# ---- block 1 ----
Block 1, track usage over the die:
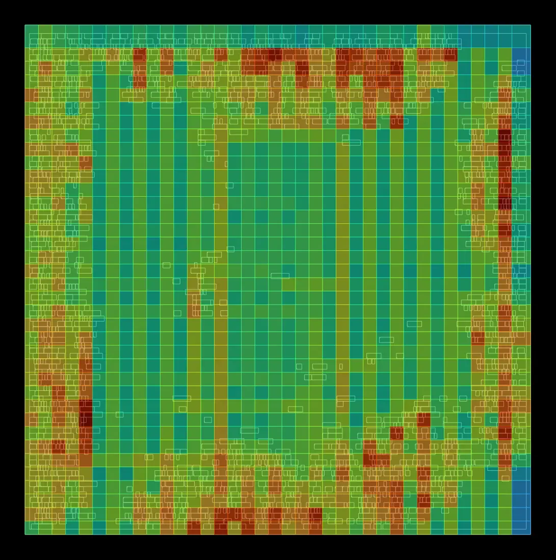
File: config.mk
export PLATFORM = sky130hd
export DESIGN_NAME = id_ex_pipe_reg
export DESIGN_NICKNAME = d
export VERILOG_FILES = /design/src/rtl/id_ex_pipe_reg.sv
export SDC_FILE = /design/constraint.sdc
export NUM_CORES = 1
export LEC_CHECK = 0
export CAP_MARGIN = 5
export CORE_AREA = 2 2 256 258
export DETAILED_ROUTE_END_ITERATION = 7
export DIE_AREA = 0 0 258 260
export RECOVER_POWER = 100
export SYNTH_ARGS = -nofsm -noshare
export SYNTH_HDL_FRONTEND = slang
export SYNTH_SLANG_ARGS = --single-unit
File: constraint.sdc
create_clock -name clk -period 2.5 [get_ports clk]
set_input_delay 0.5 -clock clk [delete_from_list [all_inputs] [get_ports clk]]
set_output_delay 0.5 -clock clk [all_outputs]
set_load 0.02 [all_outputs]
File: src/rtl/id_ex_pipe_reg.sv
// ID/EX pipeline register: hold on stall, bubble on flush or invalid load, x0 write suppression, saturating flush counter.
// Optional ID_EX_WB_BYPASS_EN: operand data captures MEM/WB writeback data when the writeback targets that source register.
module id_ex_pipe_reg #(
  parameter int DATA_W = 64,
  parameter int CNT_W  = 32
) (
  input  logic              clk,
  input  logic              reset,
  input  logic              stall,
  input  logic              flush,
  input  logic              in_valid,
  input  logic [DATA_W-1:0] in_pc,
  input  logic [DATA_W-1:0] in_rs1_data,
  input  logic [DATA_W-1:0] in_rs2_data,
  input  logic [DATA_W-1:0] in_imm,
  input  logic [4:0]        in_rs1,
  input  logic [4:0]        in_rs2,
  input  logic [4:0]        in_rd,
  input  logic              in_RegWrite,
  input  logic              in_MemRead,
  input  logic              in_MemWrite,
  input  logic              in_MemtoReg,
  input  logic              in_ALUSrc,
  input  logic              in_Branch,
  input  logic [1:0]        in_ALUOp,
  input  logic              MEM_WB_RegWrite,
  input  logic [4:0]        MEM_WB_rd,
  input  logic [DATA_W-1:0] MEM_WB_data,
  output logic              ID_EX_valid,
  output logic [DATA_W-1:0] ID_EX_pc,
  output logic [DATA_W-1:0] ID_EX_rs1_data,
  output logic [DATA_W-1:0] ID_EX_rs2_data,
  output logic [DATA_W-1:0] ID_EX_imm,
  output logic [4:0]        ID_EX_rs1,
  output logic [4:0]        ID_EX_rs2,
  output logic [4:0]        ID_EX_rd,
  output logic              ID_EX_RegWrite,
  output logic              ID_EX_MemRead,
  output logic              ID_EX_MemWrite,
  output logic              ID_EX_MemtoReg,
  output logic              ID_EX_ALUSrc,
  output logic              ID_EX_Branch,
  output logic [1:0]        ID_EX_ALUOp,
  output logic [CNT_W-1:0]  bubble_count
);

  localparam int PW = 1 + 4*DATA_W + 15 + 6 + 2;

  logic [PW-1:0]     pay_q, pay_d, pay_in;
  logic [CNT_W-1:0]  cnt_q, cnt_d;
  logic [DATA_W-1:0] rs1_src, rs2_src;
  logic              load_zero, capture;

`ifdef ID_EX_WB_BYPASS_EN
  logic fwd_rs1, fwd_rs2;
  assign fwd_rs1 = MEM_WB_RegWrite && (MEM_WB_rd != 5'd0) && (MEM_WB_rd == in_rs1);
  assign fwd_rs2 = MEM_WB_RegWrite && (MEM_WB_rd != 5'd0) && (MEM_WB_rd == in_rs2);
  assign rs1_src = fwd_rs1 ? MEM_WB_data : in_rs1_data;
  assign rs2_src = fwd_rs2 ? MEM_WB_data : in_rs2_data;
`else
  logic unused_wb;
  assign unused_wb = ^{MEM_WB_RegWrite, MEM_WB_rd, MEM_WB_data};
  assign rs1_src   = in_rs1_data;
  assign rs2_src   = in_rs2_data;
`endif

  // A write to x0 must never reach writeback, so RegWrite is masked at capture.
  assign pay_in = {1'b1, in_pc, rs1_src, rs2_src, in_imm, in_rs1, in_rs2, in_rd,
                   in_RegWrite && (in_rd != 5'd0), in_MemRead, in_MemWrite,
                   in_MemtoReg, in_ALUSrc, in_Branch, in_ALUOp};

  assign load_zero = flush || (!stall && !in_valid);
  assign capture   = !flush && !stall && in_valid;

  always_comb begin
    pay_d = pay_q;
    cnt_d = cnt_q;
    if (load_zero) begin
      pay_d = '0;
    end else if (capture) begin
      pay_d = pay_in;
    end
    if (flush && (cnt_q != {CNT_W{1'b1}})) begin
      cnt_d = cnt_q + 1'b1;
    end
  end

  always_ff @(posedge clk) begin
    if (reset) begin
      pay_q <= '0;
      cnt_q <= '0;
    end else begin
      pay_q <= pay_d;
      cnt_q <= cnt_d;
    end
  end

  assign {ID_EX_valid, ID_EX_pc, ID_EX_rs1_data, ID_EX_rs2_data, ID_EX_imm,
          ID_EX_rs1, ID_EX_rs2, ID_EX_rd, ID_EX_RegWrite, ID_EX_MemRead,
          ID_EX_MemWrite, ID_EX_MemtoReg, ID_EX_ALUSrc, ID_EX_Branch,
          ID_EX_ALUOp} = pay_q;
  assign bubble_count = cnt_q;

endmodule

==> flow_summary_export.csv <==
group,metric,value,unit
layout,layout.nets,2350,
layout,largest_reg_flops,280,
layout,signal_buffers,634,
power,cellPowerDensity,595.5,mW/mm²
worst_setup_path,worstSetupPathDepth,6,
yosys,top_area_share,55.38,%
layout,comb_area,0.004631,mm²
cts,clock_sinks,312,
yosys,xor_area_share,1.320,%
timing,layout_setup_ws,0.2310,ns
worst_setup_path,cp_num_buf_inv,2,
worst_setup_path,end_kind,"register",
floorplan,die_width,258,µm
layout,final_common_cell,"nand2_1",
yosys,yosysSeqAreaShare,55.38,%
layout,areaGrowthSynthToFinish,74.42,%
place,port_buffers,595,
layout,sh_comb_area,23.54,%
route,drc,0,
cts,cts_resized,0,
outcome,outcome,"finished clean",
place,dp_slack,0.08831,ns
worst_setup_path,r2r-end,"bubble_count[31]$_SDFFE_PP0P_",
timing,grt_setup_unrepaired,"no",
grt,grt-busiest-layer,"met2",
## Picture notes: 'track usage over the die' of block 1
met1 Use GR: 13.71%
GRT met3 Usage: 4.805%
wire length per cell: 15.16 µm
GRT met2 Usage: 21.06%
final core occ: 30.68%


# ---- block 2 ----
Block 2, where the registers sit:
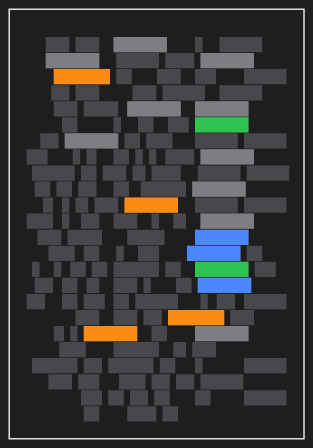
Block 2, track usage over the die:
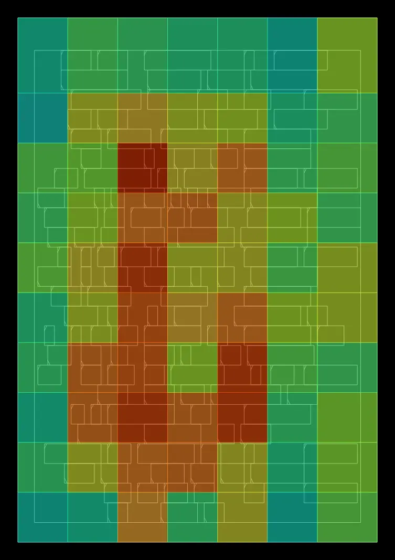
==> src/rtl/acc_pkg.sv <==
// Shared encodings for the 16-bit accumulator machine: opcodes, mux/ALU/PC selects,
// control-state encoding and the opcode-to-execute-state decode.
package acc_pkg;

    localparam int OPW  = 4;
    localparam int SELW = 3;

    localparam logic [OPW-1:0] OP_ADD   = 4'h0;
    localparam logic [OPW-1:0] OP_SUB   = 4'h1;
    localparam logic [OPW-1:0] OP_AND   = 4'h2;
    localparam logic [OPW-1:0] OP_OR    = 4'h3;
    localparam logic [OPW-1:0] OP_LOAD  = 4'h4;
    localparam logic [OPW-1:0] OP_STORE = 4'h5;
    localparam logic [OPW-1:0] OP_LI    = 4'h6;
    localparam logic [OPW-1:0] OP_BEQZ  = 4'h7;
    localparam logic [OPW-1:0] OP_BNEZ  = 4'h8;
    localparam logic [OPW-1:0] OP_JUMP  = 4'h9;
    localparam logic [OPW-1:0] OP_HALT  = 4'hF;

    localparam logic [SELW-1:0] ACC_SRC_ALU  = 3'd0;
    localparam logic [SELW-1:0] ACC_SRC_MEM  = 3'd1;
    localparam logic [SELW-1:0] ACC_SRC_SEXT = 3'd2;
    localparam logic [SELW-1:0] ACC_SRC_ZEXT = 3'd3;

    localparam logic [2:0] ALU_ADD = 3'd0;
    localparam logic [2:0] ALU_SUB = 3'd1;
    localparam logic [2:0] ALU_AND = 3'd2;
    localparam logic [2:0] ALU_OR  = 3'd3;
    localparam logic [2:0] ALU_INC = 3'd4;

    localparam logic [1:0] PC_SRC_INC    = 2'd0;
    localparam logic [1:0] PC_SRC_BRANCH = 2'd1;
    localparam logic [1:0] PC_SRC_JUMP   = 2'd2;

    // S_IRLD is the single cycle after a completed fetch that loads IR and bumps PC.
    typedef enum logic [3:0] {
        S_INIT   = 4'd0,
        S_FETCH  = 4'd1,
        S_IRLD   = 4'd2,
        S_DECODE = 4'd3,
        S_ALU    = 4'd4,
        S_MRD    = 4'd5,
        S_MWB    = 4'd6,
        S_MWR    = 4'd7,
        S_LI     = 4'd8,
        S_BR     = 4'd9,
        S_JMP    = 4'd10,
        S_HALT   = 4'd11
    } state_e;

    function automatic logic is_illegal_op(input logic [OPW-1:0] opcode);
        return (opcode >= 4'hA) && (opcode <= 4'hE);
    endfunction

    function automatic state_e decode_target(input logic [OPW-1:0] opcode);
        state_e target;
        case (opcode)
            OP_ADD, OP_SUB, OP_AND, OP_OR: target = S_ALU;
            OP_LOAD:                       target = S_MRD;
            OP_STORE:                      target = S_MWR;
            OP_LI:                         target = S_LI;
            OP_BEQZ, OP_BNEZ:              target = S_BR;
            OP_JUMP:                       target = S_JMP;
            OP_HALT:                       target = S_HALT;
            default:                       target = S_FETCH;
        endcase
        return target;
    endfunction

endpackage

==> src/rtl/acc_control_fsm.sv <==
// Multicycle control unit for the accumulator datapath: fetch/decode/execute sequencing,
// memory-ready stalls and registered control strobes decoded from the next state.
module acc_control_fsm
    import acc_pkg::*;
(
    input  logic            CLK,
    input  logic            Reset_n,
    input  logic [15:0]     Instr,
    input  logic            AccZero,
    input  logic            MemReady,
    output logic            PCWrite,
    output logic            IRWrite,
    output logic            MemRead,
    output logic            MemWrite,
    output logic            IorD,
    output logic            AccWrite,
    output logic [SELW-1:0] AccSrc,
    output logic [2:0]      ALUOp,
    output logic [1:0]      PCSrc,
    output logic            Halted,
    output logic            Illegal
);

    state_e          state_q, state_d;
    logic            pc_write_q, pc_write_d;
    logic            ir_write_q, ir_write_d;
    logic            mem_read_q, mem_read_d;
    logic            mem_write_q, mem_write_d;
    logic            iord_q, iord_d;
    logic            acc_write_q, acc_write_d;
    logic [SELW-1:0] acc_src_q, acc_src_d;
    logic [2:0]      alu_op_q, alu_op_d;
    logic [1:0]      pc_src_q, pc_src_d;
    logic            halted_q, halted_d;
    logic            illegal_q, illegal_d;

    logic [OPW-1:0]  opcode;
    logic            branch_taken;
    logic            unused_instr_bits;

    assign opcode            = Instr[15:16-OPW];
    assign unused_instr_bits = ^Instr[15-OPW:0];
    assign branch_taken      = ((opcode == OP_BEQZ) &&  AccZero) ||
                               ((opcode == OP_BNEZ) && !AccZero);

    always_comb begin
        state_d = state_q;
        case (state_q)
            S_INIT:   state_d = S_FETCH;
            S_FETCH:  if (MemReady) state_d = S_IRLD;
            S_IRLD:   state_d = S_DECODE;
            S_DECODE: state_d = decode_target(opcode);
            S_MRD:    if (MemReady) state_d = S_MWB;
            S_MWR:    if (MemReady) state_d = S_FETCH;
            S_ALU, S_MWB, S_LI, S_BR, S_JMP: state_d = S_FETCH;
            S_HALT:   state_d = S_HALT;
            default:  state_d = S_INIT;
        endcase
    end

    // Outputs are a function of the state being entered, so they line up with it once registered.
    always_comb begin
        pc_write_d  = 1'b0;
        ir_write_d  = 1'b0;
        mem_read_d  = 1'b0;
        mem_write_d = 1'b0;
        iord_d      = 1'b0;
        acc_write_d = 1'b0;
        acc_src_d   = ACC_SRC_ALU;
        alu_op_d    = ALU_ADD;
        pc_src_d    = PC_SRC_INC;
        halted_d    = halted_q || (state_d == S_HALT);
        illegal_d   = illegal_q || ((state_q == S_DECODE) && is_illegal_op(opcode));
        case (state_d)
            S_FETCH: begin
                mem_read_d = 1'b1;
            end
            S_IRLD: begin
                ir_write_d = 1'b1;
                pc_write_d = 1'b1;
                alu_op_d   = ALU_INC;
                pc_src_d   = PC_SRC_INC;
            end
            S_ALU: begin
                acc_write_d = 1'b1;
                acc_src_d   = ACC_SRC_ALU;
                alu_op_d    = opcode[2:0];
            end
            S_MRD: begin
                mem_read_d = 1'b1;
                iord_d     = 1'b1;
            end
            S_MWB: begin
                acc_write_d = 1'b1;
                acc_src_d   = ACC_SRC_MEM;
            end
            S_MWR: begin
                mem_write_d = 1'b1;
                iord_d      = 1'b1;
            end
            S_LI: begin
                acc_write_d = 1'b1;
                acc_src_d   = ACC_SRC_SEXT;
            end
            S_BR: begin
                pc_write_d = branch_taken;
                pc_src_d   = PC_SRC_BRANCH;
            end
            S_JMP: begin
                pc_write_d = 1'b1;
                pc_src_d   = PC_SRC_JUMP;
            end
            default: begin
            end
        endcase
    end

    always_ff @(posedge CLK or negedge Reset_n) begin
        if (!Reset_n) begin
            state_q     <= S_INIT;
            pc_write_q  <= 1'b0;
            ir_write_q  <= 1'b0;
            mem_read_q  <= 1'b0;
            mem_write_q <= 1'b0;
            iord_q      <= 1'b0;
            acc_write_q <= 1'b0;
            acc_src_q   <= '0;
            alu_op_q    <= '0;
            pc_src_q    <= '0;
            halted_q    <= 1'b0;
            illegal_q   <= 1'b0;
        end else begin
            state_q     <= state_d;
            pc_write_q  <= pc_write_d;
            ir_write_q  <= ir_write_d;
            mem_read_q  <= mem_read_d;
            mem_write_q <= mem_write_d;
            iord_q      <= iord_d;
            acc_write_q <= acc_write_d;
            acc_src_q   <= acc_src_d;
            alu_op_q    <= alu_op_d;
            pc_src_q    <= pc_src_d;
            halted_q    <= halted_d;
            illegal_q   <= illegal_d;
        end
    end

    assign PCWrite  = pc_write_q;
    assign IRWrite  = ir_write_q;
    assign MemRead  = mem_read_q;
    assign MemWrite = mem_write_q;
    assign IorD     = iord_q;
    assign AccWrite = acc_write_q;
    assign AccSrc   = acc_src_q;
    assign ALUOp    = alu_op_q;
    assign PCSrc    = pc_src_q;
    assign Halted   = halted_q;
    assign Illegal  = illegal_q;

endmodule

==> config.mk <==
export PLATFORM = sky130hd
export DESIGN_NAME = acc_control_fsm
export DESIGN_NICKNAME = d
export VERILOG_FILES = /design/src/rtl/acc_pkg.sv /design/src/rtl/acc_control_fsm.sv
export SDC_FILE = /design/constraint.sdc
export NUM_CORES = 1
export LEC_CHECK = 0
export CELL_PAD_IN_SITES_DETAIL_PLACEMENT = 1
export CELL_PAD_IN_SITES_GLOBAL_PLACEMENT = 1
export CORE_ASPECT_RATIO = 1.5
export CORE_MARGIN = 2
export CORE_UTILIZATION = 28
export DETAILED_ROUTE_END_ITERATION = 10
export PLACE_DENSITY = 0.73
export SLEW_MARGIN = 10
export SYNTH_ARGS = -nofsm -noshare
export SYNTH_HDL_FRONTEND = slang
export SYNTH_SLANG_ARGS = --single-unit
==> constraint.sdc <==
create_clock -name CLK -period 1.32 [get_ports CLK]
set_clock_uncertainty 0.05 [all_clocks]
set_input_delay 0.198 -clock CLK [delete_from_list [all_inputs] [get_ports CLK]]
set_output_delay 0.198 -clock CLK [all_outputs]
set_load 0.1 [all_outputs]
==> flow_summary_export.csv <==
group,metric,value,unit
outcome,outcome,"finished, violations left",
outcome,violations,"setup timing",
timing,layout_setup_ws,-0.3412,ns
timing,hold-worst-slack,0.2314,ns
layout,largest_reg_flops,4,
floorplan,fp.dieH,72.50,µm
route,post_drt_via_cell_ratio,4.739,
timing,setup_viol_count_final,14,
layout,top_register,"state_q",
cts,clk_pin_slew,0.07,ns
worst_setup_path,worstPathMaxFanout,5,
layout,layout.nets,158,
worst_setup_path,cp_num_buf_inv,2,
layout,post-route-cell-area,0.001797,mm²
layout,inv_count,5,
grt,grt_start_max_net_pins,20,
layout,areaGrowthSynthToFinish,105.1,%
cts,cts_buffer_depth,2,
worst_setup_path,worstPathArrival,1.79,ns
place,port_buffers,22,
worst_setup_path,cpMaxStageDelayCell,"dfrtp_2",
route,met3_length,114,µm
place,globalplace.congestion,0.8156,
floorplan,die_width,49.67,µm
worst_setup_path,cp-startpoint,"state_q[2]$_DFF_PN0_",
floorplan,die-area,0.003601,mm²
route,drtIter0Drc,10,
route,dr.max_layer_used,"met4",
layout,logic_gates,53,
worst_setup_path,worstSetupPathDepth,7,
cts,cts_resized,26,
layout,final_common_cell,"buf_4",
route,drtAntennaViolNets,0,
cts,root_buffer,"clkbuf_8",
yosys,xor_area_share,1.000,%
yosys,synth-edff-count,0,
power,power_frac_comb,70.6,%
yosys,synthTopCellsByCount,"19 x dfrtp_1, 7 x nand2_1, 7 x nor2_1",
floorplan,initCoreUtil,29.76,%
grt,grt_pass1_vias,967,
timing,layout_min_cycle_time,1.661,ns
yosys,synth_flops,19,
power,finalPower,4.465,mW
cts,cts_tree,"built",
Notes on 'where the registers sit' of block 2 above:
| color | netlist name | sequential cells |
|---|---|---|
| orange | state_q | 4 |
| green | AccSrc | 2 |
| blue | ALUOp | 3 |
not colored: 10
Seq group: 923 µW
Register Area: 478.0 µm²
Seq area share: 26.60%
final core occ: 61.05%

Notes on 'track usage over the die' of block 2 above:
GRT Util Overall: 17.61%
GR peak layer: met2


# ---- block 3 ----
Block 3, M1 wires:
Supply wires on this layer in gray.
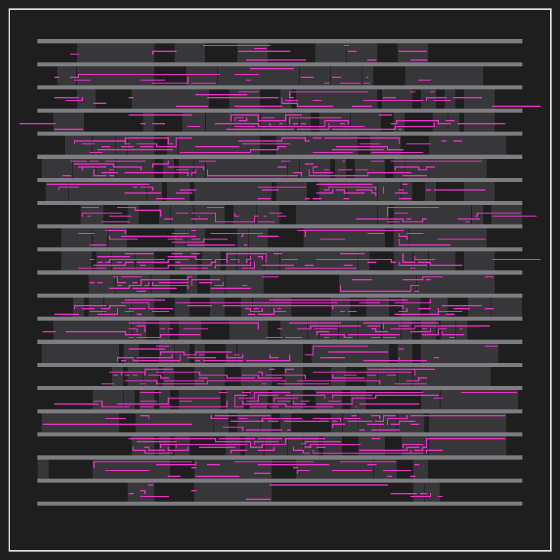
Block 3, where the registers sit:
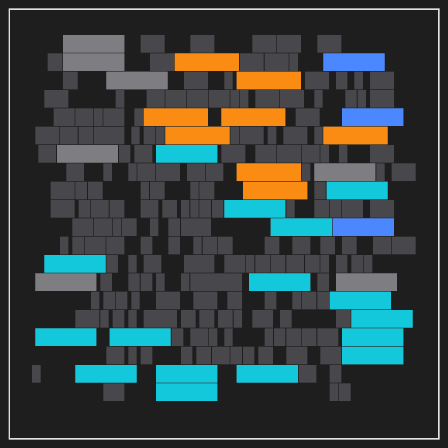
Block 3, met2 routing:
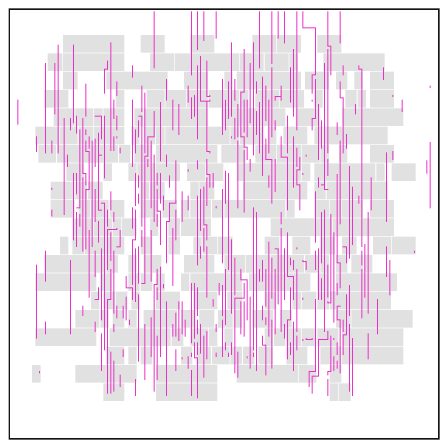
### src/rtl/ss_drv.sv
// ============================================================================
// Module   : ss_drv
// Purpose  : Master-side SPI slave-select driver. Accepts a request that
//            carries a 4-bit target ID and drives the matching active-low
//            select. Around the shifter transfer it times the setup period
//            (select to xfer_start), the hold period (xfer_done to select
//            release) and a minimum gap before the next request is accepted.
// Ports    : clk, rst (async, active high)
//            req_i / req_id_i   - level request with target ID (valid < NUM_SS)
//            abort_i            - terminate the current transfer
//            xfer_done_i        - completion pulse from the shifter
//            req_ack_o          - pulse, request accepted
//            err_id_o           - pulse, request rejected (bad ID)
//            xfer_start_o       - pulse, start the shifter
//            ss_n_o             - active-low selects, at most one low
//            ss_id_o            - latched target ID
//            busy_o             - high when not idle
//            timeout_o          - pulse, ACTIVE watchdog fired
// Options  : SS_DRV_TIMEOUT_EN - enables the ACTIVE-state watchdog
// Revision : 1.0 - initial release
// ============================================================================
`default_nettype none

module ss_drv #(
  parameter int NUM_SS      = 8,
  parameter int SETUP_CYC   = 2,
  parameter int HOLD_CYC    = 2,
  parameter int GAP_CYC     = 4,
  parameter int TIMEOUT_CYC = 1024
) (
  input  logic              clk,
  input  logic              rst,
  input  logic              req_i,
  input  logic [3:0]        req_id_i,
  input  logic              abort_i,
  input  logic              xfer_done_i,
  output logic              req_ack_o,
  output logic              err_id_o,
  output logic              xfer_start_o,
  output logic [NUM_SS-1:0] ss_n_o,
  output logic [2:0]        ss_id_o,
  output logic              busy_o,
  output logic              timeout_o
);

  localparam logic [2:0] c_IDLE   = 3'd0;
  localparam logic [2:0] c_SETUP  = 3'd1;
  localparam logic [2:0] c_ACTIVE = 3'd2;
  localparam logic [2:0] c_HOLD   = 3'd3;
  localparam logic [2:0] c_GAP    = 3'd4;

  localparam logic [15:0] c_SETUP_LD   = 16'(SETUP_CYC);
  localparam logic [15:0] c_HOLD_LD    = 16'(HOLD_CYC);
  localparam logic [15:0] c_GAP_LD     = 16'(GAP_CYC);
  localparam logic [15:0] c_TIMEOUT_LD = 16'(TIMEOUT_CYC);
  localparam logic [4:0]  c_NUM_SS     = 5'(NUM_SS);

  logic [2:0]        state_q, state_d;
  logic [15:0]       cnt_q, cnt_d;
  logic              req_ack_q, req_ack_d;
  logic              err_id_q, err_id_d;
  logic              xfer_start_q, xfer_start_d;
  logic [NUM_SS-1:0] ss_n_q, ss_n_d;
  logic [2:0]        ss_id_q, ss_id_d;
  logic              busy_q, busy_d;
  logic              timeout_q, timeout_d;

  logic              w_id_ok;
  logic              w_accept;
  logic              w_cnt_exp;
  logic [NUM_SS-1:0] w_sel_n;

  // An ID with bit 3 set is always >= NUM_SS, so one compare covers both rules.
  assign w_id_ok   = {1'b0, req_id_i} < c_NUM_SS;
  assign w_accept  = (state_q == c_IDLE) && req_i && w_id_ok;
  // Counter is loaded with N and the state expires on the edge where it reads 1,
  // giving exactly N edges in the timed state.
  assign w_cnt_exp = (cnt_q == 16'd1);

  for (genvar gi = 0; gi < NUM_SS; gi++) begin : g_dec
    assign w_sel_n[gi] = (req_id_i[2:0] != 3'(gi));
  end

  // State register and shared down-counter.
  always_ff @(posedge clk or posedge rst) begin
    if (rst) begin
      state_q <= c_IDLE;
      cnt_q   <= 16'd0;
    end else begin
      state_q <= state_d;
      cnt_q   <= cnt_d;
    end
  end

  // Next-state and counter logic.
  always_comb begin
    state_d = state_q;
    cnt_d   = cnt_q;
    case (state_q)
      c_IDLE: begin
        if (w_accept) begin
          state_d = c_SETUP;
          cnt_d   = c_SETUP_LD;
        end
      end
      c_SETUP: begin
        if (abort_i) begin
          state_d = c_GAP;
          cnt_d   = c_GAP_LD;
        end else if (w_cnt_exp) begin
          state_d = c_ACTIVE;
          // Harmless when the watchdog is disabled: ACTIVE ignores the count.
          cnt_d   = c_TIMEOUT_LD;
        end else begin
          cnt_d   = cnt_q - 16'd1;
        end
      end
      c_ACTIVE: begin
        // Abort takes priority over a simultaneous completion.
        if (abort_i) begin
          state_d = c_GAP;
          cnt_d   = c_GAP_LD;
        end else if (xfer_done_i) begin
          state_d = c_HOLD;
          cnt_d   = c_HOLD_LD;
        end
`ifdef SS_DRV_TIMEOUT_EN
        else if (w_cnt_exp) begin
          state_d = c_GAP;
          cnt_d   = c_GAP_LD;
        end else begin
          cnt_d   = cnt_q - 16'd1;
        end
`endif
      end
      c_HOLD: begin
        if (abort_i || w_cnt_exp) begin
          state_d = c_GAP;
          cnt_d   = c_GAP_LD;
        end else begin
          cnt_d   = cnt_q - 16'd1;
        end
      end
      c_GAP: begin
        if (w_cnt_exp) begin
          state_d = c_IDLE;
          cnt_d   = 16'd0;
        end else begin
          cnt_d   = cnt_q - 16'd1;
        end
      end
      default: begin
        state_d = c_IDLE;
        cnt_d   = 16'd0;
      end
    endcase
  end

  // Output next values; every output is registered below.
  always_comb begin
    req_ack_d    = w_accept;
    err_id_d     = (state_q == c_IDLE) && req_i && !w_id_ok;
    xfer_start_d = (state_q == c_SETUP) && !abort_i && w_cnt_exp;
    timeout_d    = 1'b0;
`ifdef SS_DRV_TIMEOUT_EN
    // Completion in the expiry cycle counts as done, not as a timeout.
    timeout_d    = (state_q == c_ACTIVE) && !abort_i && !xfer_done_i && w_cnt_exp;
`endif
    ss_id_d      = w_accept ? req_id_i[2:0] : ss_id_q;
    busy_d       = (state_d != c_IDLE);
    if (w_accept) begin
      ss_n_d = w_sel_n;
    end else if ((state_d == c_SETUP) || (state_d == c_ACTIVE) || (state_d == c_HOLD)) begin
      ss_n_d = ss_n_q;
    end else begin
      ss_n_d = '1;
    end
  end

  // Output registers; reset releases the selects asynchronously.
  always_ff @(posedge clk or posedge rst) begin
    if (rst) begin
      req_ack_q    <= 1'b0;
      err_id_q     <= 1'b0;
      xfer_start_q <= 1'b0;
      ss_n_q       <= '1;
      ss_id_q      <= 3'd0;
      busy_q       <= 1'b0;
      timeout_q    <= 1'b0;
    end else begin
      req_ack_q    <= req_ack_d;
      err_id_q     <= err_id_d;
      xfer_start_q <= xfer_start_d;
      ss_n_q       <= ss_n_d;
      ss_id_q      <= ss_id_d;
      busy_q       <= busy_d;
      timeout_q    <= timeout_d;
    end
  end

  assign req_ack_o    = req_ack_q;
  assign err_id_o     = err_id_q;
  assign xfer_start_o = xfer_start_q;
  assign ss_n_o       = ss_n_q;
  assign ss_id_o      = ss_id_q;
  assign busy_o       = busy_q;
  assign timeout_o    = timeout_q;

endmodule

`default_nettype wire

### config.mk
export PLATFORM = sky130hd
export DESIGN_NAME = ss_drv
export DESIGN_NICKNAME = d
export VERILOG_FILES = /design/src/rtl/ss_drv.sv
export SDC_FILE = /design/constraint.sdc
export NUM_CORES = 1
export LEC_CHECK = 0
export CAP_MARGIN = 40
export CORE_MARGIN = 3
export CORE_UTILIZATION = 55
export CTS_CLUSTER_SIZE = 25
export DETAILED_ROUTE_END_ITERATION = 8
export HOLD_SLACK_MARGIN = 0.06
export PLACE_DENSITY = 0.77
export SKIP_LAST_GASP = 1
export SLEW_MARGIN = 20
export SYNTH_ARGS = -nofsm -noshare
export SYNTH_HDL_FRONTEND = slang
export SYNTH_SLANG_ARGS = --single-unit
export TNS_END_PERCENT = 20
### constraint.sdc
create_clock -name clk -period 4.9 [get_ports clk]
set_input_delay 0.735 -clock clk [delete_from_list [all_inputs] [get_ports clk]]
set_output_delay 0.735 -clock clk [all_outputs]
set_load 0.005 [all_outputs]
==> flow_summary_export.csv <==
group,metric,value,unit
outcome,outcome,"finished clean",
cts,clock_sinks,34,
layout,final_common_cell,"dfrtp_1",
yosys,ys_sh_aoi,18.50,%
worst_setup_path,reg2reg_depth,5,
yosys,yosys.area_share.simple,23.66,%
worst_setup_path,path_class,"reg2reg",
layout,n_fill_cell,271,
timing,fmax,367.9,MHz
timing,finalSetupTns,0,ns
yosys,yosys-stat-area,0.001819,mm²
route,drc,0,
floorplan,initCoreUtil,58.63,%
power,clkPwrFrac,13.2,%
layout,n_antenna_cell,0,
grt,grt_pass1_vias,1454,
cts,clk_latency,0.33,ns
worst_setup_path,worstPathMaxFanout,15,
cts,ctsHoldBuffers,0,
power,cellPowerDensity,552.4,mW/mm²
yosys,ys_sh_adder,1.376,%
yosys,netlist-cell-type-count,46,
power,top_power_group,"combinational cells",
place,dpl-instance-area,0.002071,mm²
timing,layout_min_cycle_time,2.718,ns
cts,cts_tree,"built",
worst_setup_path,worstSetupPathDepth,5,
route,met2_wirelength,1.910,mm
layout,clkCellAreaFrac,2.590,%
grt,grt-ovfl-total,0,
worst_setup_path,cp-startpoint,"cnt_q[3]$_DFFE_PP0P_",
layout,largest_reg_flops,16,
Notes on 'M1 wires' of block 3 above:
longest straight run: 21.2 µm
wire length on this layer: 1750 µm
nets with wire on the layer: 212
vias: 1532
met1 Use GR: 29.97%
Detailed Route WL: 3.875 mm

Notes on 'where the registers sit' of block 3 above:
| color | netlist name | sequential cells |
|---|---|---|
| blue | ss_id_o | 3 |
| cyan | cnt_q | 16 |
| orange | ss_n_o | 8 |
final core occ: 68.51%
Seq area share: 40.49%
Seq group: 451 µW

Notes on 'met2 routing' of block 3 above:
wire length on this layer: 1910 µm
main direction: vertical
longest straight run: 26.4 µm
share of all routed wire: 49%
GRT met2 Usage: 33.38%


# ---- block 4 ----
Block 4, wires at chosen ports, followed through buffers:
Scale bar: 20 µm.
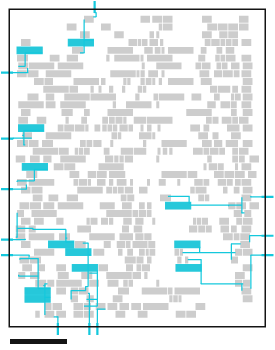
Block 4, M1 wires:
Supply wires on this layer in gray.
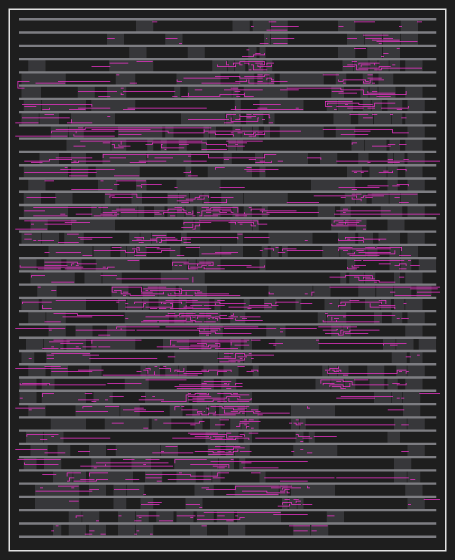
===== src/rtl/fetch_decode_if.sv =====
// fetch_decode_if: PC, program-memory, run control and execute-handshake
// signals of the CHIP-8 front end, bundled so the core and its environment
// connect through a single port.
interface fetch_decode_if #(
  parameter int ADDR_W = 12
);
  // run control
  logic              run;
  // PC register side
  logic [15:0]       pc_rd;
  logic              pc_inc_en;
  logic [15:0]       pc_inc_wr;
  // program memory side
  logic              mem_r_en;
  logic [ADDR_W-1:0] mem_r_addr;
  logic [15:0]       mem_r_data;
  // execute side
  logic              ex_done;
  logic              dec_valid;
  logic [5:0]        decode;
  logic [3:0]        x;
  logic [3:0]        y;
  logic [3:0]        n;
  logic [7:0]        val;
  logic [11:0]       addr;
  logic [15:0]       opcode;
  logic              illegal;

  // fetch_decode drives the strobes and decoded fields
  modport master (
    input  run,
    input  pc_rd,
    input  mem_r_data,
    input  ex_done,
    output pc_inc_en,
    output pc_inc_wr,
    output mem_r_en,
    output mem_r_addr,
    output dec_valid,
    output decode,
    output x,
    output y,
    output n,
    output val,
    output addr,
    output opcode,
    output illegal
  );

  // environment: PC register, program memory and execute stage
  modport slave (
    output run,
    output pc_rd,
    output mem_r_data,
    output ex_done,
    input  pc_inc_en,
    input  pc_inc_wr,
    input  mem_r_en,
    input  mem_r_addr,
    input  dec_valid,
    input  decode,
    input  x,
    input  y,
    input  n,
    input  val,
    input  addr,
    input  opcode,
    input  illegal
  );
endinterface


===== src/rtl/fetch_decode.sv =====
// fetch_decode: CHIP-8 front end. Fetches the opcode at PC, requests the
// PC increment, decodes the opcode into an operation code plus operand
// fields, issues it to execute and waits for completion before the next
// fetch. Strobes and fields are registered; the only outputs derived
// combinationally are the two that must follow pc_rd in the same cycle.
module fetch_decode #(
  parameter int ADDR_W = 12
) (
  input  logic           i_clk,
  input  logic           i_rst_n,
  fetch_decode_if.master bus
);

  typedef enum logic [2:0] {
    S_IDLE   = 3'd0,
    S_FETCH  = 3'd1,
    S_WAIT   = 3'd2,
    S_DECODE = 3'd3,
    S_ISSUE  = 3'd4,
    S_EXEC   = 3'd5
  } state_t;

  // Opcode -> 6-bit operation code; 0 marks an undefined opcode.
  function automatic logic [5:0] f_decode(input logic [15:0] op);
    logic [5:0] code;
    code = 6'd0;
    case (op[15:12])
      4'h0: begin
        if (op == 16'h00E0) begin
          code = 6'd1;
        end else if (op == 16'h00EE) begin
          code = 6'd2;
        end else begin
          code = 6'd0;
        end
      end
      4'h1: code = 6'd3;
      4'h2: code = 6'd4;
      4'h3: code = 6'd5;
      4'h4: code = 6'd6;
      4'h5: code = (op[3:0] == 4'h0) ? 6'd7 : 6'd0;
      4'h6: code = 6'd8;
      4'h7: code = 6'd9;
      4'h8: begin
        case (op[3:0])
          4'h0:    code = 6'd10;
          4'h1:    code = 6'd11;
          4'h2:    code = 6'd12;
          4'h3:    code = 6'd13;
          4'h4:    code = 6'd14;
          4'h5:    code = 6'd15;
          4'h6:    code = 6'd16;
          4'h7:    code = 6'd17;
          4'hE:    code = 6'd18;
          default: code = 6'd0;
        endcase
      end
      4'h9: code = (op[3:0] == 4'h0) ? 6'd19 : 6'd0;
      4'hA: code = 6'd20;
      4'hB: code = 6'd21;
      4'hC: code = 6'd22;
      4'hD: code = 6'd23;
      4'hE: begin
        case (op[7:0])
          8'h9E:   code = 6'd24;
          8'hA1:   code = 6'd25;
          default: code = 6'd0;
        endcase
      end
      4'hF: begin
        // code 31 is intentionally skipped: Fx29 maps to 32
        case (op[7:0])
          8'h07:   code = 6'd26;
          8'h0A:   code = 6'd27;
          8'h15:   code = 6'd28;
          8'h18:   code = 6'd29;
          8'h1E:   code = 6'd30;
          8'h29:   code = 6'd32;
          8'h33:   code = 6'd33;
          8'h55:   code = 6'd34;
          8'h65:   code = 6'd35;
          default: code = 6'd0;
        endcase
      end
      default: code = 6'd0;
    endcase
    return code;
  endfunction

  state_t      r_state;
  state_t      w_state_nxt;

  logic [15:0] r_opcode;
  logic [5:0]  r_decode;
  logic [3:0]  r_x;
  logic [3:0]  r_y;
  logic [3:0]  r_n;
  logic [7:0]  r_val;
  logic [11:0] r_addr;
  logic        r_mem_r_en;
  logic        r_pc_inc_en;
  logic        r_dec_valid;
  logic        r_illegal;

  logic [5:0]        w_code;
  logic              w_legal;
  logic [ADDR_W-1:0] w_mem_r_addr;
  logic [15:0]       w_pc_inc_wr;

  assign w_code  = f_decode(r_opcode);
  assign w_legal = (w_code != 6'd0);

  // Next-state logic; run is consulted only at instruction boundaries.
  always_comb begin
    w_state_nxt = r_state;
    case (r_state)
      S_IDLE: begin
        if (bus.run) begin
          w_state_nxt = S_FETCH;
        end else begin
          w_state_nxt = S_IDLE;
        end
      end
      S_FETCH: w_state_nxt = S_WAIT;
      S_WAIT:  w_state_nxt = S_DECODE;
      S_DECODE: begin
        if (w_legal) begin
          w_state_nxt = S_ISSUE;
        end else if (bus.run) begin
          w_state_nxt = S_FETCH;
        end else begin
          w_state_nxt = S_IDLE;
        end
      end
      S_ISSUE, S_EXEC: begin
        if (!bus.ex_done) begin
          w_state_nxt = S_EXEC;
        end else if (bus.run) begin
          w_state_nxt = S_FETCH;
        end else begin
          w_state_nxt = S_IDLE;
        end
      end
      default: w_state_nxt = S_IDLE;
    endcase
  end

  // State register; reset aborts any instruction in flight.
  always_ff @(posedge i_clk or negedge i_rst_n) begin
    if (!i_rst_n) begin
      r_state <= S_IDLE;
    end else begin
      r_state <= w_state_nxt;
    end
  end

  // Per-state strobes registered from the next state so each one is a
  // glitch-free flop that is high exactly while the FSM sits in its state.
  always_ff @(posedge i_clk or negedge i_rst_n) begin
    if (!i_rst_n) begin
      r_mem_r_en  <= 1'b0;
      r_pc_inc_en <= 1'b0;
      r_dec_valid <= 1'b0;
      r_illegal   <= 1'b0;
    end else begin
      r_mem_r_en  <= (w_state_nxt == S_FETCH);
      r_pc_inc_en <= (w_state_nxt == S_DECODE);
      r_dec_valid <= (w_state_nxt == S_ISSUE);
      r_illegal   <= (r_state == S_DECODE) && !w_legal;
    end
  end

  // Capture the memory word returned for the fetch issued one cycle earlier.
  always_ff @(posedge i_clk or negedge i_rst_n) begin
    if (!i_rst_n) begin
      r_opcode <= 16'h0000;
    end else if (r_state == S_WAIT) begin
      r_opcode <= bus.mem_r_data;
    end
  end

  // Register decoded fields; they hold until the next DECODE, even in IDLE.
  always_ff @(posedge i_clk or negedge i_rst_n) begin
    if (!i_rst_n) begin
      r_decode <= 6'd0;
      r_x      <= 4'h0;
      r_y      <= 4'h0;
      r_n      <= 4'h0;
      r_val    <= 8'h00;
      r_addr   <= 12'h000;
    end else if (r_state == S_DECODE) begin
      r_decode <= w_code;
      // Bnnn jumps relative to V0, so x is steered to register 0
      r_x      <= (r_opcode[15:12] == 4'hB) ? 4'h0 : r_opcode[11:8];
      r_y      <= r_opcode[7:4];
      r_n      <= r_opcode[3:0];
      r_val    <= r_opcode[7:0];
      r_addr   <= r_opcode[11:0];
    end
  end

  // Address and increment follow pc_rd directly: a jump taken by execute in
  // the previous cycle must be visible in the very cycle of the fetch.
  always_comb begin
    w_mem_r_addr = {ADDR_W{1'b0}};
    w_pc_inc_wr  = 16'h0000;
    if (r_mem_r_en) begin
      w_mem_r_addr = bus.pc_rd[ADDR_W-1:0];
    end else begin
      w_mem_r_addr = {ADDR_W{1'b0}};
    end
    if (r_pc_inc_en) begin
      w_pc_inc_wr = bus.pc_rd + 16'd1;
    end else begin
      w_pc_inc_wr = 16'h0000;
    end
  end

  assign bus.mem_r_en   = r_mem_r_en;
  assign bus.mem_r_addr = w_mem_r_addr;
  assign bus.pc_inc_en  = r_pc_inc_en;
  assign bus.pc_inc_wr  = w_pc_inc_wr;
  assign bus.dec_valid  = r_dec_valid;
  assign bus.illegal    = r_illegal;
  assign bus.opcode     = r_opcode;
  assign bus.decode     = r_decode;
  assign bus.x          = r_x;
  assign bus.y          = r_y;
  assign bus.n          = r_n;
  assign bus.val        = r_val;
  assign bus.addr       = r_addr;

endmodule


===== src/flat_wrapper.sv =====
// flat-port wrapper written by rule: the top's interface ports become plain ports
module fetch_decode_flat 
#(
  parameter int ADDR_W = 12
)
  (i_clk, i_rst_n, bus_run, bus_pc_rd, bus_mem_r_data, bus_ex_done, bus_pc_inc_en, bus_pc_inc_wr, bus_mem_r_en, bus_mem_r_addr, bus_dec_valid, bus_decode, bus_x, bus_y, bus_n, bus_val, bus_addr, bus_opcode, bus_illegal);
  fetch_decode_if #(.ADDR_W(ADDR_W)) bus_i ();
  input  logic i_clk;
  input  logic i_rst_n;
  input wire logic [$bits(bus_i.run)-1:0] bus_run;
  input wire logic [$bits(bus_i.pc_rd)-1:0] bus_pc_rd;
  input wire logic [$bits(bus_i.mem_r_data)-1:0] bus_mem_r_data;
  input wire logic [$bits(bus_i.ex_done)-1:0] bus_ex_done;
  output wire logic [$bits(bus_i.pc_inc_en)-1:0] bus_pc_inc_en;
  output wire logic [$bits(bus_i.pc_inc_wr)-1:0] bus_pc_inc_wr;
  output wire logic [$bits(bus_i.mem_r_en)-1:0] bus_mem_r_en;
  output wire logic [$bits(bus_i.mem_r_addr)-1:0] bus_mem_r_addr;
  output wire logic [$bits(bus_i.dec_valid)-1:0] bus_dec_valid;
  output wire logic [$bits(bus_i.decode)-1:0] bus_decode;
  output wire logic [$bits(bus_i.x)-1:0] bus_x;
  output wire logic [$bits(bus_i.y)-1:0] bus_y;
  output wire logic [$bits(bus_i.n)-1:0] bus_n;
  output wire logic [$bits(bus_i.val)-1:0] bus_val;
  output wire logic [$bits(bus_i.addr)-1:0] bus_addr;
  output wire logic [$bits(bus_i.opcode)-1:0] bus_opcode;
  output wire logic [$bits(bus_i.illegal)-1:0] bus_illegal;
  assign bus_i.run = bus_run;
  assign bus_i.pc_rd = bus_pc_rd;
  assign bus_i.mem_r_data = bus_mem_r_data;
  assign bus_i.ex_done = bus_ex_done;
  assign bus_pc_inc_en = bus_i.pc_inc_en;
  assign bus_pc_inc_wr = bus_i.pc_inc_wr;
  assign bus_mem_r_en = bus_i.mem_r_en;
  assign bus_mem_r_addr = bus_i.mem_r_addr;
  assign bus_dec_valid = bus_i.dec_valid;
  assign bus_decode = bus_i.decode;
  assign bus_x = bus_i.x;
  assign bus_y = bus_i.y;
  assign bus_n = bus_i.n;
  assign bus_val = bus_i.val;
  assign bus_addr = bus_i.addr;
  assign bus_opcode = bus_i.opcode;
  assign bus_illegal = bus_i.illegal;
  fetch_decode #(.ADDR_W(ADDR_W)) u_core (.i_clk(i_clk), .i_rst_n(i_rst_n), .bus(bus_i));
endmodule

===== config.mk =====
export PLATFORM = sky130hd
export DESIGN_NAME = fetch_decode_flat
export DESIGN_NICKNAME = d
export VERILOG_FILES = /design/src/rtl/fetch_decode_if.sv /design/src/rtl/fetch_decode.sv /design/src/flat_wrapper.sv
export SDC_FILE = /design/constraint.sdc
export NUM_CORES = 1
export LEC_CHECK = 0
export CAP_MARGIN = 20
export CELL_PAD_IN_SITES_DETAIL_PLACEMENT = 0
export CELL_PAD_IN_SITES_GLOBAL_PLACEMENT = 1
export CORE_ASPECT_RATIO = 1.25
export CORE_MARGIN = 1.5
export CORE_UTILIZATION = 31
export DETAILED_ROUTE_END_ITERATION = 6
export GPL_TIMING_DRIVEN = 0
export HOLD_SLACK_MARGIN = 0.06
export PLACE_DENSITY_LB_ADDON = 0.1
export SLEW_MARGIN = 10
export SYNTH_ARGS = -nofsm -noshare
export SYNTH_HDL_FRONTEND = slang
export SYNTH_SLANG_ARGS = --single-unit

===== constraint.sdc =====
create_clock -name i_clk -period 2.9 [get_ports i_clk]
set_input_delay 0.435 -clock i_clk [delete_from_list [all_inputs] [get_ports i_clk]]
set_output_delay 0.435 -clock i_clk [all_outputs]
set_load 0.01 [all_outputs]

==> flow_summary_export.csv <==
group,metric,value,unit
power,cellPowerDensity,1074,mW/mm²
cts,cts_resized,11,
route,drtIter0Drc,140,
layout,sh_seq_area,25.35,%
floorplan,die-area,0.009870,mm²
route,post_drt_via_cell_ratio,4.884,
yosys,ys_sh_aoi,12.88,%
power,p_comb,2.93,mW
grt,grt-ovfl-total,0,
cts,cts_setup_buffers,1,
timing,hold-worst-slack,0.07051,ns
place,dpl-instance-area,0.004247,mm²
timing,worst_pin_slew,0.6425,ns
layout,fin_util,48.94,%
power,netSwitchingFraction,39.14,%
place,place_inst,544,
grt,met3_usage,3.276,%
route,wire_per_inst,14.95,µm
power,clkPwrFrac,12.0,%
power,intPower,2.905,mW
timing,fin_crit_sh,95.37,%
yosys,synthTopLogicFamily,"simple AND/OR/NAND/NOR gates",
worst_setup_path,end_kind,"output port",
outcome,outcome,"finished clean",
power,leakagePower,1.784,nW
run,log.warning_count,28,
cts,cts_htree_levels,2,
cts,cts_buffers,5,
route,met2_wirelength,4.117,mm
yosys,area_leaders,"dfrtp_1 39%, mux2_2 9.4%, and2_1 5.9%",
floorplan,taps,123,
timing,setup_viol_count_final,0,
yosys,netlist-cell-type-count,55,
worst_setup_path,cp_num_buf_inv,2,
place,post-dp-hpwl,6.342,mm
Notes on 'wires at chosen ports, followed through buffers' of block 4 above:
| color | port | bits | direction | end cells | buffers | wire |
|---|---|---|---|---|---|---|
| cyan | bus_addr | 12 | output | 12 | 12 | 369 µm |
io pins: 122
PortBufs: 120

Notes on 'M1 wires' of block 4 above:
longest straight run: 25.8 µm
share of all routed wire: 41%
main direction: horizontal
nets with wire on the layer: 383
met1 Use GR: 21.10%
Detailed Route WL: 8.270 mm
vias: 2701


# ---- block 5 ----
Block 5, wires at chosen ports, followed through buffers:
Scale bar: 50 µm.
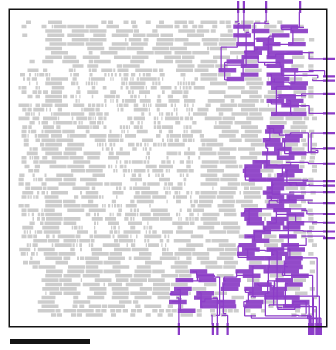
Block 5, met2 routing:
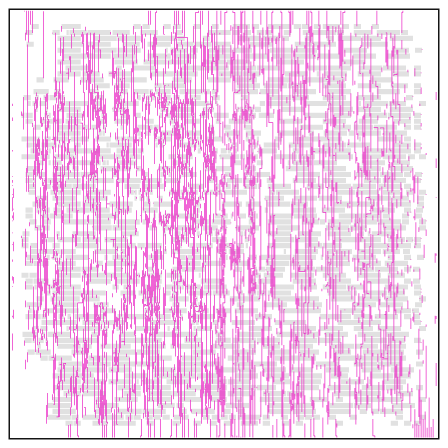
### src/rtl/ifu_fetch_queue.sv
// Fetch front end: ICache PC, static next-PC prediction, DEPTH-entry queue to decode.
// Define IFQ_STATIC_BPRED_EN for backward-branch / jal prediction; otherwise pc+4.
module ifu_fetch_queue #(
  parameter int unsigned DEPTH    = 4,
  parameter logic [31:0] RESET_PC = 32'h8000_0000
) (
  input  logic                     clock,
  input  logic                     reset,
  output logic [31:0]              fetch_pc,
  input  logic                     fetch_hit,
  input  logic [31:0]              fetch_inst,
  input  logic                     flush,
  input  logic [31:0]              flush_pc,
  input  logic                     out_ready,
  output logic                     out_valid,
  output logic [31:0]              out_pc,
  output logic [31:0]              out_inst,
  output logic [31:0]              out_pred_npc,
  output logic [$clog2(DEPTH):0]   fq_count
);

  localparam int AW = $clog2(DEPTH);
  localparam int CW = AW + 1;

  typedef struct packed {
    logic [31:0] pc;
    logic [31:0] inst;
    logic [31:0] npc;
  } fq_entry_t;

  typedef enum logic {
    S_RUN,
    S_PEND
  } state_t;

  state_t state_q, state_d;
  logic   pending;

  fq_entry_t mem_q [DEPTH];
  fq_entry_t head_e;

  logic [AW-1:0] head_q, tail_q;
  logic [CW-1:0] count_q, count_d;
  logic [31:0]   pc_q, pc_d;
  logic [31:0]   pend_pc_q, pend_pc_d;
  logic [31:0]   inc;
  logic [31:0]   pred_npc;
  logic          full;
  logic          enq, deq;

  // Next-PC increment selection
`ifdef IFQ_STATIC_BPRED_EN
  logic [31:0] imm_b, imm_j;
  logic        is_br, is_jal;

  assign imm_b = {{20{fetch_inst[31]}}, fetch_inst[7],
                  fetch_inst[30:25], fetch_inst[11:8], 1'b0};
  assign imm_j = {{12{fetch_inst[31]}}, fetch_inst[19:12],
                  fetch_inst[20], fetch_inst[30:21], 1'b0};
  assign is_br  = (fetch_inst[6:2] == 5'b11000) & fetch_inst[31];
  assign is_jal = (fetch_inst[6:2] == 5'b11011);

  always_comb begin
    inc = 32'd4;
    unique case (1'b1)
      is_br:   inc = imm_b;
      is_jal:  inc = imm_j;
      default: inc = 32'd4;
    endcase
  end
`else
  assign inc = 32'd4;
`endif

  assign pred_npc = pc_q + inc;

  assign head_e    = mem_q[head_q];
  assign full      = (count_q == CW'(DEPTH));
  assign out_valid = (count_q != '0) & ~flush;
  assign deq       = out_valid & out_ready;
  assign enq       = fetch_hit & ~pending & ~flush & (~full | deq);

  assign out_pc       = head_e.pc;
  assign out_inst     = head_e.inst;
  assign out_pred_npc = head_e.npc;
  assign fq_count     = count_q;
  assign fetch_pc     = pc_q;

  // Redirect FSM: state register
  always_ff @(posedge clock) begin
    if (reset) state_q <= S_RUN;
    else       state_q <= state_d;
  end

  // Redirect FSM: next state
  always_comb begin
    state_d = state_q;
    unique case (state_q)
      S_RUN:   if (flush & ~fetch_hit) state_d = S_PEND;
      S_PEND:  if (fetch_hit)          state_d = S_RUN;
      default: state_d = S_RUN;
    endcase
  end

  // Redirect FSM: outputs
  always_comb begin
    pending = (state_q == S_PEND);
  end

  // A miss stays addressed until it returns; the redirect is parked meanwhile
  always_comb begin
    pc_d      = pc_q;
    pend_pc_d = pend_pc_q;
    if (flush) begin
      if (fetch_hit) pc_d      = flush_pc;
      else           pend_pc_d = flush_pc;
    end else if (pending) begin
      if (fetch_hit) pc_d = pend_pc_q;
    end else if (enq) begin
      pc_d = pred_npc;
    end
  end

  always_comb begin
    count_d = count_q + CW'(enq) - CW'(deq);
    if (flush) count_d = '0;
  end

  always_ff @(posedge clock) begin
    if (reset) begin
      pc_q      <= RESET_PC;
      pend_pc_q <= '0;
      count_q   <= '0;
      head_q    <= '0;
      tail_q    <= '0;
    end else begin
      pc_q      <= pc_d;
      pend_pc_q <= pend_pc_d;
      count_q   <= count_d;
      if (flush) begin
        head_q <= '0;
        tail_q <= '0;
      end else begin
        if (deq) head_q <= head_q + AW'(1);
        if (enq) tail_q <= tail_q + AW'(1);
      end
    end
  end

  always_ff @(posedge clock) begin
    if (enq) mem_q[tail_q] <= '{pc: pc_q, inst: fetch_inst, npc: pred_npc};
  end

endmodule

### config.mk
export PLATFORM = sky130hd
export DESIGN_NAME = ifu_fetch_queue
export DESIGN_NICKNAME = d
export VERILOG_FILES = /design/src/rtl/ifu_fetch_queue.sv
export SDC_FILE = /design/constraint.sdc
export NUM_CORES = 1
export LEC_CHECK = 0
export CELL_PAD_IN_SITES_DETAIL_PLACEMENT = 0
export CELL_PAD_IN_SITES_GLOBAL_PLACEMENT = 1
export CORE_MARGIN = 5
export CORE_UTILIZATION = 51
export CTS_BUF_LIST = sky130_fd_sc_hd__clkbuf_16
export DETAILED_ROUTE_END_ITERATION = 12
export HOLD_SLACK_MARGIN = 0.12
export PLACE_DENSITY_LB_ADDON = 0.1
export RECOVER_POWER = 25
export REMOVE_ABC_BUFFERS = 1
export SETUP_SLACK_MARGIN = 0.3
export SYNTH_ARGS = -nofsm -noshare
export SYNTH_HDL_FRONTEND = slang
export SYNTH_SLANG_ARGS = --single-unit
export TNS_END_PERCENT = 50
### constraint.sdc
create_clock -name clock -period 6.2 [get_ports clock]
set_input_delay 0.62 -clock clock [delete_from_list [all_inputs] [get_ports clock]]
set_output_delay 0.62 -clock clock [all_outputs]
set_load 0.1 [all_outputs]
==> flow_summary_export.csv <==
group,metric,value,unit
route,wl_met1,17.29,mm
yosys,synth_flops,450,
timing,clock_skew,0.02348,ns
outcome,outcome,"finished clean",
power,intPower,5.033,mW
yosys,yosysWarnings,0,
yosys,top_area_share,63.55,%
route,drc,0,
route,dr.max_layer_used,"met5",
cts,root_buffer,"clkbuf_16",
floorplan,die-area,0.03867,mm²
grt,met1_usage,29.21,%
yosys,flop_cell,"edfxtp_1",
grt,grt_first_pass_wirelength,60.39,mm
route,wire_per_inst,22.61,µm
route,met2_wirelength,19.12,mm
timing,setup_viol_count_final,0,
Notes on 'wires at chosen ports, followed through buffers' of block 5 above:
| color | port | bits | direction | end cells | buffers | wire |
|---|---|---|---|---|---|---|
| purple | fetch_inst | 32 | input | 128 | 32 | 2100 µm |
io pins: 201
PortBufs: 200

Notes on 'met2 routing' of block 5 above:
wire length on this layer: 19100 µm
main direction: vertical
share of all routed wire: 48%
vias: 9994
Detailed Route WL: 39.48 mm
GRT met2 Usage: 32.38%


# ---- block 6 ----
$ cat src/rtl/fft_pkg.sv
// Shared types, defaults and fixed-point helpers for the FFT datapath.
// Helpers work at 64 bits; callers size-cast results to their own widths.
package fft_pkg;

    localparam int DEF_DATA_WIDTH = 16;
    localparam int DEF_TW_WIDTH   = 16;
    localparam int TW_ONE         = 1 << (DEF_TW_WIDTH - 2);

    typedef struct packed {
        logic signed [DEF_DATA_WIDTH-1:0] re;
        logic signed [DEF_DATA_WIDTH-1:0] im;
    } cplx_t;

    // Round half up, then arithmetic shift right by sh.
    function automatic logic signed [63:0] rnd_shr(
        input logic signed [63:0] x,
        input int                 sh
    );
        logic signed [63:0] bias;
        bias = 64'sd1 <<< (sh - 1);
        return (x + bias) >>> sh;
    endfunction

    // Clamp x to the signed range of a dw-bit word.
    function automatic logic signed [63:0] sat(
        input logic signed [63:0] x,
        input int                 dw
    );
        logic signed [63:0] hi;
        logic signed [63:0] lo;
        hi = (64'sd1 <<< (dw - 1)) - 64'sd1;
        lo = -(64'sd1 <<< (dw - 1));
        if (x > hi) return hi;
        if (x < lo) return lo;
        return x;
    endfunction

    // True when sat() would change x.
    function automatic logic clipped(
        input logic signed [63:0] x,
        input int                 dw
    );
        return sat(x, dw) != x;
    endfunction

endpackage

$ cat src/rtl/butterfly_r2_pipe_cmul_round.sv
// Pipelined complex multiply W*B (or conj(W)*B) with rounding.
// Three register stages; a sideband tag travels with each sample.
module cmul_round
    import fft_pkg::*;
#(
    parameter int DW    = DEF_DATA_WIDTH,
    parameter int TW    = DEF_TW_WIDTH,
    parameter int TAG_W = 1
) (
    input  logic              clk,
    input  logic              rst_n,
    input  logic              i_valid,
    input  logic [2*DW-1:0]   i_b,
    input  logic [2*TW-1:0]   i_w,
    input  logic              i_inverse,
    input  logic [TAG_W-1:0]  i_tag,
    output logic              o_valid,
    output logic [DW+1:0]     o_p_re,
    output logic [DW+1:0]     o_p_im,
    output logic [TAG_W-1:0]  o_tag
);

    localparam int PW = DW + TW + 1;

    logic                    r_v1, r_v2, r_v3;
    logic signed [DW-1:0]    r_b_re, r_b_im;
    logic signed [TW:0]      r_w_re, r_w_im;
    logic signed [PW-1:0]    r_rr, r_ii, r_ri, r_ir;
    logic signed [DW+1:0]    r_p_re, r_p_im;
    logic [TAG_W-1:0]        r_tag1, r_tag2, r_tag3;

    logic signed [TW:0]      w_w_re, w_w_im_raw, w_w_im;
    logic signed [PW:0]      w_s_re, w_s_im;

    // One extra bit so negating the most negative twiddle is exact.
    assign w_w_re     = (TW+1)'(signed'(i_w[2*TW-1:TW]));
    assign w_w_im_raw = (TW+1)'(signed'(i_w[TW-1:0]));
    assign w_w_im     = i_inverse ? -w_w_im_raw : w_w_im_raw;

    assign w_s_re = (PW+1)'(r_rr) - (PW+1)'(r_ii);
    assign w_s_im = (PW+1)'(r_ri) + (PW+1)'(r_ir);

    // Valid chain shifts every cycle and is cleared by reset.
    always_ff @(posedge clk or negedge rst_n) begin
        if (!rst_n) begin
            r_v1 <= 1'b0;
            r_v2 <= 1'b0;
            r_v3 <= 1'b0;
        end else begin
            r_v1 <= i_valid;
            r_v2 <= r_v1;
            r_v3 <= r_v2;
        end
    end

    // Data stages load only behind a valid sample, else hold.
    always_ff @(posedge clk) begin
        if (i_valid) begin
            r_b_re <= signed'(i_b[2*DW-1:DW]);
            r_b_im <= signed'(i_b[DW-1:0]);
            r_w_re <= w_w_re;
            r_w_im <= w_w_im;
            r_tag1 <= i_tag;
        end
        if (r_v1) begin
            r_rr   <= PW'(r_w_re) * PW'(r_b_re);
            r_ii   <= PW'(r_w_im) * PW'(r_b_im);
            r_ri   <= PW'(r_w_re) * PW'(r_b_im);
            r_ir   <= PW'(r_w_im) * PW'(r_b_re);
            r_tag2 <= r_tag1;
        end
        if (r_v2) begin
            r_p_re <= (DW+2)'(rnd_shr(64'(w_s_re), TW - 2));
            r_p_im <= (DW+2)'(rnd_shr(64'(w_s_im), TW - 2));
            r_tag3 <= r_tag2;
        end
    end

    assign o_valid = r_v3;
    assign o_p_re  = r_p_re;
    assign o_p_im  = r_p_im;
    assign o_tag   = r_tag3;

endmodule

$ cat src/rtl/butterfly_r2_pipe.sv
// Radix-2 DIT butterfly: A' = A + W*B, B' = A - W*B, 4-cycle pipeline.
// Optional halving, conjugate twiddle, saturation with overflow flags.
module butterfly_r2_pipe
    import fft_pkg::*;
#(
    parameter int DATA_WIDTH = DEF_DATA_WIDTH,
    parameter int TW_WIDTH   = DEF_TW_WIDTH,
    parameter int ADDR_WIDTH = 3
) (
    input  logic                    clk,
    input  logic                    rst_n,
    input  logic                    in_valid,
    input  logic [2*DATA_WIDTH-1:0] in_a,
    input  logic [2*DATA_WIDTH-1:0] in_b,
    input  logic [2*TW_WIDTH-1:0]   w,
    input  logic [2*ADDR_WIDTH-1:0] m_in,
    input  logic                    scale_en,
    input  logic                    inverse,
    output logic                    out_valid,
    output logic [2*DATA_WIDTH-1:0] out_a,
    output logic [2*DATA_WIDTH-1:0] out_b,
    output logic [2*ADDR_WIDTH-1:0] m_out,
    output logic                    ovf,
    output logic                    ovf_sticky,
    input  logic                    ovf_clr
);

    localparam int DW    = DATA_WIDTH;
    localparam int AW    = ADDR_WIDTH;
    localparam int TAG_W = 2*DW + 2*AW + 1;

    logic                    r_out_valid;
    logic [2*DW-1:0]         r_out_a, r_out_b;
    logic [2*AW-1:0]         r_m_out;
    logic                    r_ovf, r_ovf_sticky;

    logic                    w_v3;
    logic signed [DW+1:0]    w_p_re, w_p_im;
    logic [TAG_W-1:0]        w_tag_in, w_tag;
    logic signed [DW-1:0]    w_a_re, w_a_im;
    logic [2*AW-1:0]         w_m;
    logic                    w_sc;
    logic signed [DW+1:0]    w_sa_re, w_sa_im, w_sb_re, w_sb_im;
    logic signed [63:0]      w_fa_re, w_fa_im, w_fb_re, w_fb_im;
    logic [DW-1:0]           w_ya_re, w_ya_im, w_yb_re, w_yb_im;
    logic                    w_clip;

    // A, tag and scale flag ride alongside the multiplier.
    assign w_tag_in = {in_a, m_in, scale_en};

    cmul_round #(
        .DW    (DW),
        .TW    (TW_WIDTH),
        .TAG_W (TAG_W)
    ) u_cmul (
        .clk       (clk),
        .rst_n     (rst_n),
        .i_valid   (in_valid),
        .i_b       (in_b),
        .i_w       (w),
        .i_inverse (inverse),
        .i_tag     (w_tag_in),
        .o_valid   (w_v3),
        .o_p_re    (w_p_re),
        .o_p_im    (w_p_im),
        .o_tag     (w_tag)
    );

    assign w_a_re = signed'(w_tag[TAG_W-1 -: DW]);
    assign w_a_im = signed'(w_tag[TAG_W-1-DW -: DW]);
    assign w_m    = w_tag[2*AW:1];
    assign w_sc   = w_tag[0];

    assign w_sa_re = (DW+2)'(w_a_re) + w_p_re;
    assign w_sa_im = (DW+2)'(w_a_im) + w_p_im;
    assign w_sb_re = (DW+2)'(w_a_re) - w_p_re;
    assign w_sb_im = (DW+2)'(w_a_im) - w_p_im;

    assign w_fa_re = w_sc ? rnd_shr(64'(w_sa_re), 1) : 64'(w_sa_re);
    assign w_fa_im = w_sc ? rnd_shr(64'(w_sa_im), 1) : 64'(w_sa_im);
    assign w_fb_re = w_sc ? rnd_shr(64'(w_sb_re), 1) : 64'(w_sb_re);
    assign w_fb_im = w_sc ? rnd_shr(64'(w_sb_im), 1) : 64'(w_sb_im);

    assign w_ya_re = DW'(sat(w_fa_re, DW));
    assign w_ya_im = DW'(sat(w_fa_im, DW));
    assign w_yb_re = DW'(sat(w_fb_re, DW));
    assign w_yb_im = DW'(sat(w_fb_im, DW));

    assign w_clip = clipped(w_fa_re, DW) | clipped(w_fa_im, DW) |
                    clipped(w_fb_re, DW) | clipped(w_fb_im, DW);

    // Output stage: results hold while idle, ovf only with a sample.
    always_ff @(posedge clk or negedge rst_n) begin
        if (!rst_n) begin
            r_out_valid  <= 1'b0;
            r_out_a      <= '0;
            r_out_b      <= '0;
            r_m_out      <= '0;
            r_ovf        <= 1'b0;
            r_ovf_sticky <= 1'b0;
        end else begin
            r_out_valid <= w_v3;
            r_ovf       <= w_v3 & w_clip;
            if (w_v3) begin
                r_out_a <= {w_ya_re, w_ya_im};
                r_out_b <= {w_yb_re, w_yb_im};
                r_m_out <= w_m;
            end
            if (ovf_clr) r_ovf_sticky <= 1'b0;
            else         r_ovf_sticky <= r_ovf_sticky | (w_v3 & w_clip);
        end
    end

    assign out_valid  = r_out_valid;
    assign out_a      = r_out_a;
    assign out_b      = r_out_b;
    assign m_out      = r_m_out;
    assign ovf        = r_ovf;
    assign ovf_sticky = r_ovf_sticky;

endmodule

$ cat config.mk
export PLATFORM = sky130hd
export DESIGN_NAME = butterfly_r2_pipe
export DESIGN_NICKNAME = d
export VERILOG_FILES = /design/src/rtl/fft_pkg.sv /design/src/rtl/butterfly_r2_pipe_cmul_round.sv /design/src/rtl/butterfly_r2_pipe.sv
export SDC_FILE = /design/constraint.sdc
export NUM_CORES = 2
export LEC_CHECK = 0
export CORE_MARGIN = 3
export CORE_UTILIZATION = 40
export CTS_BUF_LIST = sky130_fd_sc_hd__clkbuf_8
export DETAILED_ROUTE_END_ITERATION = 10
export GPL_TIMING_DRIVEN = 1
export PLACE_DENSITY = 0.64
export REMOVE_ABC_BUFFERS = 1
export SLEW_MARGIN = 20
export SYNTH_ARGS = -nofsm -noshare
export SYNTH_HDL_FRONTEND = slang
export SYNTH_SLANG_ARGS = --single-unit
$ cat constraint.sdc
create_clock -name clk -period 8.55 [get_ports clk]
set_clock_uncertainty 0.2 [all_clocks]
set_input_delay 2.565 -clock clk [delete_from_list [all_inputs] [get_ports clk]]
set_output_delay 2.565 -clock clk [all_outputs]
set_load 0.005 [all_outputs]
Block 6, M1 wires:
Supply wires on this layer in gray.
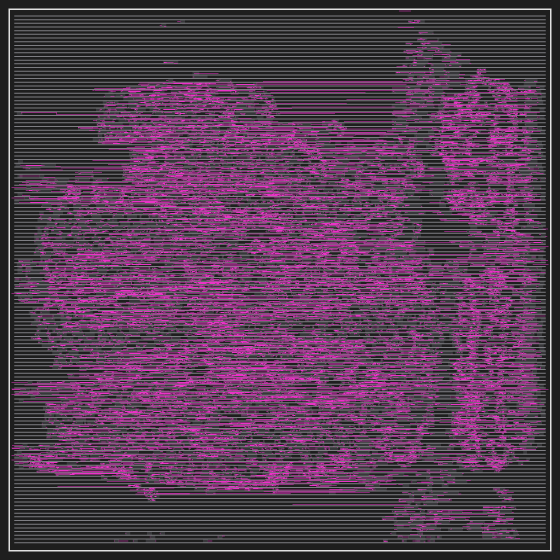
nets with wire on the layer: 7413
share of all routed wire: 44%
wire length on this layer: 69.6 mm
vias: 43460
met1 Use GR: 28.39%
Detailed Route WL: 159.2 mm

Block 6, track usage over the die:
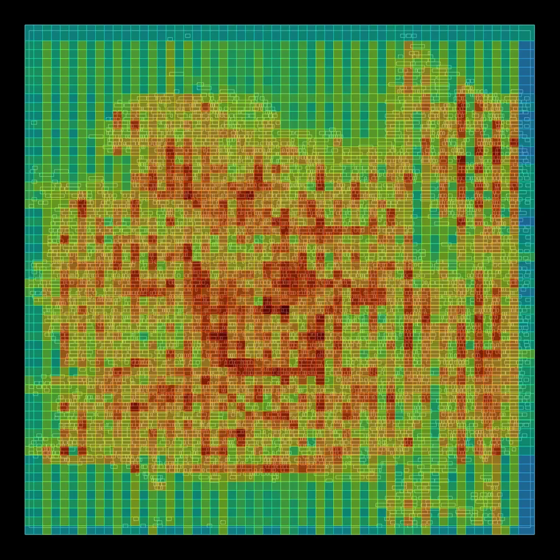
wire length per cell: 18.84 µm
GRT met2 Usage: 33.64%
GR peak layer: met2

Block 6, wires at chosen ports, followed through buffers:
Scale bar: 100 µm.
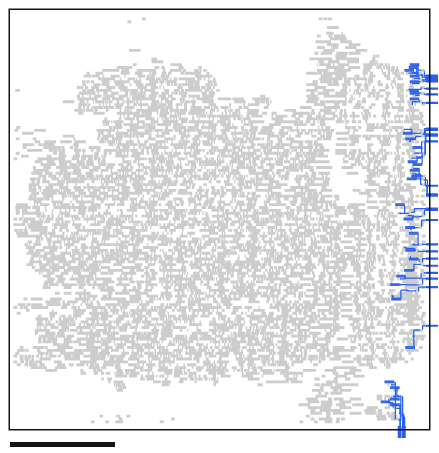
| color | port | bits | direction | end cells | buffers | wire |
|---|---|---|---|---|---|---|
| blue | out_b | 32 | output | 32 | 32 | 877 µm |
PortBufs: 180
io pins: 181

==> flow_summary_export.csv <==
group,metric,value,unit
grt,met3_usage,3.920,%
cts,cts_tree,"built",
yosys,ys_async_sr_fraction,18.01,%
layout,areaGrowthSynthToFinish,9.786,%
layout,inv_count,1224,
yosys,yosysSeqAreaShare,19.92,%
yosys,largest_area_cell,"fa_1",
yosys,netlist-cell-type-count,95,
grt,antenna_found_initial,11,
timing,slew_headroom,23.65,%
layout,sh_comb_area,64.58,%
outcome,outcome,"finished clean",
route,drtIter0Drc,3025,
cts,ctsHoldBuffers,0,
worst_setup_path,r2r_start,"u_cmul.r_w_im[8]$_DFFE_PP_",
timing,hold_viol_final,0,
place,post-dp-hpwl,128.5,mm
worst_setup_path,reg2reg_depth,26,
layout,n_sequential_cell,422,
yosys,synth-edff-count,346,
run,log.warning_count,62,

# ---- block 7 ----
Block 7, track usage over the die:
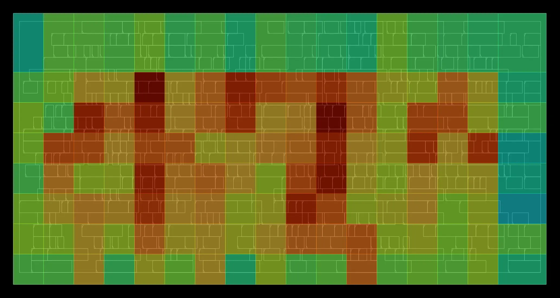
File: config.mk
export PLATFORM = sky130hd
export DESIGN_NAME = spread_stats
export DESIGN_NICKNAME = d
export VERILOG_FILES = /design/src/rtl/spread_stats.sv
export SDC_FILE = /design/constraint.sdc
export NUM_CORES = 1
export LEC_CHECK = 0
export ABC_AREA = 0
export CORE_ASPECT_RATIO = 0.5
export CORE_UTILIZATION = 50
export CTS_BUF_LIST = sky130_fd_sc_hd__clkbuf_16
export DETAILED_ROUTE_END_ITERATION = 8
export HOLD_SLACK_MARGIN = 0.05
export PLACE_DENSITY_LB_ADDON = 0.15
export SYNTH_ARGS = -nofsm -noshare
export SYNTH_HDL_FRONTEND = slang
export SYNTH_SLANG_ARGS = --single-unit
export TNS_END_PERCENT = 1
File: constraint.sdc
create_clock -name clk -period 2.09 [get_ports clk]
set_input_delay 0.418 -clock clk [delete_from_list [all_inputs] [get_ports clk]]
set_output_delay 0.418 -clock clk [all_outputs]
set_load 0.02 [all_outputs]
File: src/rtl/spread_stats.sv
// spread_stats: min/max/avg/last over windows of 2^LOG2_WIN accepted spread samples,
// published through a valid/ready hold register. Define SPREAD_STATS_ALERT_EN to add the alert output.
module spread_stats #(
  parameter int unsigned LOG2_WIN = 3
`ifdef SPREAD_STATS_ALERT_EN
  , parameter logic [7:0] ALERT_THRESH = 8'd200
`endif
) (
  input  logic                clk,
  input  logic                reset,
  input  logic                sample_valid,
  input  logic                enable_count,
  input  logic [7:0]          spread_in,
  input  logic                stats_ready,
  output logic                stats_valid,
  output logic [7:0]          stat_min,
  output logic [7:0]          stat_max,
  output logic [7:0]          stat_avg,
  output logic [7:0]          stat_last,
  output logic [LOG2_WIN-1:0] sample_count,
  output logic                overrun
`ifdef SPREAD_STATS_ALERT_EN
  , output logic              alert
`endif
);

  localparam int unsigned SUM_W = 8 + LOG2_WIN;

  typedef enum logic {EMPTY, HELD} pub_state_e;

  pub_state_e          state_q, state_d;
  logic [7:0]          acc_min_q, acc_min_d, acc_max_q, acc_max_d;
  logic [SUM_W-1:0]    acc_sum_q, acc_sum_d;
  logic [LOG2_WIN-1:0] cnt_q, cnt_d;
  logic [7:0]          min_q, min_d, max_q, max_d, avg_q, avg_d, last_q, last_d;
  logic                overrun_q, overrun_d;

  logic accept, first, close, handshake;

  assign accept    = sample_valid && enable_count;
  assign first     = (cnt_q == '0);
  assign close     = accept && (cnt_q == {LOG2_WIN{1'b1}});
  assign handshake = (state_q == HELD) && stats_ready;

  // NOTE: every always_comb output gets a default first so no path can infer a latch.
  always_comb begin
    acc_min_d = acc_min_q;
    acc_max_d = acc_max_q;
    acc_sum_d = acc_sum_q;
    cnt_d     = cnt_q;
    if (accept) begin
      if (first) begin
        acc_min_d = spread_in;
        acc_max_d = spread_in;
        acc_sum_d = SUM_W'(spread_in);
      end else begin
        acc_min_d = (spread_in < acc_min_q) ? spread_in : acc_min_q;
        acc_max_d = (spread_in > acc_max_q) ? spread_in : acc_max_q;
        acc_sum_d = acc_sum_q + SUM_W'(spread_in);
      end
      cnt_d = cnt_q + LOG2_WIN'(1);
    end
  end

  // Closing results include the closing sample, so they come from the _d side.
  always_comb begin
    min_d     = min_q;
    max_d     = max_q;
    avg_d     = avg_q;
    last_d    = last_q;
    overrun_d = overrun_q;
    if (close) begin
      min_d  = acc_min_d;
      max_d  = acc_max_d;
      avg_d  = acc_sum_d[SUM_W-1 -: 8];
      last_d = spread_in;
      if ((state_q == HELD) && !stats_ready) overrun_d = 1'b1;
    end
  end

  always_comb begin
    state_d = state_q;
    unique case (state_q)
      EMPTY: if (close) state_d = HELD;
      HELD:  if (!close && stats_ready) state_d = EMPTY;
      default: state_d = EMPTY;
    endcase
  end

  always_comb begin
    stats_valid = (state_q == HELD);
  end

  // NOTE: sequential state is updated only with non-blocking assignments.
  always_ff @(posedge clk or posedge reset) begin
    if (reset) begin
      state_q   <= EMPTY;
      acc_min_q <= '0;
      acc_max_q <= '0;
      acc_sum_q <= '0;
      cnt_q     <= '0;
      min_q     <= '0;
      max_q     <= '0;
      avg_q     <= '0;
      last_q    <= '0;
      overrun_q <= 1'b0;
    end else begin
      state_q   <= state_d;
      acc_min_q <= acc_min_d;
      acc_max_q <= acc_max_d;
      acc_sum_q <= acc_sum_d;
      cnt_q     <= cnt_d;
      min_q     <= min_d;
      max_q     <= max_d;
      avg_q     <= avg_d;
      last_q    <= last_d;
      overrun_q <= overrun_d;
    end
  end

  assign stat_min     = min_q;
  assign stat_max     = max_q;
  assign stat_avg     = avg_q;
  assign stat_last    = last_q;
  assign sample_count = cnt_q;
  assign overrun      = overrun_q;

`ifdef SPREAD_STATS_ALERT_EN
  logic alert_q, alert_d;

  // A fresh over-threshold sample wins over a handshake on the same edge.
  always_comb begin
    alert_d = alert_q;
    if (handshake) alert_d = 1'b0;
    if (accept && (spread_in > ALERT_THRESH)) alert_d = 1'b1;
  end

  always_ff @(posedge clk or posedge reset) begin
    if (reset) alert_q <= 1'b0;
    else       alert_q <= alert_d;
  end

  assign alert = alert_q;
`endif

endmodule

==> flow_summary_export.csv <==
group,metric,value,unit
outcome,outcome,"finished, violations left",
outcome,violations,"setup timing",
layout,sh_seq_area,31.35,%
place,port_buffers,49,
yosys,largest_area_cell,"dfrtp_1",
power,switchingPower,2.972,mW
grt,met2_usage,46.51,%
cts,clock_sinks,64,
cts,root_buffer,"clkbuf_16",
layout,areaGrowthSynthToFinish,43.52,%
power,netSwitchingFraction,37.67,%
layout,n_sequential_cell,64,
route,dr.pass1.iters,5,
grt,met3_usage,6.759,%
worst_setup_path,worstPathArrival,2.32,ns
cts,clk_pin_slew,0.05,ns
power,p_comb,4.04,mW
layout,regArea,0.001603,mm²
timing,setup_viol_count_final,5,
place,dpl-instance-area,0.004592,mm²
power,sequentialPowerShare,27.2,%
grt,grt-ovfl-total,0,
worst_setup_path,critPathMaxStageDelay,0.44,ns
yosys,synth-edff-count,0,
power,power_frac_comb,51.1,%
route,met3_length,657,µm
worst_setup_path,cp_num_buf_inv,1,
timing,layout_setup_ws,-0.009291,ns
layout,layout.nets,518,
yosys,yosys-stat-area,0.003562,mm²
yosys,ys_cells,371,
worst_setup_path,crit_path_end,"acc_max_q[1]$_DFF_PP0_",
layout,logic_gates,270,
yosys,syn-num-nets,411,
yosys,synth_cells,371,
route,drtAntennaViolNets,0,
worst_hold_path,holdPathEnd,"stat_last[7]$_DFFE_PP0P_",
About 'track usage over the die' of block 7:
wire length per cell: 16.99 µm
GR peak layer: met2
final core occ: 75.42%


# ---- block 8 ----
Block 8, track usage over the die:
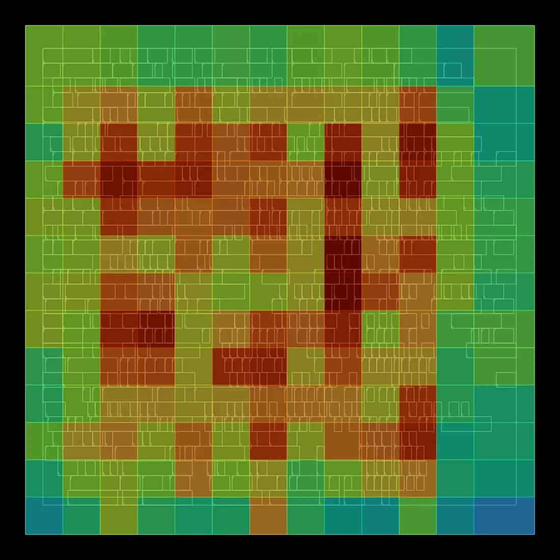
Block 8, M1 wires:
Supply wires on this layer in gray.
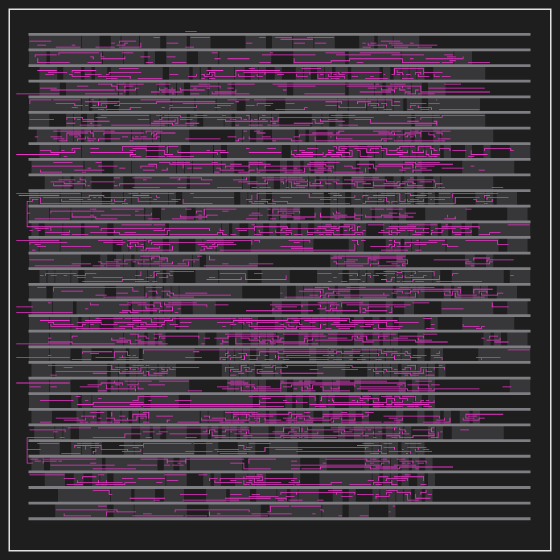
Block 8, where the registers sit:
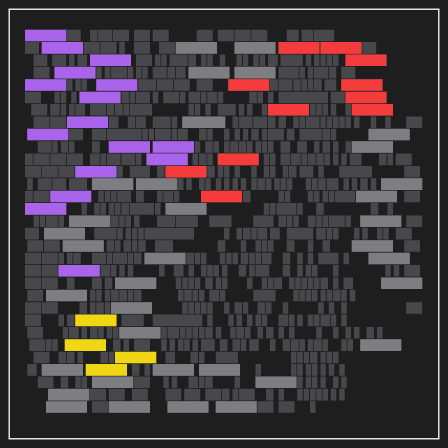
--- src/rtl/mp3_sync_pkg.sv ---
// mp3_sync_pkg: shared definitions for the MPEG-1 Layer III frame sync block.
//   state_t    - frame parser states
//   SYNC_*     - sync byte constants (first header byte, second byte with/without CRC)
//   frame_len  - total frame length in bytes from bitrate index, fs index and padding
package mp3_sync_pkg;

  typedef enum logic [2:0] {
    ST_SEARCH  = 3'd0,
    ST_GOT_FF  = 3'd1,
    ST_HDR2    = 3'd2,
    ST_HDR3    = 3'd3,
    ST_CRC     = 3'd4,
    ST_PAYLOAD = 3'd5
  } state_t;

  localparam logic [7:0] SYNC_FF = 8'hFF;
  localparam logic [7:0] SYNC_FA = 8'hFA;  // MPEG-1 Layer III, CRC present
  localparam logic [7:0] SYNC_FB = 8'hFB;  // MPEG-1 Layer III, no CRC

  // floor(144 * bitrate / fs) + padding. Columns are fs index 0/1/2 = 44.1/48/32 kHz.
  // Indices 0 and 15 are rejected before this is consulted, so they return 0.
  function automatic logic [10:0] frame_len(input logic [3:0] br,
                                            input logic [1:0] fs,
                                            input logic       pad);
    logic [10:0] base;
    base = 11'd0;
    case (br)
      4'd1:  base = (fs == 2'd0) ? 11'd104  : (fs == 2'd1) ? 11'd96  : 11'd144;
      4'd2:  base = (fs == 2'd0) ? 11'd130  : (fs == 2'd1) ? 11'd120 : 11'd180;
      4'd3:  base = (fs == 2'd0) ? 11'd156  : (fs == 2'd1) ? 11'd144 : 11'd216;
      4'd4:  base = (fs == 2'd0) ? 11'd182  : (fs == 2'd1) ? 11'd168 : 11'd252;
      4'd5:  base = (fs == 2'd0) ? 11'd208  : (fs == 2'd1) ? 11'd192 : 11'd288;
      4'd6:  base = (fs == 2'd0) ? 11'd261  : (fs == 2'd1) ? 11'd240 : 11'd360;
      4'd7:  base = (fs == 2'd0) ? 11'd313  : (fs == 2'd1) ? 11'd288 : 11'd432;
      4'd8:  base = (fs == 2'd0) ? 11'd365  : (fs == 2'd1) ? 11'd336 : 11'd504;
      4'd9:  base = (fs == 2'd0) ? 11'd417  : (fs == 2'd1) ? 11'd384 : 11'd576;
      4'd10: base = (fs == 2'd0) ? 11'd522  : (fs == 2'd1) ? 11'd480 : 11'd720;
      4'd11: base = (fs == 2'd0) ? 11'd626  : (fs == 2'd1) ? 11'd576 : 11'd864;
      4'd12: base = (fs == 2'd0) ? 11'd731  : (fs == 2'd1) ? 11'd672 : 11'd1008;
      4'd13: base = (fs == 2'd0) ? 11'd835  : (fs == 2'd1) ? 11'd768 : 11'd1152;
      4'd14: base = (fs == 2'd0) ? 11'd1044 : (fs == 2'd1) ? 11'd960 : 11'd1440;
      default: base = 11'd0;
    endcase
    return base + {10'd0, pad};
  endfunction

endpackage

--- src/rtl/mp3_frame_sync.sv ---
// mp3_frame_sync: locks onto MPEG-1 Layer III frame headers in a byte stream,
// strips the 4-byte header and optional 2-byte CRC, and forwards the payload
// (side info + main data) with first/last markers.
//   clock, reset              - rising-edge clock, async active-high reset
//   in_data/in_valid/in_ready - input byte stream
//   out_data/out_valid/out_ready/out_first/out_last - payload stream
//   hdr_*, frame_bytes        - fields of the last fully validated header
//   done                      - high while idle/searching, low during a payload
//   sync_lost                 - one-cycle pulse when an established lock is lost
//   frame_count               - completed frames, wraps
module mp3_frame_sync
  import mp3_sync_pkg::*;
#(
  parameter bit SYNC_LOST_EN = 1'b1
) (
  input  logic        clock,
  input  logic        reset,
  input  logic [7:0]  in_data,
  input  logic        in_valid,
  output logic        in_ready,
  output logic [7:0]  out_data,
  output logic        out_valid,
  input  logic        out_ready,
  output logic        out_first,
  output logic        out_last,
  output logic [3:0]  hdr_bitrate_idx,
  output logic [1:0]  hdr_fs_idx,
  output logic [1:0]  hdr_mode,
  output logic [1:0]  hdr_mode_ext,
  output logic        hdr_padding,
  output logic        hdr_protect,
  output logic [10:0] frame_bytes,
  output logic        done,
  output logic        sync_lost,
  output logic [15:0] frame_count
);

  state_t      state;
  logic        lock;
  logic        crc_second;  // second CRC byte is next
  logic        first_pend;  // next payload transfer is the first of the frame
  logic [10:0] cnt;

  // Header fields held here until HDR3 validates the whole header
  logic [3:0]  br_q;
  logic [1:0]  fs_q;
  logic        pad_q;
  logic        prot_q;

  logic        accept;
  logic        hdr2_ok;
  logic        lost_evt;
  logic [10:0] flen;
  logic [10:0] pay_len;

  assign accept  = in_valid & in_ready;
  assign hdr2_ok = (in_data[7:4] != 4'd0) && (in_data[7:4] != 4'd15) && (in_data[3:2] != 2'd3);
  assign flen    = frame_len(br_q, fs_q, pad_q);
  assign pay_len = flen - 11'd4 - (prot_q ? 11'd0 : 11'd2);

  // Payload is a zero-latency pass-through; backpressure flows straight upstream.
  always_comb begin
    in_ready  = (state == ST_PAYLOAD) ? out_ready : 1'b1;
    out_valid = (state == ST_PAYLOAD) & in_valid;
    out_data  = in_data;
    out_first = out_valid & first_pend;
    out_last  = out_valid & (cnt == 11'd1);
  end

  // Loss of lock: after a completed frame the next byte must start a new header.
  // A repeated 0xFF in GOT_FF is still a candidate sync, not a rejection.
  always_comb begin
    lost_evt = 1'b0;
    if (lock && accept) begin
      if (state == ST_SEARCH && in_data != SYNC_FF)
        lost_evt = 1'b1;
      if (state == ST_GOT_FF && in_data != SYNC_FA && in_data != SYNC_FB && in_data != SYNC_FF)
        lost_evt = 1'b1;
    end
  end

  always_ff @(posedge clock or posedge reset) begin
    if (reset) begin
      state           <= ST_SEARCH;
      lock            <= 1'b0;
      crc_second      <= 1'b0;
      first_pend      <= 1'b0;
      br_q            <= '0;
      fs_q            <= '0;
      pad_q           <= 1'b0;
      prot_q          <= 1'b0;
      hdr_bitrate_idx <= '0;
      hdr_fs_idx      <= '0;
      hdr_mode        <= '0;
      hdr_mode_ext    <= '0;
      hdr_padding     <= 1'b0;
      hdr_protect     <= 1'b0;
      frame_bytes     <= '0;
      done            <= 1'b1;
      sync_lost       <= 1'b0;
      frame_count     <= '0;
    end else begin
      sync_lost <= SYNC_LOST_EN & lost_evt;
      if (lost_evt)
        lock <= 1'b0;
      if (accept) begin
        case (state)
          ST_SEARCH: begin
            if (in_data == SYNC_FF)
              state <= ST_GOT_FF;
          end
          ST_GOT_FF: begin
            if (in_data == SYNC_FA || in_data == SYNC_FB) begin
              prot_q <= in_data[0];
              state  <= ST_HDR2;
            end else if (in_data != SYNC_FF) begin
              state <= ST_SEARCH;
            end
          end
          ST_HDR2: begin
            br_q  <= in_data[7:4];
            fs_q  <= in_data[3:2];
            pad_q <= in_data[1];
            if (hdr2_ok)
              state <= ST_HDR3;
            else if (in_data == SYNC_FF)
              state <= ST_GOT_FF;
            else
              state <= ST_SEARCH;
          end
          ST_HDR3: begin
            hdr_bitrate_idx <= br_q;
            hdr_fs_idx      <= fs_q;
            hdr_padding     <= pad_q;
            hdr_protect     <= prot_q;
            hdr_mode        <= in_data[7:6];
            hdr_mode_ext    <= in_data[5:4];
            frame_bytes     <= flen;
            done            <= 1'b0;
            first_pend      <= 1'b1;
            crc_second      <= 1'b0;
            state           <= prot_q ? ST_PAYLOAD : ST_CRC;
          end
          ST_CRC: begin
            crc_second <= 1'b1;
            if (crc_second)
              state <= ST_PAYLOAD;
          end
          ST_PAYLOAD: begin
            first_pend <= 1'b0;
            if (cnt == 11'd1) begin
              state       <= ST_SEARCH;
              lock        <= 1'b1;
              done        <= 1'b1;
              frame_count <= frame_count + 16'd1;
            end
          end
          default: state <= ST_SEARCH;
        endcase
      end
    end
  end

  // Payload down-counter: loaded on the last header byte, one step per transfer.
  always_ff @(posedge clock or posedge reset) begin
    if (reset)
      cnt <= '0;
    else if (accept && state == ST_HDR3)
      cnt <= pay_len;
    else if (accept && state == ST_PAYLOAD)
      cnt <= cnt - 11'd1;
  end

endmodule

--- config.mk ---
export PLATFORM = sky130hd
export DESIGN_NAME = mp3_frame_sync
export DESIGN_NICKNAME = d
export VERILOG_FILES = /design/src/rtl/mp3_sync_pkg.sv /design/src/rtl/mp3_frame_sync.sv
export SDC_FILE = /design/constraint.sdc
export NUM_CORES = 1
export LEC_CHECK = 0
export ABC_AREA = 1
export CORE_MARGIN = 3
export CORE_UTILIZATION = 55
export DETAILED_ROUTE_END_ITERATION = 10
export PLACE_DENSITY = 0.88
export SYNTH_ARGS = -nofsm -noshare
export SYNTH_HDL_FRONTEND = slang
export SYNTH_SLANG_ARGS = --single-unit
--- constraint.sdc ---
create_clock -name clock -period 9.3 [get_ports clock]
set_clock_uncertainty 0.2 [all_clocks]
set_input_delay 1.395 -clock clock [delete_from_list [all_inputs] [get_ports clock]]
set_output_delay 1.395 -clock clock [all_outputs]
set_load 0.01 [all_outputs]
==> flow_summary_export.csv <==
group,metric,value,unit
worst_hold_path,min_path_type,"reg2reg",
route,wl_met1,4.938,mm
yosys,synth-edff-count,0,
worst_hold_path,holdPathStages,2,
worst_setup_path,crit_required,7.71,ns
outcome,outcome,"finished clean",
power,switchingPower,570.6,µW
timing,slew_headroom,44.79,%
timing,hold_viol_final,0,
cts,cts_buffers,9,
worst_setup_path,rrSetupSlack,5.52,ns
yosys,ys_async_sr_fraction,100.0,%
route,met2_wirelength,5.487,mm
yosys,flop_cell,"dfrtp_1",
floorplan,row_count,31,
route,drtIter0Drc,345,
route,drtAntennaViolNets,0,
yosys,yosysSeqAreaShare,38.81,%
power,intPower,778.9,µW
grt,grt_first_pass_wirelength,19.56,mm
yosys,ys_sh_aoi,9.724,%
yosys,yosys-stat-area,0.004259,mm²
worst_setup_path,worstPathArrival,3.00,ns
About 'track usage over the die' of block 8:
GRT met2 Usage: 45.36%
final core occ: 70.36%
GR peak layer: met2
GRT Util Overall: 28.01%
met1 Use GR: 35.57%

About 'M1 wires' of block 8:
nets with wire on the layer: 636
longest straight run: 32.2 µm
Detailed Route WL: 11.67 mm
vias: 4255

About 'where the registers sit' of block 8:
| color | netlist name | sequential cells |
|---|---|---|
| yellow | br_q | 4 |
| purple | frame_count | 16 |
| red | cnt | 11 |
not colored: 35
Seq area share: 31.88%
Register Area: 0.001653 mm²


# ---- block 9 ----
[config.mk]
export PLATFORM = sky130hd
export DESIGN_NAME = str_gen
export DESIGN_NICKNAME = d
export VERILOG_FILES = /design/src/rtl/str_gen_pkg.sv /design/src/rtl/str_gen_lfsr.sv /design/src/rtl/str_gen.sv
export SDC_FILE = /design/constraint.sdc
export NUM_CORES = 1
export LEC_CHECK = 0
export CAP_MARGIN = 20
export CORE_MARGIN = 10
export CORE_UTILIZATION = 56
export DETAILED_ROUTE_END_ITERATION = 10
export HOLD_SLACK_MARGIN = 0.12
export PLACE_DENSITY = 0.9
export SYNTH_ARGS = -nofsm -noshare
export SYNTH_HDL_FRONTEND = slang
export SYNTH_SLANG_ARGS = --single-unit
[constraint.sdc]
create_clock -name clk -period 3.5 [get_ports clk]
set_clock_uncertainty 0.2 [all_clocks]
set_input_delay 0.875 -clock clk [delete_from_list [all_inputs] [get_ports clk]]
set_output_delay 0.875 -clock clk [all_outputs]
set_load 0.02 [all_outputs]
[src/rtl/str_gen_pkg.sv]
// Shared definitions for the framed string generator.
// Holds the FSM state encoding, frame mode codes, ASCII constants,
// LFSR tap selection and the payload byte formatting helpers.
package str_gen_pkg;

  localparam int unsigned CNT_W = 4;  // holds byte counts up to 8
  localparam int unsigned PAY_W = 5;  // LFSR bits consumed per payload byte

  typedef enum logic [2:0] {
    ST_IDLE = 3'd0,
    ST_SOF  = 3'd1,
    ST_CAP  = 3'd2,
    ST_NUM  = 3'd3,
    ST_EOF  = 3'd4
  } state_e;

  localparam logic [2:0] MODE_OK       = 3'd0;
  localparam logic [2:0] MODE_SHORTCAP = 3'd1;
  localparam logic [2:0] MODE_LONGNUM  = 3'd2;
  localparam logic [2:0] MODE_LOWER    = 3'd3;
  localparam logic [2:0] MODE_TRUNC    = 3'd4;
  localparam logic [2:0] MODE_BADSTART = 3'd5;

  localparam logic [7:0] ASCII_NUL  = 8'h00;
  localparam logic [7:0] ASCII_A    = 8'h41;
  localparam logic [7:0] ASCII_0    = 8'h30;
  localparam logic [7:0] ASCII_CASE = 8'h20;

  // Fibonacci tap mask (bit n-1 set for tap n); unknown widths fall back
  // to the top two bits, which still cycles but is not maximal length.
  function automatic logic [63:0] lfsr_taps(input int unsigned w);
    logic [63:0] m;
    case (w)
      32'd8:   m = 64'h0000_0000_0000_00B8;
      32'd16:  m = 64'h0000_0000_0000_B400;
      32'd24:  m = 64'h0000_0000_00E1_0000;
      32'd32:  m = 64'h0000_0000_8020_0003;
      default: m = 64'h3 << (w - 32'd2);
    endcase
    return m;
  endfunction

  // Letter byte: pseudo-random value folded into A..Z, or A+idx when fixed.
  function automatic logic [7:0] fmt_letter(input logic fixed,
                                            input logic [PAY_W-1:0] rnd,
                                            input logic [CNT_W-1:0] idx);
    logic [PAY_W-1:0] v;
    v = (rnd >= 5'd26) ? rnd - 5'd26 : rnd;
    return fixed ? ASCII_A + 8'(idx) : ASCII_A + 8'(v);
  endfunction

  // Digit byte: low nibble folded into 0..9, or 0+idx when fixed.
  function automatic logic [7:0] fmt_digit(input logic fixed,
                                           input logic [3:0] rnd,
                                           input logic [CNT_W-1:0] idx);
    logic [3:0] v;
    v = (rnd >= 4'd10) ? rnd - 4'd10 : rnd;
    return fixed ? ASCII_0 + 8'(idx) : ASCII_0 + 8'(v);
  endfunction

endpackage

[src/rtl/str_gen_lfsr.sv]
// Seedable Fibonacci LFSR for the payload generator.
// Ports: clk, rst (sync active-low, resets state to 1), load_i/seed_i load
// the seed (a zero seed loads 1 so the register never locks up), step_i
// advances one position. cur_o/nxt_o expose the low payload bits of the
// current and next state so the caller can format a byte for either.
module str_gen_lfsr
  import str_gen_pkg::*;
#(
  parameter int unsigned LFSR_W = 16
) (
  input  logic              clk,
  input  logic              rst,
  input  logic              load_i,
  input  logic [LFSR_W-1:0] seed_i,
  input  logic              step_i,
  output logic [PAY_W-1:0]  cur_o,
  output logic [PAY_W-1:0]  nxt_o
);

  localparam logic [LFSR_W-1:0] TAPS = LFSR_W'(lfsr_taps(LFSR_W));

  logic [LFSR_W-1:0] lfsr_q;
  logic [LFSR_W-1:0] lfsr_d;
  logic [LFSR_W-1:0] next_c;

  // Shift left, feedback into bit 0.
  assign next_c = {lfsr_q[LFSR_W-2:0], ^(lfsr_q & TAPS)};
  assign cur_o  = lfsr_q[PAY_W-1:0];
  assign nxt_o  = next_c[PAY_W-1:0];

  always_comb begin
    lfsr_d = lfsr_q;
    if (load_i) begin
      lfsr_d = (seed_i == '0) ? LFSR_W'(1) : seed_i;
    end else if (step_i) begin
      lfsr_d = next_c;
    end
  end

  always_ff @(posedge clk) begin
    if (!rst) begin
      lfsr_q <= LFSR_W'(1);
    end else begin
      lfsr_q <= lfsr_d;
    end
  end

endmodule

[src/rtl/str_gen.sv]
// Framed string generator: emits 0x00, capital letters, digits, 0x00 per
// accepted start, over a valid/ready byte stream. A latched mode can inject
// format errors (short caps, long/truncated digits, lowercase, bad start).
// Ports:
//   clk, rst        clock and synchronous active-low reset
//   start           begin a frame (honoured only in IDLE)
//   mode, seed      frame type and LFSR seed, latched on accepted start
//   out_data/valid  byte stream towards the consumer, out_ready accepts
//   busy            frame in progress
//   done            one-cycle pulse after the final 0x00 transfers
module str_gen
  import str_gen_pkg::*;
#(
  parameter int unsigned CAP_LEN = 2,
  parameter int unsigned NUM_LEN = 3,
  parameter int unsigned LFSR_W  = 16
) (
  input  logic              clk,
  input  logic              rst,
  input  logic              start,
  input  logic [2:0]        mode,
  input  logic [LFSR_W-1:0] seed,
  output logic [7:0]        out_data,
  output logic              out_valid,
  input  logic              out_ready,
  output logic              busy,
  output logic              done
);

  state_e           state_q, state_d;
  logic [2:0]       mode_q, mode_d;
  logic             fixed_q, fixed_d;
  logic [CNT_W-1:0] cnt_q, cnt_d;
  logic [7:0]       out_data_q, out_data_d;
  logic             out_valid_q, out_valid_d;
  logic             busy_q, busy_d;
  logic             done_q, done_d;

  logic             xfer_c;
  logic             lfsr_load_c;
  logic             lfsr_step_c;
  logic [PAY_W-1:0] lfsr_cur_c;
  logic [PAY_W-1:0] lfsr_nxt_c;
  logic [CNT_W-1:0] cap_tgt_c;
  logic [CNT_W-1:0] num_tgt_c;
  logic [CNT_W-1:0] cap_last_c;
  logic [CNT_W-1:0] num_last_c;

  str_gen_lfsr #(
    .LFSR_W(LFSR_W)
  ) u_lfsr (
    .clk    (clk),
    .rst    (rst),
    .load_i (lfsr_load_c),
    .seed_i (seed),
    .step_i (lfsr_step_c),
    .cur_o  (lfsr_cur_c),
    .nxt_o  (lfsr_nxt_c)
  );

  assign xfer_c     = out_valid_q && out_ready;
  assign cap_last_c = cap_tgt_c - CNT_W'(1);
  assign num_last_c = num_tgt_c - CNT_W'(1);

  // Per-mode field lengths; bad start reuses the empty-CAP path.
  always_comb begin
    cap_tgt_c = CNT_W'(CAP_LEN);
    num_tgt_c = CNT_W'(NUM_LEN);
    case (mode_q)
      MODE_SHORTCAP: cap_tgt_c = CNT_W'(CAP_LEN - 1);
      MODE_LONGNUM:  num_tgt_c = CNT_W'(NUM_LEN + 1);
      MODE_TRUNC:    num_tgt_c = CNT_W'(NUM_LEN - 1);
      MODE_BADSTART: cap_tgt_c = '0;
      default:       ;
    endcase
  end

  // Next state and next output byte. The byte for the following beat is
  // formatted at the transfer of the current one, so CAP/NUM advances use
  // the LFSR's next value while the first byte after SOF uses its current one.
  always_comb begin
    state_d     = state_q;
    mode_d      = mode_q;
    fixed_d     = fixed_q;
    cnt_d       = cnt_q;
    out_data_d  = out_data_q;
    out_valid_d = out_valid_q;
    busy_d      = busy_q;
    done_d      = 1'b0;
    lfsr_load_c = 1'b0;
    lfsr_step_c = 1'b0;

    unique case (state_q)
      ST_IDLE: begin
        if (start) begin
          mode_d      = mode;
          fixed_d     = (seed == '0);
          lfsr_load_c = 1'b1;
          cnt_d       = '0;
          state_d     = ST_SOF;
          out_valid_d = 1'b1;
          out_data_d  = ASCII_NUL;
          busy_d      = 1'b1;
        end
      end

      ST_SOF: begin
        if (xfer_c) begin
          cnt_d = '0;
          if (cap_tgt_c == '0) begin
            if (num_tgt_c == '0) begin
              state_d    = ST_EOF;
              out_data_d = ASCII_NUL;
            end else begin
              state_d    = ST_NUM;
              out_data_d = fmt_digit(fixed_q, lfsr_cur_c[3:0], '0);
            end
          end else begin
            state_d    = ST_CAP;
            out_data_d = fmt_letter(fixed_q, lfsr_cur_c, '0);
            if (mode_q == MODE_LOWER) begin
              out_data_d = out_data_d | ASCII_CASE;
            end
          end
        end
      end

      ST_CAP: begin
        if (xfer_c) begin
          lfsr_step_c = 1'b1;
          if (cnt_q == cap_last_c) begin
            cnt_d = '0;
            if (num_tgt_c == '0) begin
              state_d    = ST_EOF;
              out_data_d = ASCII_NUL;
            end else begin
              state_d    = ST_NUM;
              out_data_d = fmt_digit(fixed_q, lfsr_nxt_c[3:0], '0);
            end
          end else begin
            cnt_d      = cnt_q + CNT_W'(1);
            out_data_d = fmt_letter(fixed_q, lfsr_nxt_c, cnt_q + CNT_W'(1));
          end
        end
      end

      ST_NUM: begin
        if (xfer_c) begin
          lfsr_step_c = 1'b1;
          if (cnt_q == num_last_c) begin
            cnt_d      = '0;
            state_d    = ST_EOF;
            out_data_d = ASCII_NUL;
          end else begin
            cnt_d      = cnt_q + CNT_W'(1);
            out_data_d = fmt_digit(fixed_q, lfsr_nxt_c[3:0], cnt_q + CNT_W'(1));
          end
        end
      end

      ST_EOF: begin
        if (xfer_c) begin
          state_d     = ST_IDLE;
          out_valid_d = 1'b0;
          out_data_d  = ASCII_NUL;
          busy_d      = 1'b0;
          done_d      = 1'b1;
        end
      end

      default: begin
        state_d     = ST_IDLE;
        out_valid_d = 1'b0;
        busy_d      = 1'b0;
      end
    endcase
  end

  always_ff @(posedge clk) begin
    if (!rst) begin
      state_q     <= ST_IDLE;
      mode_q      <= MODE_OK;
      fixed_q     <= 1'b0;
      cnt_q       <= '0;
      out_data_q  <= ASCII_NUL;
      out_valid_q <= 1'b0;
      busy_q      <= 1'b0;
      done_q      <= 1'b0;
    end else begin
      state_q     <= state_d;
      mode_q      <= mode_d;
      fixed_q     <= fixed_d;
      cnt_q       <= cnt_d;
      out_data_q  <= out_data_d;
      out_valid_q <= out_valid_d;
      busy_q      <= busy_d;
      done_q      <= done_d;
    end
  end

  assign out_data  = out_data_q;
  assign out_valid = out_valid_q;
  assign busy      = busy_q;
  assign done      = done_q;

endmodule
Block 9, wires at chosen ports, followed through buffers:
Scale bar: 20 µm.
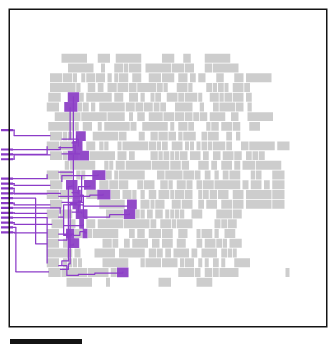
| color | port | bits | direction | end cells | buffers | wire |
|---|---|---|---|---|---|---|
| purple | seed | 16 | input | 20 | 16 | 480 µm |
PortBufs: 32
io pins: 34

==> flow_summary_export.csv <==
group,metric,value,unit
outcome,outcome,"finished clean",
place,place_inst,411,
route,drtAntennaViolNets,0,
layout,final_cell_mix,"41 x nand2_1, 36 x dfxtp_1, 32 x clkdlybuf4s50_1",
yosys,syn_area,0.002610,mm²
yosys,synthMuxAreaShare,0.7670,%
cts,cts_htree_levels,2,
layout,logic_gates,274,
yosys,synth_flops,36,
power,clkPwrFrac,16.9,%
yosys,yosysSeqAreaShare,27.61,%
timing,grt_setup_unrepaired,"no",
yosys,synthTopLogicFamily,"AND-OR/OR-AND gates",
floorplan,taps,52,
route,drc,0,
route,post_drt_via_cell_ratio,6.470,
layout,drive_above_1_share,6.267,%
yosys,top_area_share,27.61,%
power,cellPowerDensity,603.1,mW/mm²
power,power_frac_comb,49.5,%
route,met3_length,622,µm
worst_setup_path,crit_path_start_kind,"register",
layout,clkCellAreaFrac,2.958,%
yosys,yosys.area_share.simple,25.17,%
route,drtIter0Drc,338,
floorplan,fp.coreArea,0.004444,mm²
yosys,ys_sh_adder,5.273,%
place,post-dp-hpwl,5.229,mm
run,log.warning_count,32,
timing,fmax,328.9,MHz

# ---- block 10 ----
Block 10, met2 routing:
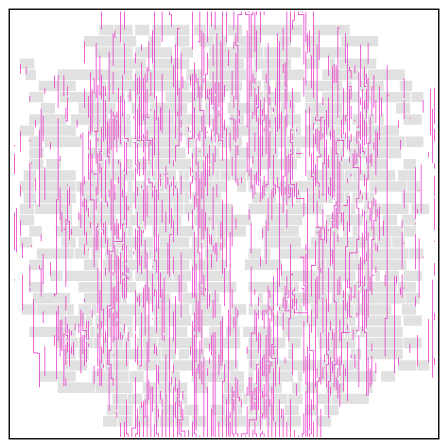
Block 10, track usage over the die:
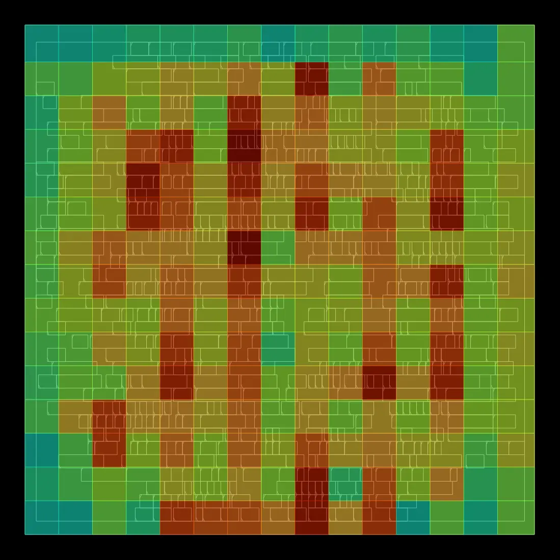
<file path="src/rtl/apb_gpio_pkg.sv">
// APB GPIO slave shared definitions.
// Register offsets, ID constant and FSM state encoding.
package apb_gpio_pkg;

    localparam logic [7:0] ADDR_LED     = 8'h00;
    localparam logic [7:0] ADDR_SWITCH  = 8'h04;
    localparam logic [7:0] ADDR_SCRATCH = 8'h08;
    localparam logic [7:0] ADDR_ID      = 8'h0C;

    localparam logic [31:0] GPIO_ID = 32'h4750_4F31;

    typedef logic [1:0] state_t;

    localparam state_t ST_IDLE = 2'd0;
    localparam state_t ST_WAIT = 2'd1;
    localparam state_t ST_DONE = 2'd2;

endpackage

</file>
<file path="src/rtl/apb_gpio_slave_if.sv">
// APB completer bus bundle.
// Master drives the request, slave drives the response.
interface apb_gpio_slave_if #(
    parameter int DW = 32,
    parameter int AW = 32
);
    logic [AW-1:0] pADDR;
    logic          pSELx;
    logic          pENABLE;
    logic          pWRITE;
    logic [DW-1:0] pWDATA;
    logic [DW-1:0] pRDATA;
    logic          pREADY;
    logic          pSLVERR;

    modport master (
        output pADDR, pSELx, pENABLE, pWRITE, pWDATA,
        input  pRDATA, pREADY, pSLVERR
    );

    modport slave (
        input  pADDR, pSELx, pENABLE, pWRITE, pWDATA,
        output pRDATA, pREADY, pSLVERR
    );
endinterface

</file>
<file path="src/rtl/apb_gpio_slave_sync_2ff.sv">
// Two-flop synchronizer for asynchronous inputs.
// Output lags the input by two clock edges.
module sync_2ff #(
    parameter int W = 1
) (
    input  logic         clk,
    input  logic         rst_n,
    input  logic [W-1:0] d,
    output logic [W-1:0] q
);
    logic [W-1:0] meta_q;
    logic [W-1:0] sync_q;

    // Shift the input through two flops to settle metastability.
    always_ff @(posedge clk or negedge rst_n) begin
        if (!rst_n) begin
            meta_q <= '0;
            sync_q <= '0;
        end else begin
            meta_q <= d;
            sync_q <= meta_q;
        end
    end

    assign q = sync_q;
endmodule

</file>
<file path="src/rtl/apb_gpio_slave.sv">
// APB GPIO completer: LED, switch, scratch and ID registers.
// Fixed wait-state count, registered pREADY/pSLVERR/pRDATA.
module apb_gpio_slave
    import apb_gpio_pkg::*;
#(
    parameter int DW          = 32,
    parameter int AW          = 32,
    parameter int WAIT_STATES = 1
) (
    input  logic               pCLK,
    input  logic               pRESETn,
    apb_gpio_slave_if.slave    bus,
    input  logic [15:0]        switch,
    output logic [15:0]        led
);
    localparam logic [3:0] WS = 4'(WAIT_STATES);

    state_t        state_q;
    state_t        state_d;
    logic [3:0]    cnt_q;
    logic [3:0]    cnt_d;
    logic [15:0]   led_q;
    logic [DW-1:0] scratch_q;
    logic [15:0]   sw_sync;
    logic          ready_q;
    logic          slverr_q;
    logic [DW-1:0] rdata_q;
    logic          addr_err;
    logic          wr_en;
    logic [DW-1:0] rd_mux;

    sync_2ff #(
        .W (16)
    ) u_sync (
        .clk   (pCLK),
        .rst_n (pRESETn),
        .d     (switch),
        .q     (sw_sync)
    );

    assign addr_err = (bus.pADDR > AW'(ADDR_ID))
                   || (bus.pADDR[1:0] != 2'b00);

    assign wr_en = (state_q == ST_DONE) && bus.pSELx
                && bus.pENABLE && bus.pWRITE && !addr_err;

    // Select the addressed register for a read.
    always_comb begin
        rd_mux = '0;
        if (!addr_err) begin
            case (bus.pADDR[3:2])
                2'd0:    rd_mux = DW'(led_q);
                2'd1:    rd_mux = DW'(sw_sync);
                2'd2:    rd_mux = scratch_q;
                default: rd_mux = DW'(GPIO_ID);
            endcase
        end
    end

    // Next-state logic: setup -> wait count -> done -> idle.
    always_comb begin
        state_d = state_q;
        cnt_d   = cnt_q;
        case (state_q)
            ST_IDLE: begin
                if (bus.pSELx && !bus.pENABLE) begin
                    if (WS == 4'd0) begin
                        state_d = ST_DONE;
                    end else begin
                        state_d = ST_WAIT;
                        cnt_d   = WS;
                    end
                end
            end
            ST_WAIT: begin
                if (!bus.pSELx) begin
                    state_d = ST_IDLE;
                    cnt_d   = 4'd0;
                end else begin
                    cnt_d = cnt_q - 4'd1;
                    if (cnt_q == 4'd1) begin
                        state_d = ST_DONE;
                    end
                end
            end
            ST_DONE: begin
                state_d = ST_IDLE;
            end
            default: begin
                state_d = ST_IDLE;
                cnt_d   = 4'd0;
            end
        endcase
    end

    // State, counter and response registers track the next state.
    always_ff @(posedge pCLK or negedge pRESETn) begin
        if (!pRESETn) begin
            state_q  <= ST_IDLE;
            cnt_q    <= 4'd0;
            ready_q  <= 1'b0;
            slverr_q <= 1'b0;
            rdata_q  <= '0;
        end else begin
            state_q  <= state_d;
            cnt_q    <= cnt_d;
            ready_q  <= (state_d == ST_DONE);
            slverr_q <= (state_d == ST_DONE) && addr_err;
            if ((state_d == ST_DONE) && !bus.pWRITE && !addr_err) begin
                rdata_q <= rd_mux;
            end else begin
                rdata_q <= '0;
            end
        end
    end

    // Commit writes to the RW registers in the completing cycle.
    always_ff @(posedge pCLK or negedge pRESETn) begin
        if (!pRESETn) begin
            led_q     <= 16'h0;
            scratch_q <= '0;
        end else if (wr_en) begin
            if (bus.pADDR == AW'(ADDR_LED)) begin
                led_q <= bus.pWDATA[15:0];
            end
            if (bus.pADDR == AW'(ADDR_SCRATCH)) begin
                scratch_q <= bus.pWDATA;
            end
        end
    end

    assign bus.pREADY  = ready_q;
    assign bus.pSLVERR = slverr_q;
    assign bus.pRDATA  = rdata_q;
    assign led         = led_q;
endmodule

</file>
<file path="src/flat_wrapper.sv">
// flat-port wrapper written by rule: the top's interface ports become plain ports
module apb_gpio_slave_flat import apb_gpio_pkg::*;
#(
    parameter int DW          = 32,
    parameter int AW          = 32,
    parameter int WAIT_STATES = 1
)
  (pCLK, pRESETn, switch, led, bus_pADDR, bus_pSELx, bus_pENABLE, bus_pWRITE, bus_pWDATA, bus_pRDATA, bus_pREADY, bus_pSLVERR);
  apb_gpio_slave_if #(.DW(DW), .AW(AW)) bus_i ();
  input  logic pCLK;
  input  logic pRESETn;
  input  logic [15:0] switch;
  output logic [15:0] led;
  input wire logic [$bits(bus_i.pADDR)-1:0] bus_pADDR;
  input wire logic [$bits(bus_i.pSELx)-1:0] bus_pSELx;
  input wire logic [$bits(bus_i.pENABLE)-1:0] bus_pENABLE;
  input wire logic [$bits(bus_i.pWRITE)-1:0] bus_pWRITE;
  input wire logic [$bits(bus_i.pWDATA)-1:0] bus_pWDATA;
  output wire logic [$bits(bus_i.pRDATA)-1:0] bus_pRDATA;
  output wire logic [$bits(bus_i.pREADY)-1:0] bus_pREADY;
  output wire logic [$bits(bus_i.pSLVERR)-1:0] bus_pSLVERR;
  assign bus_i.pADDR = bus_pADDR;
  assign bus_i.pSELx = bus_pSELx;
  assign bus_i.pENABLE = bus_pENABLE;
  assign bus_i.pWRITE = bus_pWRITE;
  assign bus_i.pWDATA = bus_pWDATA;
  assign bus_pRDATA = bus_i.pRDATA;
  assign bus_pREADY = bus_i.pREADY;
  assign bus_pSLVERR = bus_i.pSLVERR;
  apb_gpio_slave #(.DW(DW), .AW(AW), .WAIT_STATES(WAIT_STATES)) u_core (.pCLK(pCLK), .pRESETn(pRESETn), .bus(bus_i), .switch(switch), .led(led));
endmodule
</file>
<file path="config.mk">
export PLATFORM = sky130hd
export DESIGN_NAME = apb_gpio_slave_flat
export DESIGN_NICKNAME = d
export VERILOG_FILES = /design/src/rtl/apb_gpio_pkg.sv /design/src/rtl/apb_gpio_slave_if.sv /design/src/rtl/apb_gpio_slave_sync_2ff.sv /design/src/rtl/apb_gpio_slave.sv /design/src/flat_wrapper.sv
export SDC_FILE = /design/constraint.sdc
export NUM_CORES = 1
export LEC_CHECK = 0
export ABC_AREA = 1
export CAP_MARGIN = 30
export CORE_MARGIN = 2
export CORE_UTILIZATION = 47
export CTS_CLUSTER_SIZE = 20
export DETAILED_ROUTE_END_ITERATION = 8
export PLACE_DENSITY = 0.8
export SYNTH_ARGS = -nofsm -noshare
export SYNTH_HDL_FRONTEND = slang
export SYNTH_SLANG_ARGS = --single-unit
</file>
<file path="constraint.sdc">
create_clock -name pCLK -period 1.6 [get_ports pCLK]
set_input_delay 0.16 -clock pCLK [delete_from_list [all_inputs] [get_ports pCLK]]
set_output_delay 0.16 -clock pCLK [all_outputs]
set_load 0.02 [all_outputs]
</file>
==> flow_summary_export.csv <==
group,metric,value,unit
route,post_drt_via_cell_ratio,5.130,
layout,clkCellAreaFrac,8.680,%
worst_hold_path,min_path_type,"in2reg",
yosys,synth_flops,120,
floorplan,die-area,0.01085,mm²
route,met3_length,667,µm
layout,regArea,0.003003,mm²
worst_setup_path,reg2reg_depth,7,
layout,final_common_cell,"nand2_1",
layout,n_fill_cell,708,
timing,clock_skew,0.008658,ns
place,dp_slack,-0.1735,ns
cts,cts_htree_levels,4,
outcome,outcome,"finished clean",
worst_setup_path,crit_required,1.44,ns
timing,fin_crit_sh,98.27,%
layout,areaGrowthSynthToFinish,47.37,%
worst_setup_path,worstPathArrival,1.41,ns
power,finalPower,7.860,mW
layout,sh_seq_area,43.22,%
cts,clk_pin_slew,0.05,ns
yosys,synthTopCellsByCount,"136 x nand2_1, 120 x dfrtp_1, 53 x nor2_1",
cts,cts_buffers,17,
yosys,xor_area_share,0.3715,%
power,p_comb,811,µW
Notes on 'met2 routing' of block 10 above:
nets with wire on the layer: 570
main direction: vertical
wire length on this layer: 6360 µm
longest straight run: 61.5 µm
share of all routed wire: 52%
vias: 3899
GRT met2 Usage: 41.45%
Detailed Route WL: 12.17 mm

Notes on 'track usage over the die' of block 10 above:
met1 Use GR: 27.82%
GRT Util Overall: 23.71%
wire length per cell: 16.01 µm


# ---- block 11 ----
<file path="src/rtl/mem_access_multi_if.sv">
`default_nettype none
`timescale 1ns/1ps
// ============================================================================
// mem_access_multi_if: word-wide req/ack memory port of the access unit.
// Revision: 1.0
// ============================================================================
interface mem_access_multi_if #(
  parameter int ADDR_W = 32
);
  logic [ADDR_W-1:0] oMemAddr;
  logic [31:0]       oMemWData;
  logic [3:0]        oMemBE;
  logic              oMemReq;
  logic              oMemWE;
  logic [31:0]       iMemRData;
  logic              iMemAck;

  modport master (
    output oMemAddr, oMemWData, oMemBE, oMemReq, oMemWE,
    input  iMemRData, iMemAck
  );

  modport slave (
    input  oMemAddr, oMemWData, oMemBE, oMemReq, oMemWE,
    output iMemRData, iMemAck
  );
endinterface
`default_nettype wire

</file>
<file path="src/rtl/mem_access_multi.sv">
`default_nettype none
`timescale 1ns/1ps
// ============================================================================
// mem_access_multi: turns control-FSM MemRead/MemWrite strobes into a req/ack
// memory transaction with lane steering, filling IR/MDR. Optional macro:
// MISALIGN_TRAP_EN (misaligned accesses complete without a bus request).
// Revision: 1.0
// ============================================================================
module mem_access_multi #(
  parameter int ADDR_W = 32
) (
  input  logic              iCLK,
  input  logic              iRST,
  input  logic              iMemRead,
  input  logic              iMemWrite,
  input  logic              iIouD,
  input  logic [ADDR_W-1:0] iPC,
  input  logic [ADDR_W-1:0] iALUOut,
  input  logic [31:0]       iWriteData,
  input  logic [2:0]        iFunct3,
  output logic [31:0]       oIR,
  output logic [31:0]       oMDR,
  output logic              oBusy,
  output logic              oDone,
  output logic              oMisaligned,
  mem_access_multi_if.master mem
);

  typedef enum logic [1:0] {
    S_IDLE = 2'd0,
    S_REQ  = 2'd1,
    S_DONE = 2'd2
  } state_t;

  state_t            state_q, state_d;
  logic [ADDR_W-1:2] addr_hi_q, addr_hi_d;
  logic [1:0]        addr_lo_q, addr_lo_d;
  logic [2:0]        funct3_q, funct3_d;
  logic              is_data_q, is_data_d;
  logic              we_q, we_d;
  logic [3:0]        be_q, be_d;
  logic [31:0]       wdata_q, wdata_d;
  logic [31:0]       ir_q, ir_d;
  logic [31:0]       mdr_q, mdr_d;
`ifdef MISALIGN_TRAP_EN
  logic              mis_q, mis_d;
`endif

  logic              start;
  logic [ADDR_W-1:0] addr_in;
  logic              in_byte, in_half, mis_in;
  logic [7:0]        rd_byte;
  logic [15:0]       rd_half;
  logic [31:0]       ld_ext;

  always_comb begin
    start   = iMemRead | iMemWrite;
    addr_in = iIouD ? iALUOut : iPC;
    // lbu/lhu encodings are only sized accesses on the load side
    in_byte = iIouD & ((iFunct3 == 3'b000) | (~iMemWrite & (iFunct3 == 3'b100)));
    in_half = iIouD & ((iFunct3 == 3'b001) | (~iMemWrite & (iFunct3 == 3'b101)));
`ifdef MISALIGN_TRAP_EN
    mis_in  = in_byte ? 1'b0 : (in_half ? addr_in[0] : (addr_in[1:0] != 2'b00));
`else
    mis_in  = 1'b0;
`endif

    case (addr_lo_q)
      2'd0:    rd_byte = mem.iMemRData[7:0];
      2'd1:    rd_byte = mem.iMemRData[15:8];
      2'd2:    rd_byte = mem.iMemRData[23:16];
      default: rd_byte = mem.iMemRData[31:24];
    endcase
    rd_half = addr_lo_q[1] ? mem.iMemRData[31:16] : mem.iMemRData[15:0];
    case (funct3_q)
      3'b000:  ld_ext = {{24{rd_byte[7]}}, rd_byte};
      3'b100:  ld_ext = {24'd0, rd_byte};
      3'b001:  ld_ext = {{16{rd_half[15]}}, rd_half};
      3'b101:  ld_ext = {16'd0, rd_half};
      default: ld_ext = mem.iMemRData;
    endcase

    state_d   = state_q;
    addr_hi_d = addr_hi_q;
    addr_lo_d = addr_lo_q;
    funct3_d  = funct3_q;
    is_data_d = is_data_q;
    we_d      = we_q;
    be_d      = be_q;
    wdata_d   = wdata_q;
    ir_d      = ir_q;
    mdr_d     = mdr_q;
`ifdef MISALIGN_TRAP_EN
    mis_d     = mis_q;
`endif

    case (state_q)
      S_IDLE: begin
        if (start) begin
          addr_hi_d = addr_in[ADDR_W-1:2];
          addr_lo_d = addr_in[1:0];
          funct3_d  = iFunct3;
          is_data_d = iIouD;
          we_d      = iMemWrite;
          if (in_byte) begin
            be_d    = 4'b0001 << addr_in[1:0];
            wdata_d = {4{iWriteData[7:0]}};
          end else if (in_half) begin
            be_d    = 4'b0011 << {addr_in[1], 1'b0};
            wdata_d = {2{iWriteData[15:0]}};
          end else begin
            be_d    = 4'b1111;
            wdata_d = iWriteData;
          end
`ifdef MISALIGN_TRAP_EN
          mis_d     = mis_in;
`endif
          state_d   = mis_in ? S_DONE : S_REQ;
        end
      end
      S_REQ: begin
        if (mem.iMemAck) begin
          if (!we_q) begin
            if (is_data_q) mdr_d = ld_ext;
            else           ir_d  = mem.iMemRData;
          end
          state_d = S_DONE;
        end
      end
      default: state_d = S_IDLE;
    endcase
  end

  always_ff @(posedge iCLK or posedge iRST) begin
    if (iRST) begin
      state_q   <= S_IDLE;
      addr_hi_q <= '0;
      addr_lo_q <= 2'd0;
      funct3_q  <= 3'd0;
      is_data_q <= 1'b0;
      we_q      <= 1'b0;
      be_q      <= 4'd0;
      wdata_q   <= 32'd0;
      ir_q      <= 32'd0;
      mdr_q     <= 32'd0;
`ifdef MISALIGN_TRAP_EN
      mis_q     <= 1'b0;
`endif
    end else begin
      state_q   <= state_d;
      addr_hi_q <= addr_hi_d;
      addr_lo_q <= addr_lo_d;
      funct3_q  <= funct3_d;
      is_data_q <= is_data_d;
      we_q      <= we_d;
      be_q      <= be_d;
      wdata_q   <= wdata_d;
      ir_q      <= ir_d;
      mdr_q     <= mdr_d;
`ifdef MISALIGN_TRAP_EN
      mis_q     <= mis_d;
`endif
    end
  end

  assign oIR           = ir_q;
  assign oMDR          = mdr_q;
  assign oDone         = (state_q == S_DONE);
  assign oBusy         = (state_q == S_REQ) | ((state_q == S_IDLE) & start);
`ifdef MISALIGN_TRAP_EN
  assign oMisaligned   = (state_q == S_DONE) & mis_q;
`else
  assign oMisaligned   = 1'b0;
`endif
  assign mem.oMemReq   = (state_q == S_REQ);
  assign mem.oMemWE    = (state_q == S_REQ) & we_q;
  assign mem.oMemAddr  = {addr_hi_q, 2'b00};
  assign mem.oMemBE    = be_q;
  assign mem.oMemWData = wdata_q;

endmodule
`default_nettype wire

</file>
<file path="src/flat_wrapper.sv">
// flat-port wrapper written by rule: the top's interface ports become plain ports
module mem_access_multi_flat 
#(
  parameter int ADDR_W = 32
)
  (iCLK, iRST, iMemRead, iMemWrite, iIouD, iPC, iALUOut, iWriteData, iFunct3, oIR, oMDR, oBusy, oDone, oMisaligned, mem_oMemAddr, mem_oMemWData, mem_oMemBE, mem_oMemReq, mem_oMemWE, mem_iMemRData, mem_iMemAck);
  mem_access_multi_if #(.ADDR_W(ADDR_W)) mem_i ();
  input  logic iCLK;
  input  logic iRST;
  input  logic iMemRead;
  input  logic iMemWrite;
  input  logic iIouD;
  input  logic [ADDR_W-1:0] iPC;
  input  logic [ADDR_W-1:0] iALUOut;
  input  logic [31:0] iWriteData;
  input  logic [2:0] iFunct3;
  output logic [31:0] oIR;
  output logic [31:0] oMDR;
  output logic oBusy;
  output logic oDone;
  output logic oMisaligned;
  output wire logic [$bits(mem_i.oMemAddr)-1:0] mem_oMemAddr;
  output wire logic [$bits(mem_i.oMemWData)-1:0] mem_oMemWData;
  output wire logic [$bits(mem_i.oMemBE)-1:0] mem_oMemBE;
  output wire logic [$bits(mem_i.oMemReq)-1:0] mem_oMemReq;
  output wire logic [$bits(mem_i.oMemWE)-1:0] mem_oMemWE;
  input wire logic [$bits(mem_i.iMemRData)-1:0] mem_iMemRData;
  input wire logic [$bits(mem_i.iMemAck)-1:0] mem_iMemAck;
  assign mem_oMemAddr = mem_i.oMemAddr;
  assign mem_oMemWData = mem_i.oMemWData;
  assign mem_oMemBE = mem_i.oMemBE;
  assign mem_oMemReq = mem_i.oMemReq;
  assign mem_oMemWE = mem_i.oMemWE;
  assign mem_i.iMemRData = mem_iMemRData;
  assign mem_i.iMemAck = mem_iMemAck;
  mem_access_multi #(.ADDR_W(ADDR_W)) u_core (.iCLK(iCLK), .iRST(iRST), .iMemRead(iMemRead), .iMemWrite(iMemWrite), .iIouD(iIouD), .iPC(iPC), .iALUOut(iALUOut), .iWriteData(iWriteData), .iFunct3(iFunct3), .oIR(oIR), .oMDR(oMDR), .oBusy(oBusy), .oDone(oDone), .oMisaligned(oMisaligned), .mem(mem_i));
endmodule
</file>
<file path="config.mk">
export PLATFORM = sky130hd
export DESIGN_NAME = mem_access_multi_flat
export DESIGN_NICKNAME = d
export VERILOG_FILES = /design/src/rtl/mem_access_multi_if.sv /design/src/rtl/mem_access_multi.sv /design/src/flat_wrapper.sv
export SDC_FILE = /design/constraint.sdc
export NUM_CORES = 1
export LEC_CHECK = 0
export CORE_MARGIN = 3
export CORE_UTILIZATION = 46
export CTS_CLUSTER_SIZE = 10
export DETAILED_ROUTE_END_ITERATION = 8
export MAX_ROUTING_LAYER = met4
export PLACE_DENSITY = 0.93
export SLEW_MARGIN = 20
export SYNTH_ARGS = -nofsm -noshare
export SYNTH_HDL_FRONTEND = slang
export SYNTH_SLANG_ARGS = --single-unit
</file>
<file path="constraint.sdc">
create_clock -name iCLK -period 7.31 [get_ports iCLK]
set_input_delay 1.0965 -clock iCLK [delete_from_list [all_inputs] [get_ports iCLK]]
set_output_delay 1.0965 -clock iCLK [all_outputs]
set_load 0.02 [all_outputs]
</file>
Block 11, met2 routing:
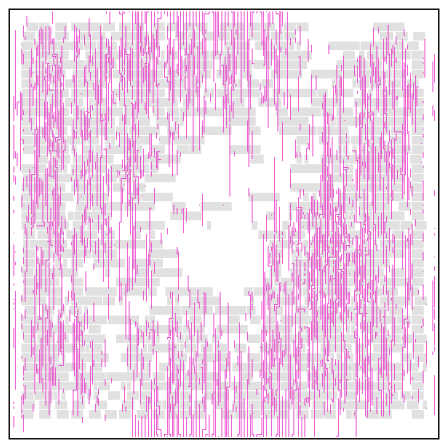
wire length on this layer: 9510 µm
longest straight run: 49.0 µm
vias: 5416
Detailed Route WL: 18.96 mm
GRT met2 Usage: 42.47%

Block 11, wires at chosen ports, followed through buffers:
Scale bar: 20 µm.
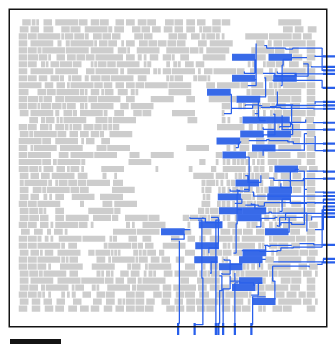
| color | port | bits | direction | end cells | buffers | wire |
|---|---|---|---|---|---|---|
| blue | oMDR | 32 | output | 32 | 32 | 1190 µm |
io pins: 274
PortBufs: 270

Block 11, M1 wires:
Supply wires on this layer in gray.
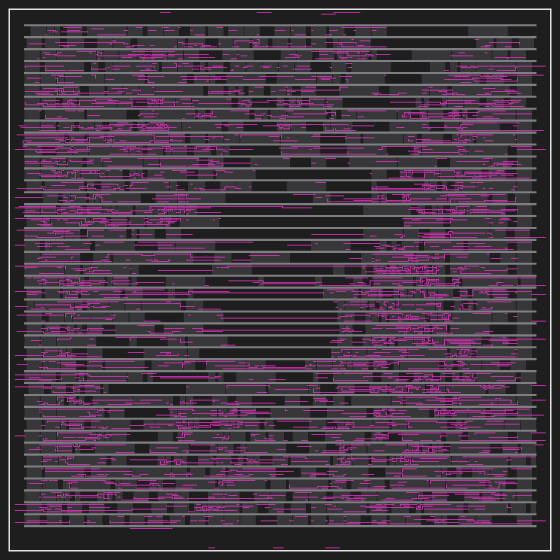
main direction: horizontal
share of all routed wire: 38%
met1 Use GR: 30.35%

==> flow_summary_export.csv <==
group,metric,value,unit
layout,layout.nonclk_buf_share,28.11,%
power,switchingPower,1.647,mW
power,p_comb,2.07,mW
layout,n_sequential_cell,139,
worst_setup_path,cp_num_buf_inv,2,
cts,clock_sinks,139,
outcome,outcome,"finished clean",
place,globalplace.congestion,0.8162,
worst_setup_path,reg2reg_depth,3,
power,cellPowerDensity,448.0,mW/mm²
yosys,synth_flops,139,
timing,fmax,267.7,MHz
place,post-dp-hpwl,13.53,mm
timing,finalSetupTns,0,ns
yosys,area_leaders,"dfrtp_1 55%, mux2i_1 10%, mux2_2 10%",
cts,cts_tree,"built",
route,post_drt_via_cell_ratio,5.294,
layout,layout.nets,972,
worst_hold_path,holdPathEnd,"u_core.addr_hi_q[16]$_DFFE_PP0P_",
layout,sh_seq_area,35.75,%
yosys,ys_async_sr_fraction,100.0,%
timing,worst_pin_slew,1.021,ns
power,p_seq,1.41,mW
timing,slew_headroom,31.96,%
grt,grt_pass1_vias,5498,
layout,sh_comb_area,27.30,%
power,clkPwrFrac,20.2,%
cts,cts_setup_buffers,0,
yosys,yosys-stat-area,0.006314,mm²
route,drc,0,
grt,grt_start_max_net_pins,101,
worst_setup_path,r2r-end,"u_core.oMDR[13]$_DFFE_PP0P_",
cts,ctsHoldBuffers,0,
cts,cts_resized,0,
grt,grt-busiest-layer,"met2",
yosys,flop_cell,"dfrtp_1",
worst_setup_path,crit_required,6.21,ns
worst_setup_path,end_kind,"output port",
worst_setup_path,path_cells,"clkdlybuf4s50_1 > nor3_1 > nor2_1 > clkdlybuf4s50_1",
cts,cts_htree_levels,4,
worst_hold_path,min_path_type,"reg2reg",
timing,layout_min_cycle_time,3.735,ns
layout,regArea,0.003478,mm²
route,met3_length,1.666,mm
yosys,ys_cells,578,


==> gallery <==
Wires at chosen ports, followed through buffers.
picture 1
Scale bar: 10 µm.
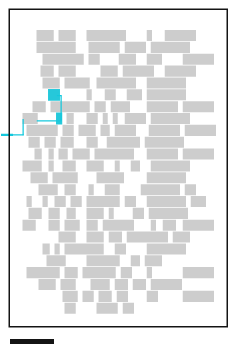
picture 2
Scale bar: 20 µm.
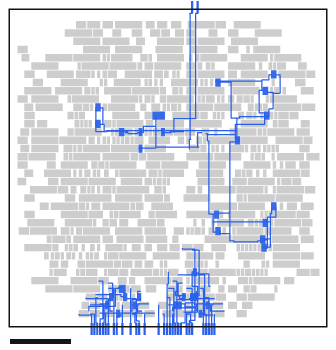
picture 3
Scale bar: 20 µm.
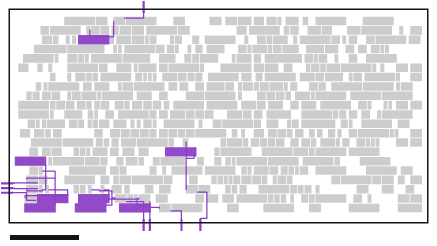
picture 4
Scale bar: 20 µm.
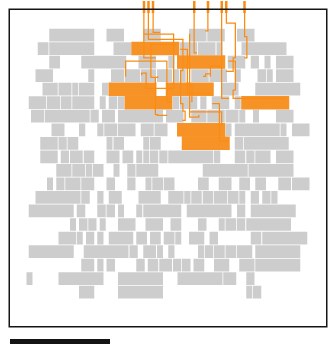
picture 5
Scale bar: 100 µm.
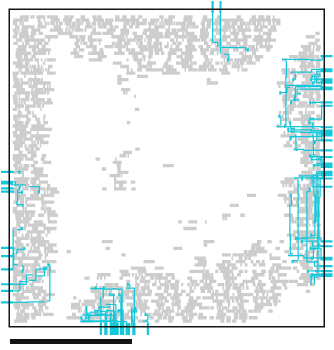
picture 6
Scale bar: 20 µm.
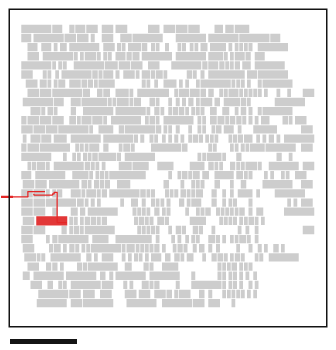
| picture | from |
|---|---|
| picture 3 | block 7 |
| picture 4 | block 3 |
| picture 5 | block 1 |
| picture 2 | block 10 |
| picture 6 | block 8 |
| picture 1 | block 2 |
- largest die: picture 5

Key to picture 1:
| color | port | bits | direction | end cells | buffers | wire |
|---|---|---|---|---|---|---|
| cyan | AccZero | 1 | input | 2 | 1 | 18.3 µm |


## Gallery

M1 wires.
Supply wires on this layer in gray.
image #1
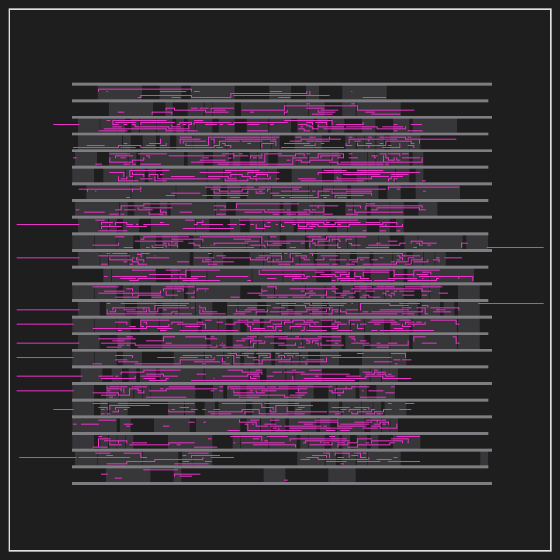
image #2
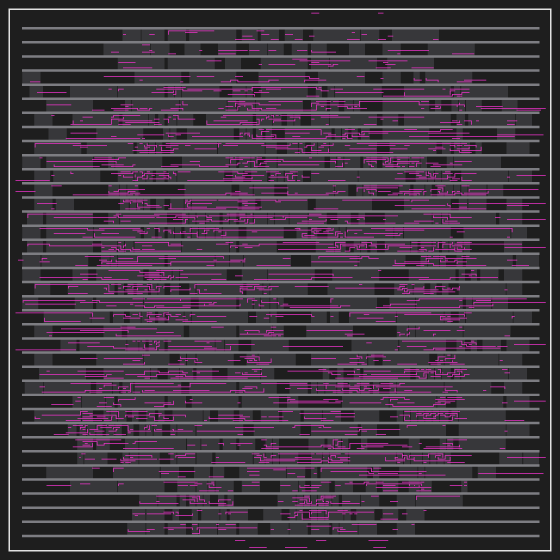
image #3
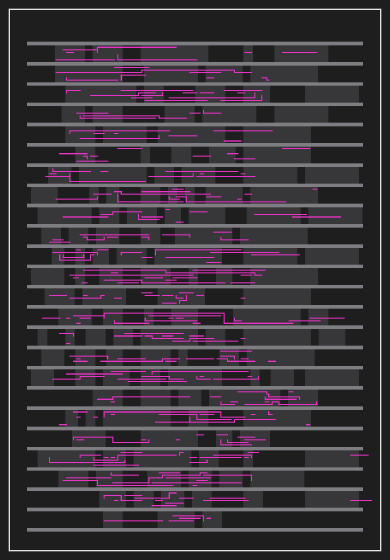
image #4
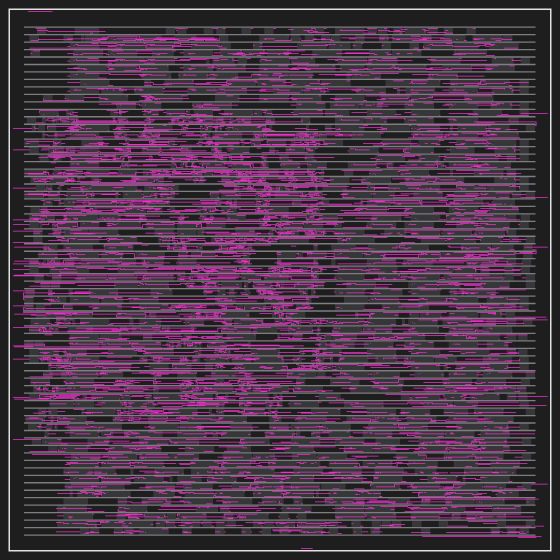
image #5
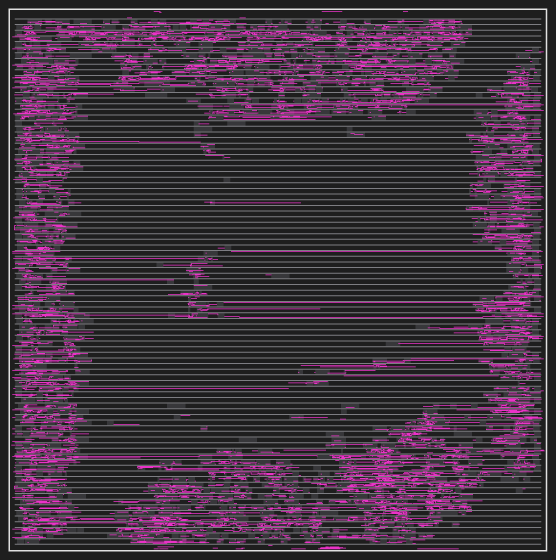
image #6
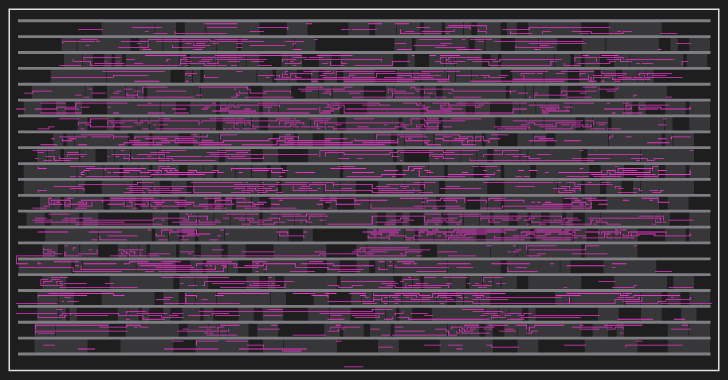
block 5: image #4
block 2: image #3
block 9: image #1
block 1: image #5
block 7: image #6
block 10: image #2

Key to image #4:
longest straight run: 46.9 µm
nets with wire on the layer: 1233
share of all routed wire: 44%
main direction: horizontal
wire length on this layer: 17300 µm

Power figures rest on the tool's default switching activity, not on a simulated workload.
